# ---- block 1 ----
Fig. 1: block 1, signal wires by layer
Drawn at 6 px/um. Two of the layers only.
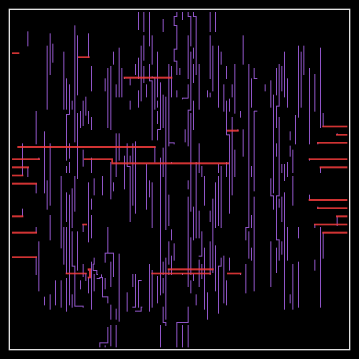

`src/rtl/serial_adder_pkg.sv`:
```
// serial_adder_pkg
//   Shared types and elaboration helpers for the serial adder/subtractor:
//   the control FSM state encoding, the beat count per operation and the
//   width of the beat counter.
package serial_adder_pkg;

  typedef enum logic [1:0] {
    IDLE,
    RUN,
    DONE
  } state_t;

  // Smallest counter width allowed, even when a single beat needs no count.
  localparam int unsigned MIN_CNT_W = 1;

  // Beats needed to push WIDTH bits through a CHUNK-bit chain. A zero CHUNK
  // is rejected elsewhere; the guard only avoids a divide-by-zero first.
  function automatic int unsigned beats(input int unsigned width,
                                        input int unsigned chunk);
    return (chunk == 0) ? 1 : width / chunk;
  endfunction

  function automatic int unsigned cnt_width(input int unsigned n_beats);
    return (n_beats > 1) ? $clog2(n_beats) : MIN_CNT_W;
  endfunction

endpackage

```
`src/rtl/serial_adder_fa_cell.sv`:
```
// fa_cell
//   One-bit full adder; CHUNK copies form the per-beat ripple chain.
//   a, b : operand bits      ci : carry in
//   s    : sum bit           co : carry out
module fa_cell (
  input  logic a,
  input  logic b,
  input  logic ci,
  output logic s,
  output logic co
);

  always_comb begin
    s  = a ^ b ^ ci;
    co = (a & b) | (ci & (a ^ b));
  end

endmodule

```
`src/rtl/serial_adder.sv`:
```
// serial_adder
//   Multi-cycle adder/subtractor. A WIDTH-bit operand pair is processed
//   CHUNK bits per clock through a ripple chain of fa_cell instances, with
//   the carry held in a register between beats.
//   clk, rst_n          : clock, synchronous active-low reset
//   in_valid / in_ready : operand handshake (ready only while idle)
//   a, b, cin, sub      : operands, carry-in, subtract select (A+~B+1)
//   out_valid/out_ready : result handshake; result held until accepted
//   sum, cout, ovf      : result mod 2^WIDTH, carry-out (1 = no borrow on
//                         subtract), two's-complement overflow
module serial_adder
  import serial_adder_pkg::*;
#(
  parameter int unsigned WIDTH = 8,
  parameter int unsigned CHUNK = 1
) (
  input  logic             clk,
  input  logic             rst_n,
  input  logic             in_valid,
  output logic             in_ready,
  input  logic [WIDTH-1:0] a,
  input  logic [WIDTH-1:0] b,
  input  logic             cin,
  input  logic             sub,
  output logic             out_valid,
  input  logic             out_ready,
  output logic [WIDTH-1:0] sum,
  output logic             cout,
  output logic             ovf
);

  localparam int unsigned BEATS = beats(WIDTH, CHUNK);
  localparam int unsigned CNT_W = cnt_width(BEATS);

  generate
    if ((WIDTH < 1) || (CHUNK < 1) ||
        ((WIDTH % ((CHUNK < 1) ? 1 : CHUNK)) != 0)) begin : g_bad_params
      $error("serial_adder: CHUNK must be >= 1 and divide WIDTH exactly");
    end
  endgenerate

  state_t             state_q, state_d;
  logic [WIDTH-1:0]   a_sh_q, a_sh_d;
  logic [WIDTH-1:0]   b_sh_q, b_sh_d;
  logic [WIDTH-1:0]   sum_q, sum_d;
  logic               carry_q, carry_d;
  logic               c_msb_q, c_msb_d;
  logic [CNT_W-1:0]   cnt_q, cnt_d;

  logic [CHUNK:0]     chain_c;
  logic [CHUNK-1:0]   chunk_s;
  logic               accept;
  logic               last_beat;

  // Per-beat ripple chain over the low CHUNK bits of the shift registers.
  assign chain_c[0] = carry_q;

  for (genvar i = 0; i < CHUNK; i++) begin : g_chain
    fa_cell u_fa (
      .a  (a_sh_q[i]),
      .b  (b_sh_q[i]),
      .ci (chain_c[i]),
      .s  (chunk_s[i]),
      .co (chain_c[i+1])
    );
  end

  always_ff @(posedge clk) begin
    if (!rst_n) begin
      state_q <= IDLE;
      a_sh_q  <= '0;
      b_sh_q  <= '0;
      sum_q   <= '0;
      carry_q <= 1'b0;
      c_msb_q <= 1'b0;
      cnt_q   <= '0;
    end else begin
      state_q <= state_d;
      a_sh_q  <= a_sh_d;
      b_sh_q  <= b_sh_d;
      sum_q   <= sum_d;
      carry_q <= carry_d;
      c_msb_q <= c_msb_d;
      cnt_q   <= cnt_d;
    end
  end

  always_comb begin
    accept    = in_valid && in_ready;
    last_beat = (cnt_q == CNT_W'(BEATS - 1));

    state_d = state_q;
    a_sh_d  = a_sh_q;
    b_sh_d  = b_sh_q;
    sum_d   = sum_q;
    carry_d = carry_q;
    c_msb_d = c_msb_q;
    cnt_d   = cnt_q;

    unique case (state_q)
      IDLE: begin
        if (accept) begin
          a_sh_d  = a;
          b_sh_d  = sub ? ~b : b;
          carry_d = sub ? 1'b1 : cin;
          cnt_d   = '0;
          state_d = RUN;
        end
      end
      RUN: begin
        a_sh_d  = a_sh_q >> CHUNK;
        b_sh_d  = b_sh_q >> CHUNK;
        // Result bits enter from the MSB side so that after BEATS shifts the
        // first chunk sits at bit 0.
        sum_d   = (sum_q >> CHUNK) | (WIDTH'(chunk_s) << (WIDTH - CHUNK));
        carry_d = chain_c[CHUNK];
        cnt_d   = cnt_q + CNT_W'(1);
        if (last_beat) begin
          c_msb_d = chain_c[CHUNK-1];
          state_d = DONE;
        end
      end
      DONE: begin
        if (out_ready) begin
          state_d = IDLE;
        end
      end
      default: state_d = IDLE;
    endcase
  end

  always_comb begin
    in_ready  = rst_n && (state_q == IDLE);
    out_valid = (state_q == DONE);
    sum       = sum_q;
    cout      = carry_q;
    ovf       = c_msb_q ^ carry_q;
  end

endmodule
```
`config.mk`:
```
export PLATFORM = sky130hd
export DESIGN_NAME = serial_adder
export DESIGN_NICKNAME = d
export VERILOG_FILES = /design/src/rtl/serial_adder_pkg.sv /design/src/rtl/serial_adder_fa_cell.sv /design/src/rtl/serial_adder.sv
export SDC_FILE = /design/constraint.sdc
export NUM_CORES = 1
export LEC_CHECK = 0
export CAP_MARGIN = 20
export CORE_UTILIZATION = 48
export CTS_CLUSTER_DIAMETER = 150
export CTS_CLUSTER_SIZE = 16
export DETAILED_ROUTE_END_ITERATION = 10
export GPL_TIMING_DRIVEN = 0
export PLACE_DENSITY = 0.78
export RECOVER_POWER = 100
export SYNTH_ARGS = -nofsm -noshare
export SYNTH_HDL_FRONTEND = slang
export SYNTH_SLANG_ARGS = --single-unit
```
`constraint.sdc`:
```
create_clock -name clk -period 1.45 [get_ports clk]
set_input_delay 0.145 -clock clk [delete_from_list [all_inputs] [get_ports clk]]
set_output_delay 0.145 -clock clk [all_outputs]
set_load 0.02 [all_outputs]
```
# ---- block 2 ----
<file path="src/rtl/display_init_sequencer.sv">
// -----------------------------------------------------------------------------
// display_init_sequencer
//
// Runs a display power-up script stored in an external synchronous ROM. A
// start request first pulses the display reset pin low for RESET_MS ms and then
// waits another RESET_MS ms with the pin high. After that the sequencer walks
// the ROM one entry at a time. Command and data bytes go out over a
// valid/ready byte interface. Delay entries pause for N ms. An end entry, or
// the last ROM address, finishes the script.
//
// Entry encoding (romData[9:8]):
//   00 command byte romData[7:0]   01 data byte romData[7:0]
//   10 delay of romData[7:0] ms    11 end of script
//
// Ports
//   clk            system clock, rising edge
//   resetN         asynchronous active-low reset
//   start          one-cycle run request, honoured only in IDLE or DONE
//   romAddr        script ROM address
//   romData        script entry, valid one cycle after romAddr
//   txData/txDc    byte and data(1)/command(0) flag offered downstream
//   txValid        byte offer; accepted when txValid && txReady
//   txReady        downstream accept
//   displayResetN  display hardware reset pin, active-low
//   busy           high in every state except IDLE and DONE
//   done           high only in DONE
// -----------------------------------------------------------------------------
module display_init_sequencer #(
  parameter int CLK_PER_MS = 25000,
  parameter int RESET_MS   = 10,
  parameter int ROM_DEPTH  = 64
) (
  input  logic                         clk,
  input  logic                         resetN,
  input  logic                         start,
  output logic [$clog2(ROM_DEPTH)-1:0] romAddr,
  input  logic [9:0]                   romData,
  output logic [7:0]                   txData,
  output logic                         txDc,
  output logic                         txValid,
  input  logic                         txReady,
  output logic                         displayResetN,
  output logic                         busy,
  output logic                         done
);

  localparam int AW     = $clog2(ROM_DEPTH);
  localparam int PRE_W  = (CLK_PER_MS > 1) ? $clog2(CLK_PER_MS) : 1;
  // The ms counter has to reach both the reset time and the longest delay.
  localparam int MS_MAX = (RESET_MS > 255) ? RESET_MS : 255;
  localparam int MS_W   = $clog2(MS_MAX);

  localparam logic [PRE_W-1:0] PRE_LAST      = PRE_W'(CLK_PER_MS - 1);
  localparam logic [MS_W-1:0]  RESET_MS_LAST = MS_W'(RESET_MS - 1);
  localparam logic [AW-1:0]    ADDR_LAST     = AW'(ROM_DEPTH - 1);

  typedef enum logic [2:0] {
    IDLE, RST_LOW, RST_WAIT, FETCH, DECODE, SEND, DELAY, DONE
  } state_t;

  state_t           state;
  state_t           state_nxt;
  logic [PRE_W-1:0] pre_cnt;     // clk cycles within the current ms
  logic [MS_W-1:0]  ms_cnt;      // whole ms elapsed in the current timed state
  logic [7:0]       delay_ms;    // length of the active delay entry
  logic [MS_W-1:0]  ms_last;
  logic             timer_done;
  logic             last_entry;

  // Both counters start at 0 on entry to a timed state. The state therefore
  // lasts exactly (ms_last + 1) * CLK_PER_MS cycles.
  assign ms_last    = (state == DELAY) ? MS_W'(delay_ms - 8'd1) : RESET_MS_LAST;
  assign timer_done = (pre_cnt == PRE_LAST) && (ms_cnt == ms_last);
  // The last ROM entry never advances the address, so it cannot wrap to 0.
  assign last_entry = (romAddr == ADDR_LAST);

  // Outputs are decoded straight from the state register. Reset therefore
  // forces them to their idle values without needing a clock edge.
  assign txValid       = (state == SEND);
  assign displayResetN = (state != RST_LOW);
  assign busy          = (state != IDLE) && (state != DONE);
  assign done          = (state == DONE);

  // NOTE: sequential state uses non-blocking (<=) so every flop samples
  // pre-edge values; blocking here would create order-dependent races.
  always_ff @(posedge clk or negedge resetN) begin
    if (!resetN) state <= IDLE;
    else         state <= state_nxt;
  end

  // NOTE: state_nxt is defaulted before the case, so no path leaves it
  // unassigned and no latch is inferred.
  always_comb begin
    state_nxt = state;
    case (state)
      IDLE, DONE: if (start)      state_nxt = RST_LOW;
      RST_LOW:    if (timer_done) state_nxt = RST_WAIT;
      RST_WAIT:   if (timer_done) state_nxt = FETCH;
      FETCH:                      state_nxt = DECODE;
      DECODE: begin
        case (romData[9:8])
          2'b00, 2'b01: state_nxt = SEND;
          2'b10: begin
            if (romData[7:0] != 8'd0) state_nxt = DELAY;
            else                      state_nxt = last_entry ? DONE : FETCH;
          end
          default:      state_nxt = DONE;
        endcase
      end
      SEND:  if (txReady)    state_nxt = last_entry ? DONE : FETCH;
      DELAY: if (timer_done) state_nxt = last_entry ? DONE : FETCH;
      default:               state_nxt = IDLE;
    endcase
  end

  always_ff @(posedge clk or negedge resetN) begin
    if (!resetN) begin
      romAddr  <= '0;
      txData   <= '0;
      txDc     <= 1'b0;
      delay_ms <= '0;
      pre_cnt  <= '0;
      ms_cnt   <= '0;
    end else begin
      // Any state change restarts the ms timer. Only timed states count.
      if (state_nxt != state) begin
        pre_cnt <= '0;
        ms_cnt  <= '0;
      end else if (state inside {RST_LOW, RST_WAIT, DELAY}) begin
        if (pre_cnt == PRE_LAST) begin
          pre_cnt <= '0;
          ms_cnt  <= ms_cnt + MS_W'(1);
        end else begin
          pre_cnt <= pre_cnt + PRE_W'(1);
        end
      end

      case (state)
        IDLE, DONE: if (start) romAddr <= '0;
        DECODE: begin
          if (!romData[9]) begin
            // Byte entry: the offer is registered here and held through SEND.
            txData <= romData[7:0];
            txDc   <= romData[8];
          end else if (!romData[8]) begin
            delay_ms <= romData[7:0];
            // A zero-length delay skips DELAY and moves to the next entry.
            if ((romData[7:0] == 8'd0) && !last_entry) romAddr <= romAddr + AW'(1);
          end
        end
        SEND:  if (txReady && !last_entry)    romAddr <= romAddr + AW'(1);
        DELAY: if (timer_done && !last_entry) romAddr <= romAddr + AW'(1);
        default: ;
      endcase
    end
  end

endmodule
</file>
<file path="config.mk">
export PLATFORM = sky130hd
export DESIGN_NAME = display_init_sequencer
export DESIGN_NICKNAME = d
export VERILOG_FILES = /design/src/rtl/display_init_sequencer.sv
export SDC_FILE = /design/constraint.sdc
export NUM_CORES = 1
export LEC_CHECK = 0
export CORE_MARGIN = 10
export CORE_UTILIZATION = 25
export DETAILED_ROUTE_END_ITERATION = 10
export SLEW_MARGIN = 30
export SYNTH_ARGS = -nofsm -noshare
export SYNTH_HDL_FRONTEND = slang
export SYNTH_SLANG_ARGS = --single-unit
</file>
<file path="constraint.sdc">
create_clock -name clk -period 4 [get_ports clk]
set_clock_uncertainty 0.2 [all_clocks]
set_input_delay 0.4 -clock clk [delete_from_list [all_inputs] [get_ports clk]]
set_output_delay 0.4 -clock clk [all_outputs]
set_load 0.05 [all_outputs]
</file>
# ---- block 3 ----
`src/rtl/mem_ctrl_if.sv`:
```
// Bundles the fetch port, the LSU port and the byte-wide RAM bus of mem_ctrl.
// The controller uses the slave view; the clients and the RAM use the master view.
interface mem_ctrl_if #(
  parameter int ADDR_W = 32,
  parameter int DATA_W = 32
);
  logic              inst_req;
  logic [ADDR_W-1:0] inst_addr;
  logic [1:0]        inst_stat;
  logic [ADDR_W-1:0] inst_done_addr;
  logic [DATA_W-1:0] inst_data;

  logic              data_req;
  logic              data_we;
  logic [1:0]        data_len;
  logic [ADDR_W-1:0] data_addr;
  logic [DATA_W-1:0] data_wdata;
  logic [1:0]        data_stat;
  logic [DATA_W-1:0] data_rdata;

  logic [7:0]        mem_din;
  logic [7:0]        mem_dout;
  logic [ADDR_W-1:0] mem_a;
  logic              mem_wr;

  modport master (
    output inst_req, inst_addr,
    output data_req, data_we, data_len, data_addr, data_wdata,
    output mem_din,
    input  inst_stat, inst_done_addr, inst_data,
    input  data_stat, data_rdata,
    input  mem_dout, mem_a, mem_wr
  );

  modport slave (
    input  inst_req, inst_addr,
    input  data_req, data_we, data_len, data_addr, data_wdata,
    input  mem_din,
    output inst_stat, inst_done_addr, inst_data,
    output data_stat, data_rdata,
    output mem_dout, mem_a, mem_wr
  );
endinterface

```
`src/rtl/mem_ctrl.sv`:
```
// Single owner of the byte-wide RAM bus: serialises fetch words and LSU 1/2/4-byte
// accesses into byte cycles, assembling read data little-endian.
module mem_ctrl #(
  parameter int ADDR_W = 32,
  parameter int DATA_W = 32
) (
  input logic       clk,
  input logic       rst,
  mem_ctrl_if.slave bus
);

  typedef enum logic [1:0] {S_IDLE, S_READ, S_WRITE, S_DONE} state_t;

  localparam logic [1:0] STAT_IDLE    = 2'd0;
  localparam logic [1:0] STAT_BUSY    = 2'd1;
  localparam logic [1:0] STAT_HANDLED = 2'd2;

  state_t            state, state_nxt;
  logic              last_inst;
  logic              cli_inst;
  logic              grant_any, grant_inst;
  logic              last_wr, last_rd;
  logic [2:0]        cnt;
  logic [2:0]        n_l;
  logic [1:0]        rd_idx;
  logic [ADDR_W-1:0] addr_l;
  logic [DATA_W-1:0] wdata_l;
  logic [DATA_W-1:0] acc, acc_nxt;

  function automatic logic [7:0] get_byte(input logic [DATA_W-1:0] w, input logic [1:0] idx);
    return w[{idx, 3'b000} +: 8];
  endfunction

  function automatic logic [DATA_W-1:0] put_byte(input logic [DATA_W-1:0] w,
                                                 input logic [1:0] idx,
                                                 input logic [7:0] b);
    logic [DATA_W-1:0] r;
    r = w;
    r[{idx, 3'b000} +: 8] = b;
    return r;
  endfunction

  function automatic logic [2:0] len_bytes(input logic [1:0] len);
    case (len)
      2'd0:    return 3'd1;
      2'd1:    return 3'd2;
      default: return 3'd4;
    endcase
  endfunction

  // On contention the client not granted last time wins; last_inst resets to 1 so data goes first.
  assign grant_any  = bus.inst_req | bus.data_req;
  assign grant_inst = bus.inst_req & (~bus.data_req | ~last_inst);

  // RAM read data lags the address by one cycle, so cycle k+1 carries byte k-1.
  assign rd_idx  = 2'(cnt - 3'd2);
  assign acc_nxt = put_byte(acc, rd_idx, bus.mem_din);
  assign last_wr = (cnt == n_l);
  assign last_rd = (cnt == n_l + 3'd1);

  always_ff @(posedge clk) begin
    if (rst) state <= S_IDLE;
    else     state <= state_nxt;
  end

  always_comb begin
    state_nxt = state;
    case (state)
      S_IDLE: begin
        if (grant_any) begin
          if (!grant_inst && bus.data_we) state_nxt = S_WRITE;
          else                            state_nxt = S_READ;
        end
      end
      S_READ:  if (last_rd) state_nxt = S_DONE;
      S_WRITE: if (last_wr) state_nxt = S_DONE;
      S_DONE:  state_nxt = S_IDLE;
      default: state_nxt = S_IDLE;
    endcase
  end

  // Latched transaction operands and read assembly buffer
  always_ff @(posedge clk) begin
    if (state == S_IDLE && grant_any) begin
      acc <= '0;
      if (grant_inst) begin
        addr_l <= bus.inst_addr;
        n_l    <= 3'd4;
      end else begin
        addr_l  <= bus.data_addr;
        n_l     <= len_bytes(bus.data_len);
        wdata_l <= bus.data_wdata;
      end
    end else if (state == S_READ && cnt >= 3'd2) begin
      acc <= acc_nxt;
    end
  end

  // Registered client status and RAM bus outputs
  always_ff @(posedge clk) begin
    if (rst) begin
      bus.inst_stat      <= STAT_IDLE;
      bus.data_stat      <= STAT_IDLE;
      bus.inst_done_addr <= '0;
      bus.inst_data      <= '0;
      bus.data_rdata     <= '0;
      bus.mem_a          <= '0;
      bus.mem_dout       <= '0;
      bus.mem_wr         <= 1'b0;
      last_inst          <= 1'b1;
      cli_inst           <= 1'b0;
      cnt                <= '0;
    end else begin
      case (state)
        S_IDLE: begin
          if (grant_any) begin
            cli_inst  <= grant_inst;
            last_inst <= grant_inst;
            cnt       <= 3'd1;
            if (grant_inst) begin
              bus.mem_a     <= bus.inst_addr;
              bus.inst_stat <= STAT_BUSY;
            end else begin
              bus.mem_a     <= bus.data_addr;
              bus.mem_wr    <= bus.data_we;
              bus.data_stat <= STAT_BUSY;
              if (bus.data_we) bus.mem_dout <= bus.data_wdata[7:0];
            end
          end
        end
        S_READ: begin
          cnt <= cnt + 3'd1;
          if (cnt < n_l) bus.mem_a <= addr_l + ADDR_W'(cnt);
          if (last_rd) begin
            bus.mem_a <= '0;
            if (cli_inst) begin
              bus.inst_stat      <= STAT_HANDLED;
              bus.inst_data      <= acc_nxt;
              bus.inst_done_addr <= addr_l;
            end else begin
              bus.data_stat  <= STAT_HANDLED;
              bus.data_rdata <= acc_nxt;
            end
          end
        end
        S_WRITE: begin
          cnt <= cnt + 3'd1;
          if (last_wr) begin
            bus.mem_wr    <= 1'b0;
            bus.mem_a     <= '0;
            bus.data_stat <= STAT_HANDLED;
          end else begin
            bus.mem_a    <= addr_l + ADDR_W'(cnt);
            bus.mem_dout <= get_byte(wdata_l, cnt[1:0]);
          end
        end
        S_DONE: begin
          bus.inst_stat <= STAT_IDLE;
          bus.data_stat <= STAT_IDLE;
          bus.mem_wr    <= 1'b0;
          bus.mem_a     <= '0;
        end
        default: ;
      endcase
    end
  end

endmodule

```
`src/flat_wrapper.sv`:
```
// flat-port wrapper written by rule: the top's interface ports become plain ports
module mem_ctrl_flat 
#(
  parameter int ADDR_W = 32,
  parameter int DATA_W = 32
)
  (clk, rst, bus_inst_req, bus_inst_addr, bus_data_req, bus_data_we, bus_data_len, bus_data_addr, bus_data_wdata, bus_mem_din, bus_inst_stat, bus_inst_done_addr, bus_inst_data, bus_data_stat, bus_data_rdata, bus_mem_dout, bus_mem_a, bus_mem_wr);
  mem_ctrl_if #(.ADDR_W(ADDR_W), .DATA_W(DATA_W)) bus_i ();
  input logic clk;
  input logic rst;
  input wire logic [$bits(bus_i.inst_req)-1:0] bus_inst_req;
  input wire logic [$bits(bus_i.inst_addr)-1:0] bus_inst_addr;
  input wire logic [$bits(bus_i.data_req)-1:0] bus_data_req;
  input wire logic [$bits(bus_i.data_we)-1:0] bus_data_we;
  input wire logic [$bits(bus_i.data_len)-1:0] bus_data_len;
  input wire logic [$bits(bus_i.data_addr)-1:0] bus_data_addr;
  input wire logic [$bits(bus_i.data_wdata)-1:0] bus_data_wdata;
  input wire logic [$bits(bus_i.mem_din)-1:0] bus_mem_din;
  output wire logic [$bits(bus_i.inst_stat)-1:0] bus_inst_stat;
  output wire logic [$bits(bus_i.inst_done_addr)-1:0] bus_inst_done_addr;
  output wire logic [$bits(bus_i.inst_data)-1:0] bus_inst_data;
  output wire logic [$bits(bus_i.data_stat)-1:0] bus_data_stat;
  output wire logic [$bits(bus_i.data_rdata)-1:0] bus_data_rdata;
  output wire logic [$bits(bus_i.mem_dout)-1:0] bus_mem_dout;
  output wire logic [$bits(bus_i.mem_a)-1:0] bus_mem_a;
  output wire logic [$bits(bus_i.mem_wr)-1:0] bus_mem_wr;
  assign bus_i.inst_req = bus_inst_req;
  assign bus_i.inst_addr = bus_inst_addr;
  assign bus_i.data_req = bus_data_req;
  assign bus_i.data_we = bus_data_we;
  assign bus_i.data_len = bus_data_len;
  assign bus_i.data_addr = bus_data_addr;
  assign bus_i.data_wdata = bus_data_wdata;
  assign bus_i.mem_din = bus_mem_din;
  assign bus_inst_stat = bus_i.inst_stat;
  assign bus_inst_done_addr = bus_i.inst_done_addr;
  assign bus_inst_data = bus_i.inst_data;
  assign bus_data_stat = bus_i.data_stat;
  assign bus_data_rdata = bus_i.data_rdata;
  assign bus_mem_dout = bus_i.mem_dout;
  assign bus_mem_a = bus_i.mem_a;
  assign bus_mem_wr = bus_i.mem_wr;
  mem_ctrl #(.ADDR_W(ADDR_W), .DATA_W(DATA_W)) u_core (.clk(clk), .rst(rst), .bus(bus_i));
endmodule
```
`config.mk`:
```
export PLATFORM = sky130hd
export DESIGN_NAME = mem_ctrl_flat
export DESIGN_NICKNAME = d
export VERILOG_FILES = /design/src/rtl/mem_ctrl_if.sv /design/src/rtl/mem_ctrl.sv /design/src/flat_wrapper.sv
export SDC_FILE = /design/constraint.sdc
export NUM_CORES = 1
export LEC_CHECK = 0
export CAP_MARGIN = 20
export CELL_PAD_IN_SITES_DETAIL_PLACEMENT = 1
export CELL_PAD_IN_SITES_GLOBAL_PLACEMENT = 2
export CORE_MARGIN = 2
export CORE_UTILIZATION = 30
export DETAILED_ROUTE_END_ITERATION = 8
export PLACE_DENSITY = 0.86
export SYNTH_ARGS = -nofsm -noshare
export SYNTH_HDL_FRONTEND = slang
export SYNTH_SLANG_ARGS = --single-unit
export TNS_END_PERCENT = 1
```
`constraint.sdc`:
```
create_clock -name clk -period 4.25 [get_ports clk]
set_clock_uncertainty 0.05 [all_clocks]
set_input_delay 0.85 -clock clk [delete_from_list [all_inputs] [get_ports clk]]
set_output_delay 0.85 -clock clk [all_outputs]
set_load 0.005 [all_outputs]
```
# ---- block 4 ----
<file path="src/rtl/cpu_pkg.sv">
// Shared CPU definitions: datapath widths used by fetch, the instruction
// register and the decoder, plus the fetch unit's state encoding.
package cpu_pkg;

    localparam int INST_W = 18;
    localparam int ADDR_W = 12;

    typedef enum logic [1:0] {
        S_IDLE  = 2'd0,
        S_FETCH = 2'd1,
        S_VALID = 2'd2
    } fetch_state_t;

endpackage

</file>
<file path="src/rtl/fetch_pc.sv">
// Program counter for the fetch unit: wrap-around increment, direct load,
// and a one-entry latch that parks a redirect target while a memory request
// is in flight (the request address must not move until it is acknowledged).
module fetch_pc
    import cpu_pkg::*;
#(
    parameter logic [ADDR_W-1:0] RESET_PC = '0
) (
    input  logic              clk,
    input  logic              rst,
    input  logic              inc,
    input  logic              load,
    input  logic [ADDR_W-1:0] load_addr,
    input  logic              capture_redirect,
    input  logic              apply_redirect,
    output logic [ADDR_W-1:0] pc,
    output logic              redir_pend
);

    logic [ADDR_W-1:0] redir_pc;

    // PC update (load beats a parked redirect beats increment) and redirect latch.
    always_ff @(posedge clk or negedge rst) begin
        if (!rst) begin
            pc         <= RESET_PC;
            redir_pend <= 1'b0;
            redir_pc   <= '0;
        end else begin
            // NOTE: non-blocking assignments keep every register reading the
            // pre-edge values of its neighbours, independent of statement order.
            if (load) begin
                pc <= load_addr;
            end else if (apply_redirect) begin
                pc <= redir_pc;
            end else if (inc) begin
                pc <= pc + 1'b1;  // wraps naturally at 2^ADDR_W
            end

            if (apply_redirect) begin
                redir_pend <= 1'b0;
            end else if (capture_redirect) begin
                redir_pend <= 1'b1;
                redir_pc   <= load_addr;  // a later jump simply overwrites
            end
        end
    end

endmodule

</file>
<file path="src/rtl/inst_fetch.sv">
// Instruction fetch unit: requests words from instruction memory at the
// current PC, buffers each returned word for the instruction register and
// handles jump redirects, discarding any fetch made stale by a jump.
// All outputs come straight from registers.
module inst_fetch
    import cpu_pkg::*;
#(
    parameter logic [ADDR_W-1:0] RESET_PC = '0
) (
    input  logic              clk,
    input  logic              rst,
    output logic              mem_req_o,
    output logic [ADDR_W-1:0] mem_addr_o,
    input  logic              mem_ack_i,
    input  logic [INST_W-1:0] mem_data_i,
    output logic              ack_o,
    output logic [INST_W-1:0] inst_o,
    output logic [ADDR_W-1:0] pc_o,
    input  logic              ready_i,
    input  logic              jump_i,
    input  logic [ADDR_W-1:0] jump_addr_i
);

    fetch_state_t      state;
    logic [ADDR_W-1:0] pc;
    logic              redir_pend;
    logic              pc_inc;
    logic              pc_load;
    logic              pc_capture;
    logic              pc_apply;

    fetch_pc #(
        .RESET_PC(RESET_PC)
    ) u_fetch_pc (
        .clk              (clk),
        .rst              (rst),
        .inc              (pc_inc),
        .load             (pc_load),
        .load_addr        (jump_addr_i),
        .capture_redirect (pc_capture),
        .apply_redirect   (pc_apply),
        .pc               (pc),
        .redir_pend       (redir_pend)
    );

    // The PC register is the request address, so it is stable while waiting.
    assign mem_addr_o = pc;

    // PC control: jumps land directly except mid-request, where they are parked.
    always_comb begin
        // NOTE: every output gets a default first, so no path leaves a
        // signal unassigned and no latch is inferred.
        pc_inc     = 1'b0;
        pc_load    = 1'b0;
        pc_capture = 1'b0;
        pc_apply   = 1'b0;
        case (state)
            S_IDLE:  pc_load = jump_i;
            S_FETCH: begin
                if (mem_ack_i) begin
                    if (redir_pend) begin
                        pc_apply = 1'b1;
                        pc_load  = jump_i;  // a fresh jump beats the parked one
                    end else if (jump_i) begin
                        pc_load = 1'b1;
                    end else begin
                        pc_inc = 1'b1;
                    end
                end else begin
                    pc_capture = jump_i;
                end
            end
            S_VALID: pc_load = jump_i;
            default: ;
        endcase
    end

    // Fetch FSM with registered request, ack and instruction buffer.
    always_ff @(posedge clk or negedge rst) begin
        if (!rst) begin
            state     <= S_IDLE;
            mem_req_o <= 1'b0;
            ack_o     <= 1'b0;
            inst_o    <= '0;
            pc_o      <= RESET_PC;
        end else begin
            case (state)
                S_IDLE: begin
                    state     <= S_FETCH;
                    mem_req_o <= 1'b1;
                end
                S_FETCH: begin
                    // Data is kept only when no redirect made this fetch stale.
                    if (mem_ack_i && !redir_pend && !jump_i) begin
                        inst_o    <= mem_data_i;
                        pc_o      <= pc;
                        state     <= S_VALID;
                        mem_req_o <= 1'b0;
                        ack_o     <= 1'b1;
                    end
                end
                S_VALID: begin
                    if (jump_i || ready_i) begin
                        state     <= S_FETCH;
                        mem_req_o <= 1'b1;
                        ack_o     <= 1'b0;
                    end
                end
                default: begin
                    state     <= S_IDLE;
                    mem_req_o <= 1'b0;
                    ack_o     <= 1'b0;
                end
            endcase
        end
    end

endmodule

</file>
<file path="config.mk">
export PLATFORM = sky130hd
export DESIGN_NAME = inst_fetch
export DESIGN_NICKNAME = d
export VERILOG_FILES = /design/src/rtl/cpu_pkg.sv /design/src/rtl/fetch_pc.sv /design/src/rtl/inst_fetch.sv
export SDC_FILE = /design/constraint.sdc
export NUM_CORES = 1
export LEC_CHECK = 0
export ABC_AREA = 0
export CAP_MARGIN = 20
export CORE_MARGIN = 5
export CORE_UTILIZATION = 35
export CTS_BUF_LIST = sky130_fd_sc_hd__clkbuf_4 sky130_fd_sc_hd__clkbuf_8 sky130_fd_sc_hd__clkbuf_16
export CTS_CLUSTER_SIZE = 16
export DETAILED_ROUTE_END_ITERATION = 10
export HOLD_SLACK_MARGIN = 0.05
export PLACE_DENSITY = 0.62
export SYNTH_ARGS = -nofsm -noshare
export SYNTH_HDL_FRONTEND = slang
export SYNTH_SLANG_ARGS = --single-unit
</file>
<file path="constraint.sdc">
create_clock -name clk -period 2.2 [get_ports clk]
set_input_delay 0.33 -clock clk [delete_from_list [all_inputs] [get_ports clk]]
set_output_delay 0.33 -clock clk [all_outputs]
set_load 0.01 [all_outputs]
</file>
Fig. 2: block 4, wiring heat map
Drawn at 3 px/um. 20 x 20 tiles, from dark purple (low) to yellow (high), scaled to the fullest tile. Values are wire area over tile area, all layers added.
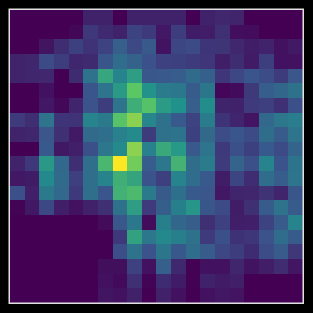
The emptiest ninth of the die: south-west. 21% of the tiles are nearly empty. 6.2% of the tiles are over half the peak. The mean over all tiles is 0.11. The densest ninth of the die: centre.

==> deck_impl_summary.md, block 4 <==
Synthesis and Place & Route Summary

Outcome
  – Status: finished clean

Finish
  – Non-filler cells, final: around 420
  – Area-dominant class: flip-flops and latches
  – Clock Network Area Fraction: 0.0557

Yosys
  – Seq share, synth: 0.551
  – Main flop type: dfrtp_1
  – Yosys cell count: 220
  – Async set or reset register ratio after synthesis: 1.00

Clock network
  – Clock sinks: 59
  – H-tree levels: 3

Route
  – Detail Route Antenna Nets: 0
  – DR DRC count: 0

STA
  – Worst Max-Slew Pin Slew: 0.517 ns
  – Setup ws final: approximately 0.35 ns
  – Final slew viol count: 0

Pwr
  – Power Clock: 1.08 mW
  – Leak: 1.58 nW

Worst hold path
  – HP Start: pc_o[7]

Flow run
  – MaxCap Viol Count: 0
-- block 4: timing repair --
item                      4_1_cts  5_1_grt
buffers inserted                0        0
hold buffers                    1        0
hold endpoints to repair       20        0
-- block 4: state kept, by name, indices dropped and copies added, names as in the netlist --
signal	flops
inst_o	18
pc_o	12
u_fetch_pc.pc	12
u_fetch_pc.redir_pc	12
state	2
ack_o	1
mem_req_o	1
u_fetch_pc.redir_pend	1
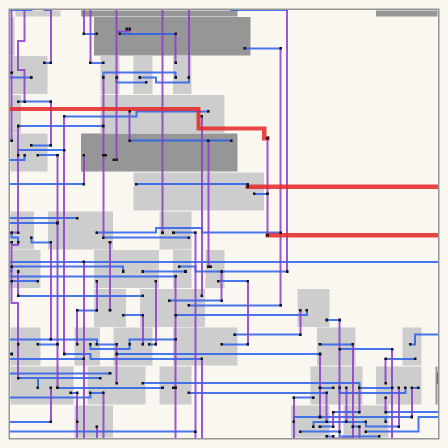
Fig. 3. Zoomed window (block 3).
Window x 82 to 112, y 82 to 112 um. Cells in grey, sequential cells in the stronger grey; small squares are vias.
Key: met1 = blue; met2 = purple; met3 = red
Netlist names of flops here include `u_core.n_l` (2). Sequential cells in the window: 2. 32 logic cells have their middle in the window. Most frequent: ha_1 (5), inv_1 (4), nand2b_1 (3).

==> deck_impl_summary.md, block 3 <==
Synthesis and Place & Route Summary

Outcome
  – Status: finished clean

Placed design
  – DP Area: 13700 um^2

Yosys
  – Post-synth EDFFs: 67
  – YS chip area: between 10000 and 15000 um^2
  – Post-Syn Nets: 1270
  – Flops out of synthesis: 247

Worst setup path
  – Cell at the slowest stage of the critical path: a21oi_4
  – Worst setup SP type: register
  – R2R depth: 8

Clock network
  – Clk buf depth: 3

Pwr
  – Total Power: about 9.0 mW
  – Pwr/cell area: 609 nW/um^2
  – Combinational share of power: 0.333

Finish
  – Most frequent logic cell in the layout: clkdlybuf4s50_1
  – Share of layout cells above drive strength 1: 0.0713
  – Non-clock buffers: 272

STA
  – F_max: 323 MHz
  – Final setup vio count: 0

Route
  – Initial DRC Count: 449
  – Met3 WL: 2.01 mm
  – WL met2: roughly 17 mm

GRT
  – Number of global-route vias before repair: ~9500

Flow run
  – OpenROAD warning count: 34
[block 3: worst register-to-register path: stages, from the launching register on]
cell	delay, ns
dfxtp_1	0.37
buf_4	0.29
inv_1	0.20
ha_1	0.41
nand3_1	0.17
nand2_1	0.14
a21oi_4	0.85
o21ai_0	0.29
a211oi_1	0.25
[block 3: power by group through the flow]
stage	combinational (mW)	clock (mW)	sequential, mW
after floorplan	1.72	0	3.37
after global placement	2.91	0	3.45
after detailed placement	2.99	0	3.47
after CTS	3.02	2.63	3.43
after global routing	3.31	2.72	3.50
final	3.00	2.56	3.43
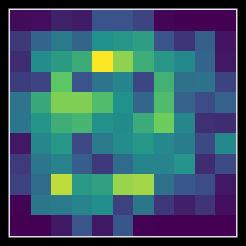
Fig. 4. Wiring heat map (block 1).
Drawn at 4 px/um. 11 x 11 tiles, from dark purple (low) to yellow (high), scaled to the fullest tile. Values are wire area over tile area, all layers added.
The fullest tile reaches 0.43. The emptiest ninth of the die: south-east. 9.9% of the tiles are nearly empty. The mean over all tiles is 0.15. 26% of the tiles are over half the peak.

About Fig. 1:
Key: met2 = purple [wire length 1450 um]; met3 = red [wire length 148 um]

==> deck_impl_summary.md, block 1 <==
Synthesis and Place & Route Summary

Finish
  – Most frequent logic cell in the layout: nand2_1
  – Top cells excl fill/tap: 34 x nand2_1, 28 x dfxtp_1, 18 x clkdlybuf4s50_1
  – Fin util: 0.675
  – Area-dominant class: multi-input combinational cells
  – ANT cells: 0
  – Non-filler cells, final: 225

GRT
  – Met1 Use GR: 0.249
  – Number of global-route vias before repair: 1135
  – Layer with the highest usage: met2
  – Met2 Usage GRT: 0.338
  – Pin count of the biggest net entering global routing: 11
  – Grt met3 use: 0.0507

Worst setup path
  – Critical path origin: state_q[0]
  – Arr. time, crit path: about 1.6 ns
  – Register-to-register setup slack: 0.06 ns

STA
  – Worst Max-Slew Pin Slew: slightly above 0.4 ns
  – Slew headroom: 0.728
  – Final worst hold slack: 0.203 ns
  – Final slew viol count: 0

Yosys
  – Largest logic family: simple AND/OR/NAND/NOR gates
  – Yosys top cell by area: dfxtp_1
  – Async set or reset register ratio after synthesis: 0
  – Flops out of synthesis: 31
  – Yosys simple share: 0.217

Route
  – Vias per cell: 5.53
  – Via count: 1245
  – Met1 Wirelength: 1.27 mm

Outcome
  – Status: finished clean

Clock network
  – Worst-path clk slew: 0.08 ns

Die
  – Die Span X: 56.5 um
-- block 1: critical path, cell delays in order, from the launching register on --
cell      delay (ns)
dfxtp_4         0.37
nor2b_1         0.13
buf_4           0.16
buf_6           0.14
a222oi_1        0.37
nor2b_1         0.10
-- block 1: power by group through the flow --
stage / combinational, mW / sequential [mW] / clock, mW
2_1_floorplan: 0.175 / 0.944 / 0
3_3_place_gp: 0.290 / 0.942 / 0
3_5_place_dp: 0.297 / 0.944 / 0
4_1_cts: 0.295 / 0.925 / 0.568
5_1_grt: 0.324 / 0.931 / 0.607
6_report: 0.293 / 0.925 / 0.558
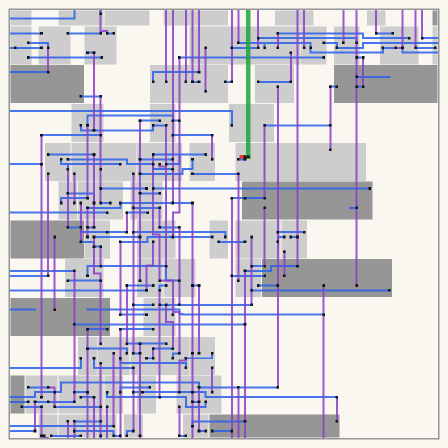
Fig. 5. Zoomed window (block 2).
Window x 50 to 80, y 50 to 80 um. Cells in grey, sequential cells in the stronger grey; small squares are vias.
Key: met2 = purple; met4 = green; met3 = red; met1 = blue
51 logic cells have their middle in the window. Most frequent: dfrtp_1 (7), o21ai_0 (5). Sequential cells in the window: 7. Netlist names of flops here include `pre_cnt` (6), `state` (1).

==> deck_impl_summary.md, block 2 <==
Synthesis and Place & Route Summary

Die
  – Die H: 131 um
  – Tapcell Cnt: 147
  – Die Span X: 131 um
  – CORE AREA: about 12000 um^2

Placed design
  – Pre-CTS setup slack: 0.729 ns
  – Placer Congestion: 0.803

GRT
  – Layer with the highest usage: met2

Yosys
  – Async set or reset register ratio after synthesis: 1.00
  – Yosys top cell by area: dfrtp_1
  – Yosys top cell by instances: dfrtp_1
  – Yosys cell count: 312

Worst setup path
  – Delay-heaviest family, CP: simple AND/OR/NAND/NOR gates
  – Arr. time, crit path: ~3.2 ns

Clock network
  – CTS tree: yes
  – TritonCTS Buffers: 5

Pwr
  – Switching share of power: 0.462
  – Flop pwr share: 0.316

Outcome
  – Violated checks: negative hold slack
  – Status: complete, but fails checks

STA
  – Final Hold Fails: 1
  – Final worst hold slack: -0.0000830 ns
  – TNS Setup: 0 ns
  – Minimum clock period: 3.21 ns

Route
  – Met3 WL: 271 um
  – WL met2: 3.55 mm
  – WL final: 7.52 mm

Flow run
  – OpenROAD warning count: 26

Finish
  – Seq cells: 49
-- block 2: registers in the layout, indices dropped and copies added, names as in the netlist --
register  flops
txData        8
delay_ms      8
pre_cnt      15
txDc          1
state         3
romAddr       6
ms_cnt        8
-- block 2: final timing paths --
path,start,to,slack [ns],depth (start not counted)
min in group clk,txData[5],txData[5],0.31,1
max in group asynchronous,resetN,romAddr[2],3.15,2
worst max register to register,pre_cnt[0],romAddr[2],0.79,9
worst min register to register,txData[5],txData[5],0.31,1
worst min-delay path,resetN,pre_cnt[6],-0.00008,2
worst max-delay path,pre_cnt[0],romAddr[2],0.79,9

# ---- block 5 ----
Fig. 6: block 5, logic cells by family
Drawn at 2 px/um.
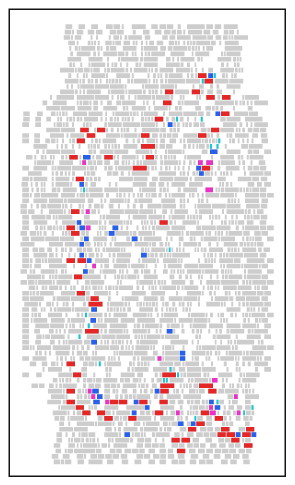

==> src/rtl/pipelined_addsub_pkg.sv <==
// Shared definitions for the pipelined adder/subtractor: flag bit positions,
// operation encoding and the slice-width helper.
package adder_pkg;

  localparam int FLAG_N = 3;
  localparam int FLAG_Z = 2;
  localparam int FLAG_C = 1;
  localparam int FLAG_V = 0;

  typedef enum logic {
    OP_ADD = 1'b0,
    OP_SUB = 1'b1
  } op_e;

  function automatic int chunk_width(int width, int stages);
    return width / stages;
  endfunction

endpackage

==> src/rtl/pipelined_addsub_if.sv <==
// Operand/result stream bundle for pipelined_addsub.
// Handshake: a beat transfers on a rising edge where valid and ready are both high;
// the sender holds valid and its data steady until that edge, and valid never waits on ready.
interface pipelined_addsub_if #(
  parameter int WIDTH = 64
);
  logic             in_valid;
  logic             in_ready;
  logic [WIDTH-1:0] in_a;
  logic [WIDTH-1:0] in_b;
  logic             in_sub;
  logic             out_valid;
  logic             out_ready;
  logic [WIDTH-1:0] out_sum;
  logic [3:0]       out_flags;

  modport master (
    output in_valid, in_a, in_b, in_sub, out_ready,
    input  in_ready, out_valid, out_sum, out_flags
  );

  modport slave (
    input  in_valid, in_a, in_b, in_sub, out_ready,
    output in_ready, out_valid, out_sum, out_flags
  );
endinterface

==> src/rtl/pipelined_addsub_slice.sv <==
// One carry-chain slice: W-bit add of two operands with carry in and carry out.
module addsub_slice #(
  parameter int W = 16
) (
  input  logic [W-1:0] a_i,
  input  logic [W-1:0] b_i,
  input  logic         c_i,
  output logic [W-1:0] s_o,
  output logic         c_o
);
  assign {c_o, s_o} = {1'b0, a_i} + {1'b0, b_i} + {{W{1'b0}}, c_i};
endmodule

==> src/rtl/pipelined_addsub.sv <==
// Pipelined two's-complement add/subtract with NZCV flags; one carry-chain slice
// per stage, global stall on output backpressure.
module pipelined_addsub
  import adder_pkg::*;
#(
  parameter int WIDTH  = 64,
  parameter int STAGES = 4
) (
  input  logic                clk,
  input  logic                reset,
  pipelined_addsub_if.slave   bus
);
  localparam int CHUNK = chunk_width(WIDTH, STAGES);

  logic              advance;
  logic              sub_op;
  logic [STAGES-1:0] valid_q;

  assign sub_op        = (bus.in_sub == OP_SUB);
  assign bus.out_valid = valid_q[STAGES-1];
  assign advance       = ~bus.out_valid | bus.out_ready;
  assign bus.in_ready  = advance;

  // Bubbles are carried, not squeezed out: every stage moves together.
  always_ff @(posedge clk) begin
    if (reset) begin
      valid_q <= '0;
    end else if (advance) begin
      valid_q[0] <= bus.in_valid;
      for (int k = 1; k < STAGES; k++) valid_q[k] <= valid_q[k-1];
    end
  end

  for (genvar k = 0; k < STAGES; k++) begin : g_stage
    // a_rem/b_rem hold only the operand chunks this stage and later ones still need.
    localparam int REM = WIDTH - k * CHUNK;

    logic [REM-1:0]         a_rem;
    logic [REM-1:0]         b_rem;
    logic                   c_in;
    logic [CHUNK-1:0]       chunk_sum;
    logic                   chunk_cout;
    logic [(k+1)*CHUNK-1:0] s_d;
    logic [(k+1)*CHUNK-1:0] s_q;

    if (k == 0) begin : g_head
      assign a_rem = bus.in_a;
      assign b_rem = bus.in_b ^ {WIDTH{sub_op}};
      assign c_in  = sub_op;
      assign s_d   = chunk_sum;
    end else begin : g_body
      assign a_rem = g_stage[k-1].g_fwd.a_q;
      assign b_rem = g_stage[k-1].g_fwd.b_q;
      assign c_in  = g_stage[k-1].g_fwd.c_q;
      assign s_d   = {chunk_sum, g_stage[k-1].s_q};
    end

    addsub_slice #(.W(CHUNK)) u_slice (
      .a_i (a_rem[CHUNK-1:0]),
      .b_i (b_rem[CHUNK-1:0]),
      .c_i (c_in),
      .s_o (chunk_sum),
      .c_o (chunk_cout)
    );

    always_ff @(posedge clk) begin
      if (reset)        s_q <= '0;
      else if (advance) s_q <= s_d;
    end

    if (k < STAGES - 1) begin : g_fwd
      logic [REM-CHUNK-1:0] a_q;
      logic [REM-CHUNK-1:0] b_q;
      logic                 c_q;

      always_ff @(posedge clk) begin
        if (reset) begin
          a_q <= '0;
          b_q <= '0;
          c_q <= 1'b0;
        end else if (advance) begin
          a_q <= a_rem[REM-1:CHUNK];
          b_q <= b_rem[REM-1:CHUNK];
          c_q <= chunk_cout;
        end
      end
    end else begin : g_tail
      logic [3:0] flags_d;
      logic [3:0] flags_q;

      // Overflow uses the operand sign bits after the subtract inversion.
      always_comb begin
        flags_d         = '0;
        flags_d[FLAG_N] = s_d[WIDTH-1];
        flags_d[FLAG_Z] = (s_d == '0);
        flags_d[FLAG_C] = chunk_cout;
        flags_d[FLAG_V] = (a_rem[CHUNK-1] == b_rem[CHUNK-1]) & (s_d[WIDTH-1] != a_rem[CHUNK-1]);
      end

      always_ff @(posedge clk) begin
        if (reset)        flags_q <= '0;
        else if (advance) flags_q <= flags_d;
      end
    end
  end

  assign bus.out_sum   = g_stage[STAGES-1].s_q;
  assign bus.out_flags = g_stage[STAGES-1].g_tail.flags_q;

endmodule

==> src/flat_wrapper.sv <==
// flat-port wrapper written by rule: the top's interface ports become plain ports
module pipelined_addsub_flat import adder_pkg::*;
#(
  parameter int WIDTH  = 64,
  parameter int STAGES = 4
)
  (clk, reset, bus_in_valid, bus_in_a, bus_in_b, bus_in_sub, bus_out_ready, bus_in_ready, bus_out_valid, bus_out_sum, bus_out_flags);
  pipelined_addsub_if #(.WIDTH(WIDTH)) bus_i ();
  input  logic clk;
  input  logic reset;
  input wire logic [$bits(bus_i.in_valid)-1:0] bus_in_valid;
  input wire logic [$bits(bus_i.in_a)-1:0] bus_in_a;
  input wire logic [$bits(bus_i.in_b)-1:0] bus_in_b;
  input wire logic [$bits(bus_i.in_sub)-1:0] bus_in_sub;
  input wire logic [$bits(bus_i.out_ready)-1:0] bus_out_ready;
  output wire logic [$bits(bus_i.in_ready)-1:0] bus_in_ready;
  output wire logic [$bits(bus_i.out_valid)-1:0] bus_out_valid;
  output wire logic [$bits(bus_i.out_sum)-1:0] bus_out_sum;
  output wire logic [$bits(bus_i.out_flags)-1:0] bus_out_flags;
  assign bus_i.in_valid = bus_in_valid;
  assign bus_i.in_a = bus_in_a;
  assign bus_i.in_b = bus_in_b;
  assign bus_i.in_sub = bus_in_sub;
  assign bus_i.out_ready = bus_out_ready;
  assign bus_in_ready = bus_i.in_ready;
  assign bus_out_valid = bus_i.out_valid;
  assign bus_out_sum = bus_i.out_sum;
  assign bus_out_flags = bus_i.out_flags;
  pipelined_addsub #(.WIDTH(WIDTH), .STAGES(STAGES)) u_core (.clk(clk), .reset(reset), .bus(bus_i));
endmodule
==> config.mk <==
export PLATFORM = sky130hd
export DESIGN_NAME = pipelined_addsub_flat
export DESIGN_NICKNAME = d
export VERILOG_FILES = /design/src/rtl/pipelined_addsub_pkg.sv /design/src/rtl/pipelined_addsub_if.sv /design/src/rtl/pipelined_addsub_slice.sv /design/src/rtl/pipelined_addsub.sv /design/src/flat_wrapper.sv
export SDC_FILE = /design/constraint.sdc
export NUM_CORES = 1
export LEC_CHECK = 0
export CORE_ASPECT_RATIO = 1.75
export CORE_MARGIN = 5
export CORE_UTILIZATION = 55
export DETAILED_ROUTE_END_ITERATION = 16
export GPL_TIMING_DRIVEN = 0
export PLACE_DENSITY = 0.8
export SLEW_MARGIN = 25
export SYNTH_ARGS = -nofsm -noshare
export SYNTH_HDL_FRONTEND = slang
export SYNTH_SLANG_ARGS = --single-unit
==> constraint.sdc <==
create_clock -name clk -period 4.3 [get_ports clk]
set_input_delay 0.43 -clock clk [delete_from_list [all_inputs] [get_ports clk]]
set_output_delay 0.43 -clock clk [all_outputs]
set_load 0.005 [all_outputs]
# ---- block 6 ----
--- config.mk ---
export PLATFORM = sky130hd
export DESIGN_NAME = lift_scheduler
export DESIGN_NICKNAME = d
export VERILOG_FILES = /design/src/rtl/lift_pkg.sv /design/src/rtl/lift_req_search.sv /design/src/rtl/lift_scheduler.sv
export SDC_FILE = /design/constraint.sdc
export NUM_CORES = 1
export LEC_CHECK = 0
export CAP_MARGIN = 40
export CORE_UTILIZATION = 55
export DETAILED_ROUTE_END_ITERATION = 8
export HOLD_SLACK_MARGIN = 0.1
export PLACE_DENSITY = 0.88
export SLEW_MARGIN = 20
export SYNTH_ARGS = -nofsm -noshare
export SYNTH_HDL_FRONTEND = slang
export SYNTH_SLANG_ARGS = --single-unit
--- constraint.sdc ---
create_clock -name CLOCK_50 -period 7.6 [get_ports CLOCK_50]
set_input_delay 1.14 -clock CLOCK_50 [delete_from_list [all_inputs] [get_ports CLOCK_50]]
set_output_delay 1.14 -clock CLOCK_50 [all_outputs]
set_load 0.03 [all_outputs]
--- src/rtl/lift_pkg.sv ---
// Shared types and constants for the lift scheduler: FSM states, direction codes, default sizing.
package lift_pkg;
    localparam int FLOOR_W        = 4;
    localparam int N_FLOORS_DEF   = 9;
    localparam int DOOR_TICKS_DEF = 3;

    typedef enum logic [1:0] {
        ST_IDLE,
        ST_MOVE_UP,
        ST_MOVE_DOWN,
        ST_DOOR
    } state_t;

    localparam logic [1:0] DIR_STOP = 2'b00;
    localparam logic [1:0] DIR_UP   = 2'b01;
    localparam logic [1:0] DIR_DOWN = 2'b10;
endpackage

--- src/rtl/lift_req_search.sv ---
// Combinational scan of the pending-call bitmap relative to the cabin position.
module lift_req_search
    import lift_pkg::*;
#(
    parameter int N_FLOORS = N_FLOORS_DEF
) (
    input  logic [N_FLOORS-1:0] i_pending,
    input  logic [FLOOR_W-1:0]  i_cur_floor,
    output logic                o_any_above,
    output logic                o_any_below
);
    always_comb begin
        o_any_above = 1'b0;
        o_any_below = 1'b0;
        for (int i = 0; i < N_FLOORS; i++) begin
            if (i_pending[i]) begin
                if (i > int'(i_cur_floor)) o_any_above = 1'b1;
                if (i < int'(i_cur_floor)) o_any_below = 1'b1;
            end
        end
    end
endmodule

--- src/rtl/lift_scheduler.sv ---
// Single-cabin lift controller: collects floor calls, sweeps in the last direction
// while calls remain ahead, and dwells with the door open at each called floor.
module lift_scheduler
    import lift_pkg::*;
#(
    parameter int N_FLOORS   = N_FLOORS_DEF,
    parameter int DOOR_TICKS = DOOR_TICKS_DEF
) (
    input  logic                CLOCK_50,
    input  logic                iRST_N,
    input  logic                tick,
    input  logic                req_valid,
    input  logic [FLOOR_W-1:0]  req_floor,
    output logic [FLOOR_W-1:0]  cur_floor,
    output logic [1:0]          dir,
    output logic                door_open,
    output logic [N_FLOORS-1:0] pending,
    output logic                arrive
);
    localparam int DW = (DOOR_TICKS < 1) ? 1 : $clog2(DOOR_TICKS + 1);
    localparam logic [N_FLOORS-1:0] ONE = {{(N_FLOORS-1){1'b0}}, 1'b1};

    state_t                r_state;
    logic [FLOOR_W-1:0]    r_floor;
    logic [N_FLOORS-1:0]   r_pending;
    logic [DW-1:0]         r_dwell;
    logic                  r_last_up;
    logic [1:0]            r_dir;
    logic                  r_door;
    logic                  r_arrive;

    logic                  w_call_ok, w_call_here, w_moving, w_at_end, w_step, w_hit;
    logic                  w_any_above, w_any_below;
    logic [FLOOR_W-1:0]    w_new_floor;
    logic [N_FLOORS-1:0]   w_req_oh, w_new_oh, w_pend_nxt;

    lift_req_search #(.N_FLOORS(N_FLOORS)) u_search (
        .i_pending   (r_pending),
        .i_cur_floor (r_floor),
        .o_any_above (w_any_above),
        .o_any_below (w_any_below)
    );

    assign w_call_ok   = req_valid && (int'(req_floor) < N_FLOORS);
    assign w_call_here = w_call_ok && (req_floor == r_floor);
    assign w_moving    = (r_state == ST_MOVE_UP) || (r_state == ST_MOVE_DOWN);
    assign w_at_end    = (r_state == ST_MOVE_UP)   ? (r_floor == FLOOR_W'(N_FLOORS - 1))
                       : (r_state == ST_MOVE_DOWN) ? (r_floor == '0) : 1'b0;
    assign w_step      = tick && w_moving && !w_at_end;
    assign w_new_floor = (r_state == ST_MOVE_UP) ? r_floor + 1'b1 : r_floor - 1'b1;
    assign w_req_oh    = ONE << req_floor;
    assign w_new_oh    = ONE << w_new_floor;
    assign w_hit       = w_step && |(r_pending & w_new_oh);

    // A call for the floor being arrived at is cleared with the arrival, so it only extends the dwell.
    always_comb begin
        w_pend_nxt = r_pending;
        if (w_call_ok && (!w_call_here || w_moving)) w_pend_nxt = w_pend_nxt | w_req_oh;
        if (w_hit) w_pend_nxt = w_pend_nxt & ~w_new_oh;
    end

    always_ff @(posedge CLOCK_50) begin
        if (!iRST_N) begin
            r_state   <= ST_IDLE;
            r_floor   <= '0;
            r_pending <= '0;
            r_dwell   <= '0;
            r_last_up <= 1'b1;
            r_dir     <= DIR_STOP;
            r_door    <= 1'b0;
            r_arrive  <= 1'b0;
        end else begin
            r_arrive  <= 1'b0;
            r_pending <= w_pend_nxt;
            case (r_state)
                ST_IDLE: begin
                    if (w_call_here) begin
                        r_state  <= ST_DOOR;
                        r_dwell  <= DW'(DOOR_TICKS);
                        r_door   <= 1'b1;
                        r_arrive <= 1'b1;
                    end else if ((r_last_up && w_any_above) || (!w_any_below && w_any_above)) begin
                        r_state   <= ST_MOVE_UP;
                        r_dir     <= DIR_UP;
                        r_last_up <= 1'b1;
                    end else if (w_any_below) begin
                        r_state   <= ST_MOVE_DOWN;
                        r_dir     <= DIR_DOWN;
                        r_last_up <= 1'b0;
                    end
                end
                ST_MOVE_UP, ST_MOVE_DOWN: begin
                    if (tick && w_at_end) begin
                        r_state <= ST_IDLE;
                        r_dir   <= DIR_STOP;
                    end else if (w_step) begin
                        r_floor <= w_new_floor;
                        if (w_hit) begin
                            r_state  <= ST_DOOR;
                            r_dir    <= DIR_STOP;
                            r_dwell  <= DW'(DOOR_TICKS);
                            r_door   <= 1'b1;
                            r_arrive <= 1'b1;
                        end
                    end
                end
                ST_DOOR: begin
                    if (w_call_here) begin
                        r_dwell <= DW'(DOOR_TICKS);
                    end else if (tick) begin
                        if (r_dwell <= DW'(1)) begin
                            r_dwell <= '0;
                            r_state <= ST_IDLE;
                            r_door  <= 1'b0;
                        end else begin
                            r_dwell <= r_dwell - 1'b1;
                        end
                    end
                end
                default: r_state <= ST_IDLE;
            endcase
        end
    end

    assign cur_floor = r_floor;
    assign dir       = r_dir;
    assign door_open = r_door;
    assign pending   = r_pending;
    assign arrive    = r_arrive;
endmodule

# ---- block 7 ----
===== config.mk =====
export PLATFORM = sky130hd
export DESIGN_NAME = uart_rx_frame
export DESIGN_NICKNAME = d
export VERILOG_FILES = /design/src/rtl/uart_rx_frame.sv
export SDC_FILE = /design/constraint.sdc
export NUM_CORES = 1
export LEC_CHECK = 0
export CELL_PAD_IN_SITES_DETAIL_PLACEMENT = 0
export CELL_PAD_IN_SITES_GLOBAL_PLACEMENT = 1
export CORE_ASPECT_RATIO = 0.75
export CORE_MARGIN = 1.5
export CORE_UTILIZATION = 46
export DETAILED_ROUTE_END_ITERATION = 12
export PLACE_DENSITY_LB_ADDON = 0.25
export SLEW_MARGIN = 25
export SYNTH_ARGS = -nofsm -noshare
export SYNTH_HDL_FRONTEND = slang
export SYNTH_SLANG_ARGS = --single-unit

===== constraint.sdc =====
create_clock -name clk -period 3.9 [get_ports clk]
set_clock_uncertainty 0.15 [all_clocks]
set_input_delay 0.975 -clock clk [delete_from_list [all_inputs] [get_ports clk]]
set_output_delay 0.975 -clock clk [all_outputs]
set_load 0.02 [all_outputs]

===== src/rtl/uart_rx_frame.sv =====
// ============================================================================
// Module   : uart_rx_frame
// Brief    : Parametrised UART receiver (data width, parity, stop bits, bit
//            period) with valid/ready output, parity/framing errors and
//            overrun detection. Optional macro UART_RX_MAJORITY_EN selects a
//            2-of-3 vote at every sample point.
// Revision : 1.0 - initial release
// ============================================================================
`default_nettype none

module uart_rx_frame #(
    parameter int CLKS_PER_BIT = 1395968,
    parameter int DATA_BITS    = 8,
    parameter int PARITY       = 0,
    parameter int STOP_BITS    = 1
) (
    input  logic                 clk,
    input  logic                 i_reset,
    input  logic                 i_rx,
    output logic [DATA_BITS-1:0] o_data,
    output logic                 o_valid,
    input  logic                 i_ready,
    output logic                 o_parity_err,
    output logic                 o_frame_err,
    output logic                 o_overrun,
    output logic                 o_busy
);

    localparam int CW = $clog2(CLKS_PER_BIT);
    localparam int IW = $clog2(DATA_BITS);

    localparam logic [CW-1:0] C_BIT_LAST  = CW'(CLKS_PER_BIT - 1);
    localparam logic [CW-1:0] C_HALF_LAST = CW'(CLKS_PER_BIT / 2 - 1);
    localparam logic [IW-1:0] C_IDX_LAST  = IW'(DATA_BITS - 1);
    localparam logic          C_STOP_LAST = 1'(STOP_BITS - 1);
    localparam logic          C_ODD       = (PARITY == 2);
    localparam logic          C_HAS_PAR   = (PARITY != 0);

    typedef enum logic [2:0] {
        ST_IDLE      = 3'd0,
        ST_START     = 3'd1,
        ST_DATA      = 3'd2,
        ST_PARITY    = 3'd3,
        ST_STOP      = 3'd4,
        ST_WAIT_IDLE = 3'd5
    } state_t;

    state_t                 state_q;
    logic [CW-1:0]          cnt_q;
    logic [IW-1:0]          idx_q;
    logic                   stop_q;
    logic [DATA_BITS-1:0]   shift_q;
    logic                   perr_q;
    logic                   sync1_q;
    logic                   sync2_q;

    logic                   w_rx_s;
    logic [CW-1:0]          w_samp_last;
    logic                   w_at_sample;
    logic                   w_bit;

    // Two-flop synchroniser; resets to the idle (high) line level.
    always_ff @(posedge clk or posedge i_reset) begin
        if (i_reset) begin
            sync1_q <= 1'b1;
            sync2_q <= 1'b1;
        end else begin
            sync1_q <= i_rx;
            sync2_q <= sync1_q;
        end
    end

    assign w_rx_s      = sync2_q;
    assign w_samp_last = (state_q == ST_START) ? C_HALF_LAST : C_BIT_LAST;
    assign w_at_sample = (cnt_q == w_samp_last);

`ifdef UART_RX_MAJORITY_EN
    logic vote0_q;
    logic vote1_q;

    // The two cycles ahead of each sample point feed the vote.
    always_ff @(posedge clk or posedge i_reset) begin
        if (i_reset) begin
            vote0_q <= 1'b1;
            vote1_q <= 1'b1;
        end else begin
            if (cnt_q == (w_samp_last - CW'(2))) begin
                vote0_q <= w_rx_s;
            end
            if (cnt_q == (w_samp_last - CW'(1))) begin
                vote1_q <= w_rx_s;
            end
        end
    end

    assign w_bit = (vote0_q & vote1_q) | (vote0_q & w_rx_s) | (vote1_q & w_rx_s);
`else
    assign w_bit = w_rx_s;
`endif

    always_ff @(posedge clk or posedge i_reset) begin
        if (i_reset) begin
            state_q      <= ST_IDLE;
            cnt_q        <= '0;
            idx_q        <= '0;
            stop_q       <= 1'b0;
            shift_q      <= '0;
            perr_q       <= 1'b0;
            o_data       <= '0;
            o_valid      <= 1'b0;
            o_parity_err <= 1'b0;
            o_frame_err  <= 1'b0;
            o_overrun    <= 1'b0;
        end else begin
            o_frame_err <= 1'b0;
            o_overrun   <= 1'b0;
            // A delivery later in this block overrides the consume-clear.
            if (o_valid && i_ready) begin
                o_valid <= 1'b0;
            end

            case (state_q)
                ST_IDLE: begin
                    cnt_q <= '0;
                    if (!w_rx_s) begin
                        state_q <= ST_START;
                    end
                end

                ST_START: begin
                    if (w_at_sample) begin
                        cnt_q   <= '0;
                        idx_q   <= '0;
                        state_q <= w_bit ? ST_IDLE : ST_DATA;
                    end else begin
                        cnt_q <= cnt_q + CW'(1);
                    end
                end

                ST_DATA: begin
                    if (w_at_sample) begin
                        cnt_q   <= '0;
                        shift_q <= {w_bit, shift_q[DATA_BITS-1:1]};
                        if (idx_q == C_IDX_LAST) begin
                            idx_q   <= '0;
                            stop_q  <= 1'b0;
                            perr_q  <= 1'b0;
                            state_q <= C_HAS_PAR ? ST_PARITY : ST_STOP;
                        end else begin
                            idx_q <= idx_q + IW'(1);
                        end
                    end else begin
                        cnt_q <= cnt_q + CW'(1);
                    end
                end

                ST_PARITY: begin
                    if (w_at_sample) begin
                        cnt_q   <= '0;
                        perr_q  <= (^shift_q) ^ w_bit ^ C_ODD;
                        stop_q  <= 1'b0;
                        state_q <= ST_STOP;
                    end else begin
                        cnt_q <= cnt_q + CW'(1);
                    end
                end

                ST_STOP: begin
                    if (w_at_sample) begin
                        cnt_q <= '0;
                        if (!w_bit) begin
                            o_frame_err <= 1'b1;
                            state_q     <= ST_WAIT_IDLE;
                        end else if (stop_q == C_STOP_LAST) begin
                            state_q <= ST_IDLE;
                            if (!o_valid || i_ready) begin
                                o_data       <= shift_q;
                                o_parity_err <= perr_q;
                                o_valid      <= 1'b1;
                            end else begin
                                o_overrun <= 1'b1;
                            end
                        end else begin
                            stop_q <= 1'b1;
                        end
                    end else begin
                        cnt_q <= cnt_q + CW'(1);
                    end
                end

                ST_WAIT_IDLE: begin
                    cnt_q <= '0;
                    if (w_rx_s) begin
                        state_q <= ST_IDLE;
                    end
                end

                default: begin
                    state_q <= ST_IDLE;
                    cnt_q   <= '0;
                end
            endcase
        end
    end

    assign o_busy = (state_q != ST_IDLE);

endmodule

`default_nettype wire


# ---- block 8 ----
## src/rtl/pc_sequencer.sv

```systemverilog
// pc_sequencer: next-PC controller for the 16-bit RISC core with a circular return-address stack
// Ports: clock/reset (sync, active-high); stall, branch_taken/branch_offset, jump/jump_target,
//        call, ret, halt, resume requests; pc_out fetch address, flush redirect strobe,
//        halted status, sticky ras_overflow/ras_underflow flags.
module pc_sequencer #(
    parameter int PC_WIDTH     = 6,
    parameter int RESET_VECTOR = 0,
    parameter int RAS_DEPTH    = 4
) (
    input  logic                clock,
    input  logic                reset,
    input  logic                stall,
    input  logic                branch_taken,
    input  logic [PC_WIDTH-1:0] branch_offset,
    input  logic                jump,
    input  logic [PC_WIDTH-1:0] jump_target,
    input  logic                call,
    input  logic                ret,
    input  logic                halt,
    input  logic                resume,
    output logic [PC_WIDTH-1:0] pc_out,
    output logic                flush,
    output logic                halted,
    output logic                ras_overflow,
    output logic                ras_underflow
);
    localparam int AW = $clog2(RAS_DEPTH);
    localparam int CW = AW + 1;
    localparam logic [PC_WIDTH-1:0] PC_ONE = 1;
    localparam logic [AW-1:0] PTR_ONE = 1;
    localparam logic [CW-1:0] CNT_ONE = 1;
    localparam logic [CW-1:0] FULL = CW'(RAS_DEPTH);
    typedef enum logic {RUN, HALTED} state_t;
    state_t state, state_n;
    logic [PC_WIDTH-1:0] ras [RAS_DEPTH];
    logic [AW-1:0] ptr;
    logic [CW-1:0] count;
    logic [PC_WIDTH-1:0] pc_n;
    logic flush_n, ovf_n, unf_n, push, pop;
    wire [PC_WIDTH-1:0] top = ras[ptr - PTR_ONE];
    wire [PC_WIDTH-1:0] pc_inc = pc_out + PC_ONE;
    assign halted = (state == HALTED);
    always_comb begin
        state_n = state;
        pc_n    = pc_out;
        flush_n = 1'b0;
        ovf_n   = ras_overflow;
        unf_n   = ras_underflow;
        push    = 1'b0;
        pop     = 1'b0;
        if (state == HALTED) begin
            if (resume && !halt) state_n = RUN;
        end else if (halt) begin
            state_n = HALTED;
        end else if (ret) begin
            // an empty stack degrades to a plain increment and is only flagged
            if (count != '0) begin
                pc_n    = top;
                pop     = 1'b1;
                flush_n = 1'b1;
            end else begin
                pc_n  = pc_inc;
                unf_n = 1'b1;
            end
        end else if (call) begin
            pc_n    = jump_target;
            push    = 1'b1;
            flush_n = 1'b1;
            if (count == FULL) ovf_n = 1'b1;
        end else if (jump) begin
            pc_n    = jump_target;
            flush_n = 1'b1;
        end else if (branch_taken) begin
            pc_n    = pc_out + branch_offset;
            flush_n = 1'b1;
        end else if (!stall) begin
            pc_n = pc_inc;
        end
    end
    always_ff @(posedge clock) begin
        if (reset) begin
            state         <= RUN;
            pc_out        <= PC_WIDTH'(RESET_VECTOR);
            flush         <= 1'b0;
            ras_overflow  <= 1'b0;
            ras_underflow <= 1'b0;
            ptr           <= '0;
            count         <= '0;
        end else begin
            state         <= state_n;
            pc_out        <= pc_n;
            flush         <= flush_n;
            ras_overflow  <= ovf_n;
            ras_underflow <= unf_n;
            // a push on a full stack overwrites the oldest slot, so count saturates
            if (push) begin
                ptr   <= ptr + PTR_ONE;
                count <= (count == FULL) ? FULL : count + CNT_ONE;
            end else if (pop) begin
                ptr   <= ptr - PTR_ONE;
                count <= count - CNT_ONE;
            end
        end
    end
    always_ff @(posedge clock) begin
        if (!reset && push) ras[ptr] <= pc_inc;
    end
endmodule
```

## config.mk

```make
export PLATFORM = sky130hd
export DESIGN_NAME = pc_sequencer
export DESIGN_NICKNAME = d
export VERILOG_FILES = /design/src/rtl/pc_sequencer.sv
export SDC_FILE = /design/constraint.sdc
export NUM_CORES = 1
export LEC_CHECK = 0
export ABC_AREA = 1
export ABC_CLOCK_PERIOD_IN_PS = 2400
export CAP_MARGIN = 10
export CORE_MARGIN = 4
export CORE_UTILIZATION = 54
export DETAILED_ROUTE_END_ITERATION = 10
export PLACE_DENSITY = 0.9
export SLEW_MARGIN = 20
export SYNTH_ARGS = -nofsm -noshare
export SYNTH_HDL_FRONTEND = slang
export SYNTH_SLANG_ARGS = --single-unit
```

## constraint.sdc

```tcl
create_clock -name clock -period 2.4 [get_ports clock]
set_clock_uncertainty 0.05 [all_clocks]
set_input_delay 0.72 -clock clock [delete_from_list [all_inputs] [get_ports clock]]
set_output_delay 0.72 -clock clock [all_outputs]
set_load 0.05 [all_outputs]
```


==> screenshots <==
Signal wires by layer.
(a)
Drawn at 4 px/um. Two of the layers only.
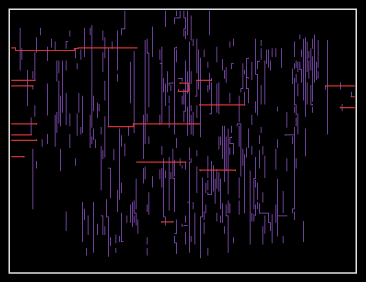
(b)
Drawn at 2 px/um. Two of the layers only.
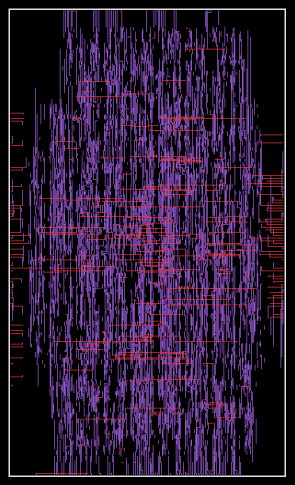
(c)
Drawn at 4 px/um. Two of the layers only.
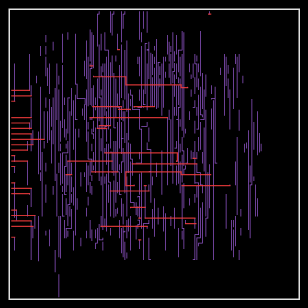
(d)
Drawn at 6 px/um. Two of the layers only.
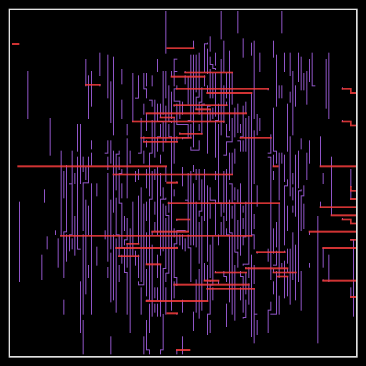
| picture | from |
|---|---|
| (a) | block 7 |
| (c) | block 8 |
| (d) | block 6 |
| (b) | block 5 |

Fig. 7: block 6, placement view
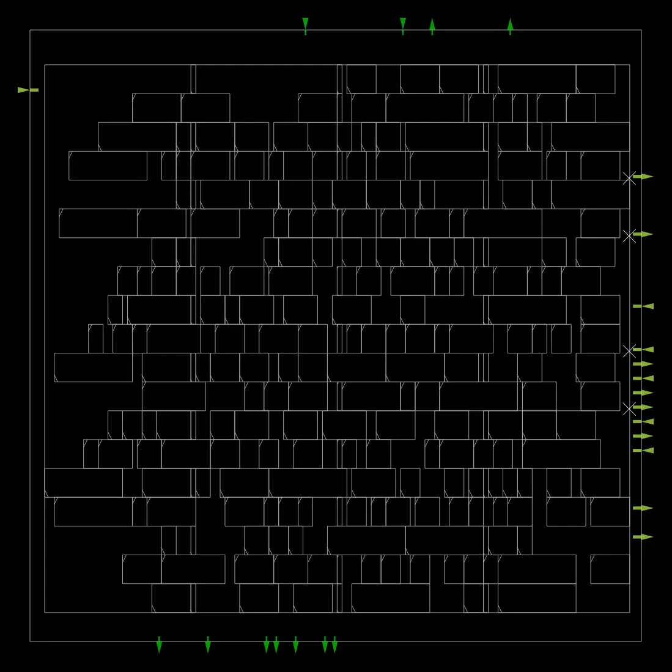
# fillers: 245
CORE AREA: 2850 um^2
fin util: 0.684
Site Rows: 19
Seq area share: 0.226

==> deck_impl_summary.md, block 6 <==
Synthesis and Place & Route Summary

Outcome
  – Status: complete, but fails checks
  – Violated checks: design-rule violations

Route
  – Router iterations before antenna repair: 7
  – DR DRC count: 4
  – Detail Route Antenna Nets: 0
  – Initial DRC Count: 178

Yosys
  – MUX share of area: 0.0484
  – Top cells by area: dfxtp_1 26%, ha_1 7.3%, a21oi_1 4.4%
  – Synth Cell Area: 1710 um^2
  – Syn Inst Count: between 200 and 250
  – Seq share, synth: 0.258
  – Yosys top cell by instances: dfxtp_1
  – Flops out of synthesis: 22

Die
  – I/O pins: 25

Finish
  – Finished Cell Area: 1950 um^2
  – Non-clk invs: 10
  – Flop area: 440 um^2
  – Seq cells: 22

Worst setup path
  – Reg-to-Reg End: r_dwell[0]
  – R2R Path Start: cur_floor[0]
  – Register-to-register setup slack: 4.21 ns

Pwr
  – Combinational share of power: 0.647
  – P_int: 0.326 mW
  – Power Clock: 0.0582 mW

Placed design
  – DP Area: 1930 um^2
  – Placer Congestion: 0.934

Clock network
  – H-tree levels: 1
## block 6: how the worst max path moves through the flow
stage	cells after the start	endpoint	slack, ns
2_1_floorplan	11	r_dwell[0]	4.34
3_3_place_gp	8	pending[4]	4.24
3_5_place_dp	8	pending[4]	4.25
4_1_cts	9	pending[0]	4.28
5_1_grt	9	door_open	4.00
6_report	9	r_dwell[0]	4.21
## block 6: per-layer routing
layer	vias to the layer above	global-route usage	wire (um)
met5	-	0	0
met4	0	0.129	104
met3	9	0.0313	336
met2	85	0.449	1970
met1	775	0.397	1890
li1	813	-	-
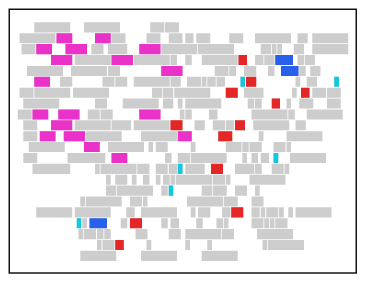
Fig. 8. Logic cells by family (block 7).
Drawn at 4 px/um.
Key: multiplexers = magenta [cells 18, most used mux2_4]; adder and majority cells = blue [cells 3, most used ha_1]; AND and OR gates = red [cells 12, most used and4_1]; inverters = cyan [cells 6, most used inv_1]

==> deck_impl_summary.md, block 7 <==
Synthesis and Place & Route Summary

Worst setup path
  – Reg-to-Reg End: o_data[4]
  – Worst path max stage delay: 0.64 ns

Yosys
  – Top cells by area: dfrtp_1 50%, xnor2_1 6.6%, mux2_4 5.6%
  – YS chip area: approximately 2400 um^2

STA
  – Fin crit share: 0.787
  – Final setup vio count: 0
  – Setup ws final: 0.830 ns

Placed design
  – Placer Congestion: roughly 0.76
  – Pre-CTS setup slack: approximately 0.84 ns

Die
  – Die Span X: 86.4 um
  – Die H: 65.6 um

Pwr
  – Leak: 1.20 nW

GRT
  – Met1 Use GR: 0.257

Outcome
  – Status: finished clean

Worst hold path
  – Hold worst-path end: sync2_q

Finish
  – Non-clk invs: 6

Clock network
  – Post-CTS Setup Inserts: 0
-- block 7: cells by family after synthesis --
logic type      share of synthesized area
simple gates                        0.191
flops                               0.522
mux                                0.0980
compound gates                     0.0490
fa+ha+maj                          0.0156
xor+xnor                           0.0985
buf+inv                            0.0250
-- block 7: registers in the layout, indices dropped and copies added (netlist names), 3 cells and up --
name,flops
shift_q,8
cnt_q,21
state_q,3
o_data,8
idx_q,3
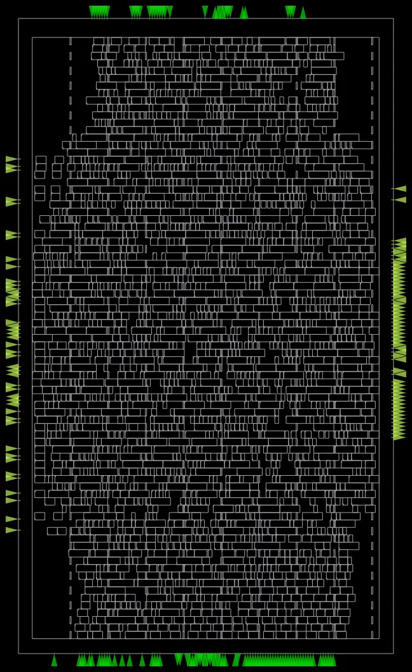
Fig. 9. Placement view (block 5).
fin util: 0.681
CORE AREA: 28000 um^2

About Fig. 6:
Key: AND and OR gates = magenta [cells 17, most used or3_1]; adder and majority cells = red [cells 67, most used ha_1]; inverters = cyan [cells 21, most used inv_1]; AND-OR and OR-AND gates = blue [cells 39]

==> deck_impl_summary.md, block 5 <==
Synthesis and Place & Route Summary

Yosys
  – Synth cell count leaders: 571 x nand2_1, 362 x dfxtp_1, 321 x a21oi_1
  – Top cells by area: dfxtp_1 46%, nand2_1 14%, a21oi_1 10%
  – Post-Syn Nets: 2130

Worst setup path
  – Arr. time, crit path: between 3 and 4 ns
  – CP Cell Sequence: nor2b_1 > clkbuf_1 > inv_1 > clkbuf_1 > clkbuf_2 > clkbuf_1 > clkdlybuf4s50_1
  – Critical path origin: u_core.valid_q[3]

STA
  – TNS Setup: 0 ns
  – Final worst hold slack: 0.406 ns

Finish
  – Top cells excl fill/tap: 571 x nand2_1, 362 x dfxtp_1, 321 x a21oi_1

Clock network
  – H-tree levels: 1

Pwr
  – Top Consumer: registers
  – Flop pwr share: 0.497

Placed design
  – Placed insts: 2504
  – Pre-CTS setup slack: -0.242 ns

Outcome
  – Status: finished clean
==> block 5: sequential cells by signal, indices dropped and copies added, names as in the netlist <==
name / count
u_core.bus.out_flags: 4
u_core.bus.out_sum: 63
u_core.g_stage.g_fwd.a_q: 96
u_core.g_stage.g_fwd.b_q: 96
u_core.g_stage.g_fwd.c_q: 3
u_core.g_stage.s_q: 96
u_core.valid_q: 4
==> block 5: cells by family after synthesis <==
family,synth area share
mux,0.00265
compound gates,0.183
flops,0.465
fa+ha+maj,0.0571
xor+xnor,0.0640
simple gates,0.193
buf+inv,0.0361
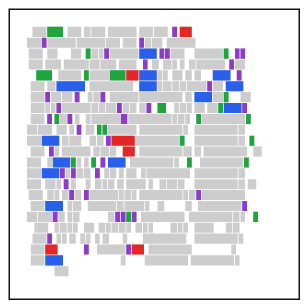
Fig. 10. Logic cells by family (block 8).
Drawn at 4 px/um.
Key: inverters = purple [cells 41, most used inv_1]; XOR/XNOR gates = red [cells 6, most used xor2_1]; adder and majority cells = blue [cells 14, most used ha_1]; NOR gates = green [cells 22, most used nor2_1]

==> deck_impl_summary.md, block 8 <==
Synthesis and Place & Route Summary

Outcome
  – Status: finished clean

Worst setup path
  – Register-to-register setup slack: 0.52 ns
  – CP Depth: 1

Yosys
  – Top cell area share: 0.325
  – Async set or reset register ratio after synthesis: 0
  – Post-synthesis adder-cell area fraction: 0.0823
  – MUX share of area: 0
  – Syn_area_per_cell: 8.57 um^2
  – Yosys xor share: 0.0271

Die
  – Site Rows: 23
  – Die ar.: 5200 um^2

Clock network
  – Clock sinks: 39
  – Clk latency of the worst-skew pair: 0.29 ns

GRT
  – Met2 Usage GRT: 0.342
  – Met1 Use GR: 0.244

Finish
  – Share of layout cells above drive strength 1: 0.135
==> block 8: cells by family after synthesis <==
family                   count (synthesis)
XOR/XNOR                                 6
flip-flops                              39
buffers and inverters                   43
adder cells (fa/ha/maj)                 14
AND-OR/OR-AND                           49
AND/OR/NAND/NOR                        108
==> block 8: through the flow <==
stage | area (um^2) | hold slack [ns] | power, mW
2_1_floorplan | 2220 | 0.425 | 1.06
3_3_place_gp | 2680 | 0.387 | 1.20
3_5_place_dp | 2680 | 0.434 | 1.22
4_1_cts | 2780 | 0.444 | 1.74
5_1_grt | 2780 | 0.466 | 1.82
6_report | 2780 | 0.441 | 1.74


==> screenshots <==
Signal wires by layer.
picture 1
Drawn at 2 px/um. Two of the layers only.
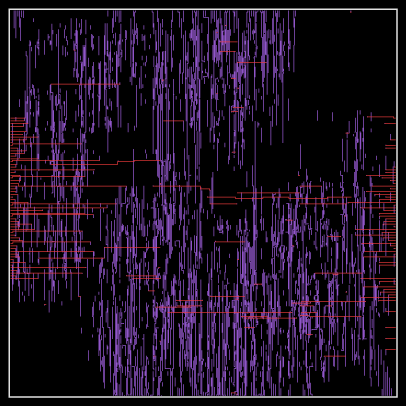
picture 2
Drawn at 3 px/um. Two of the layers only.
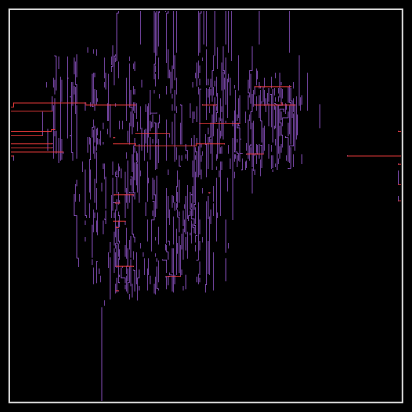
picture 3
Drawn at 4 px/um. Two of the layers only.
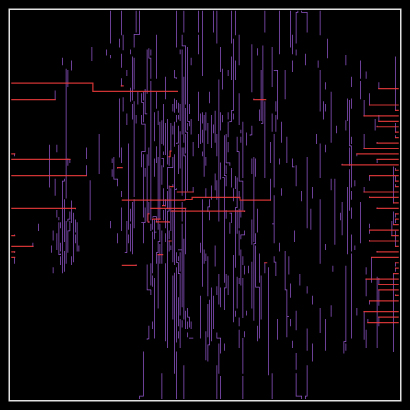
- block 4 = picture 3
- block 3 = picture 1
- block 2 = picture 2


==> gallery <==
Placement view.
Plate I
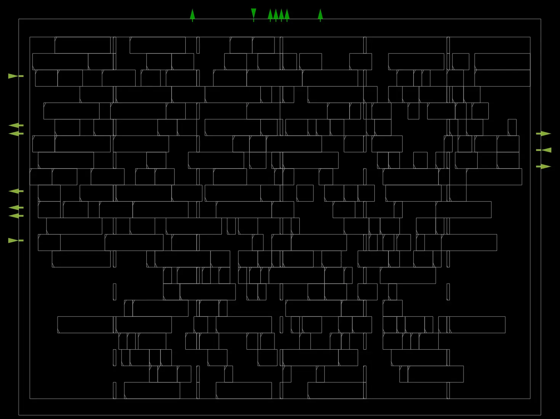
Plate II
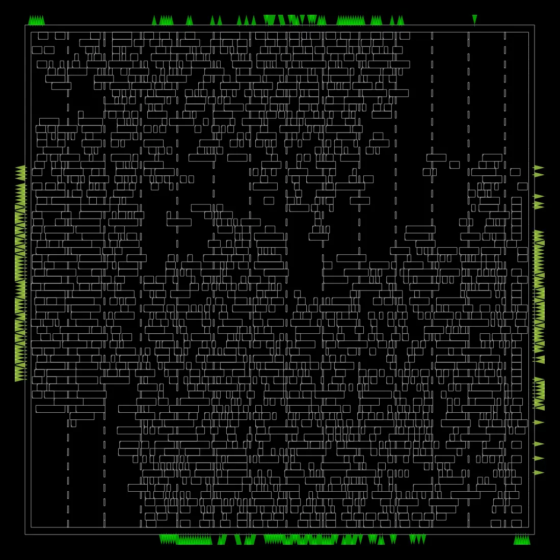
Plate III
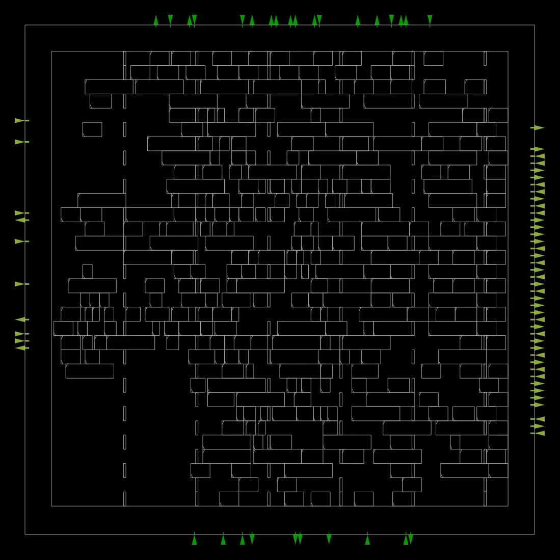
Plate IV
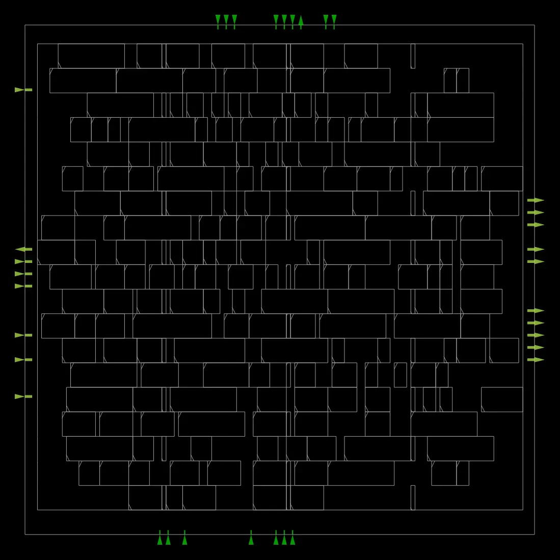
Plate V
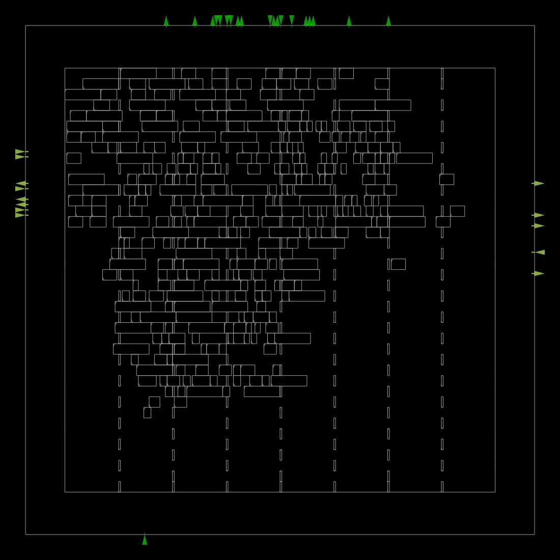
Plate III -> block 4
Plate II -> block 3
Plate I -> block 7
Plate V -> block 2
Plate IV -> block 1
Of these, highest utilization: Plate IV
Of these, most sequential cells: Plate II

No activity file was given, so power comes from the tool's default toggle rates.
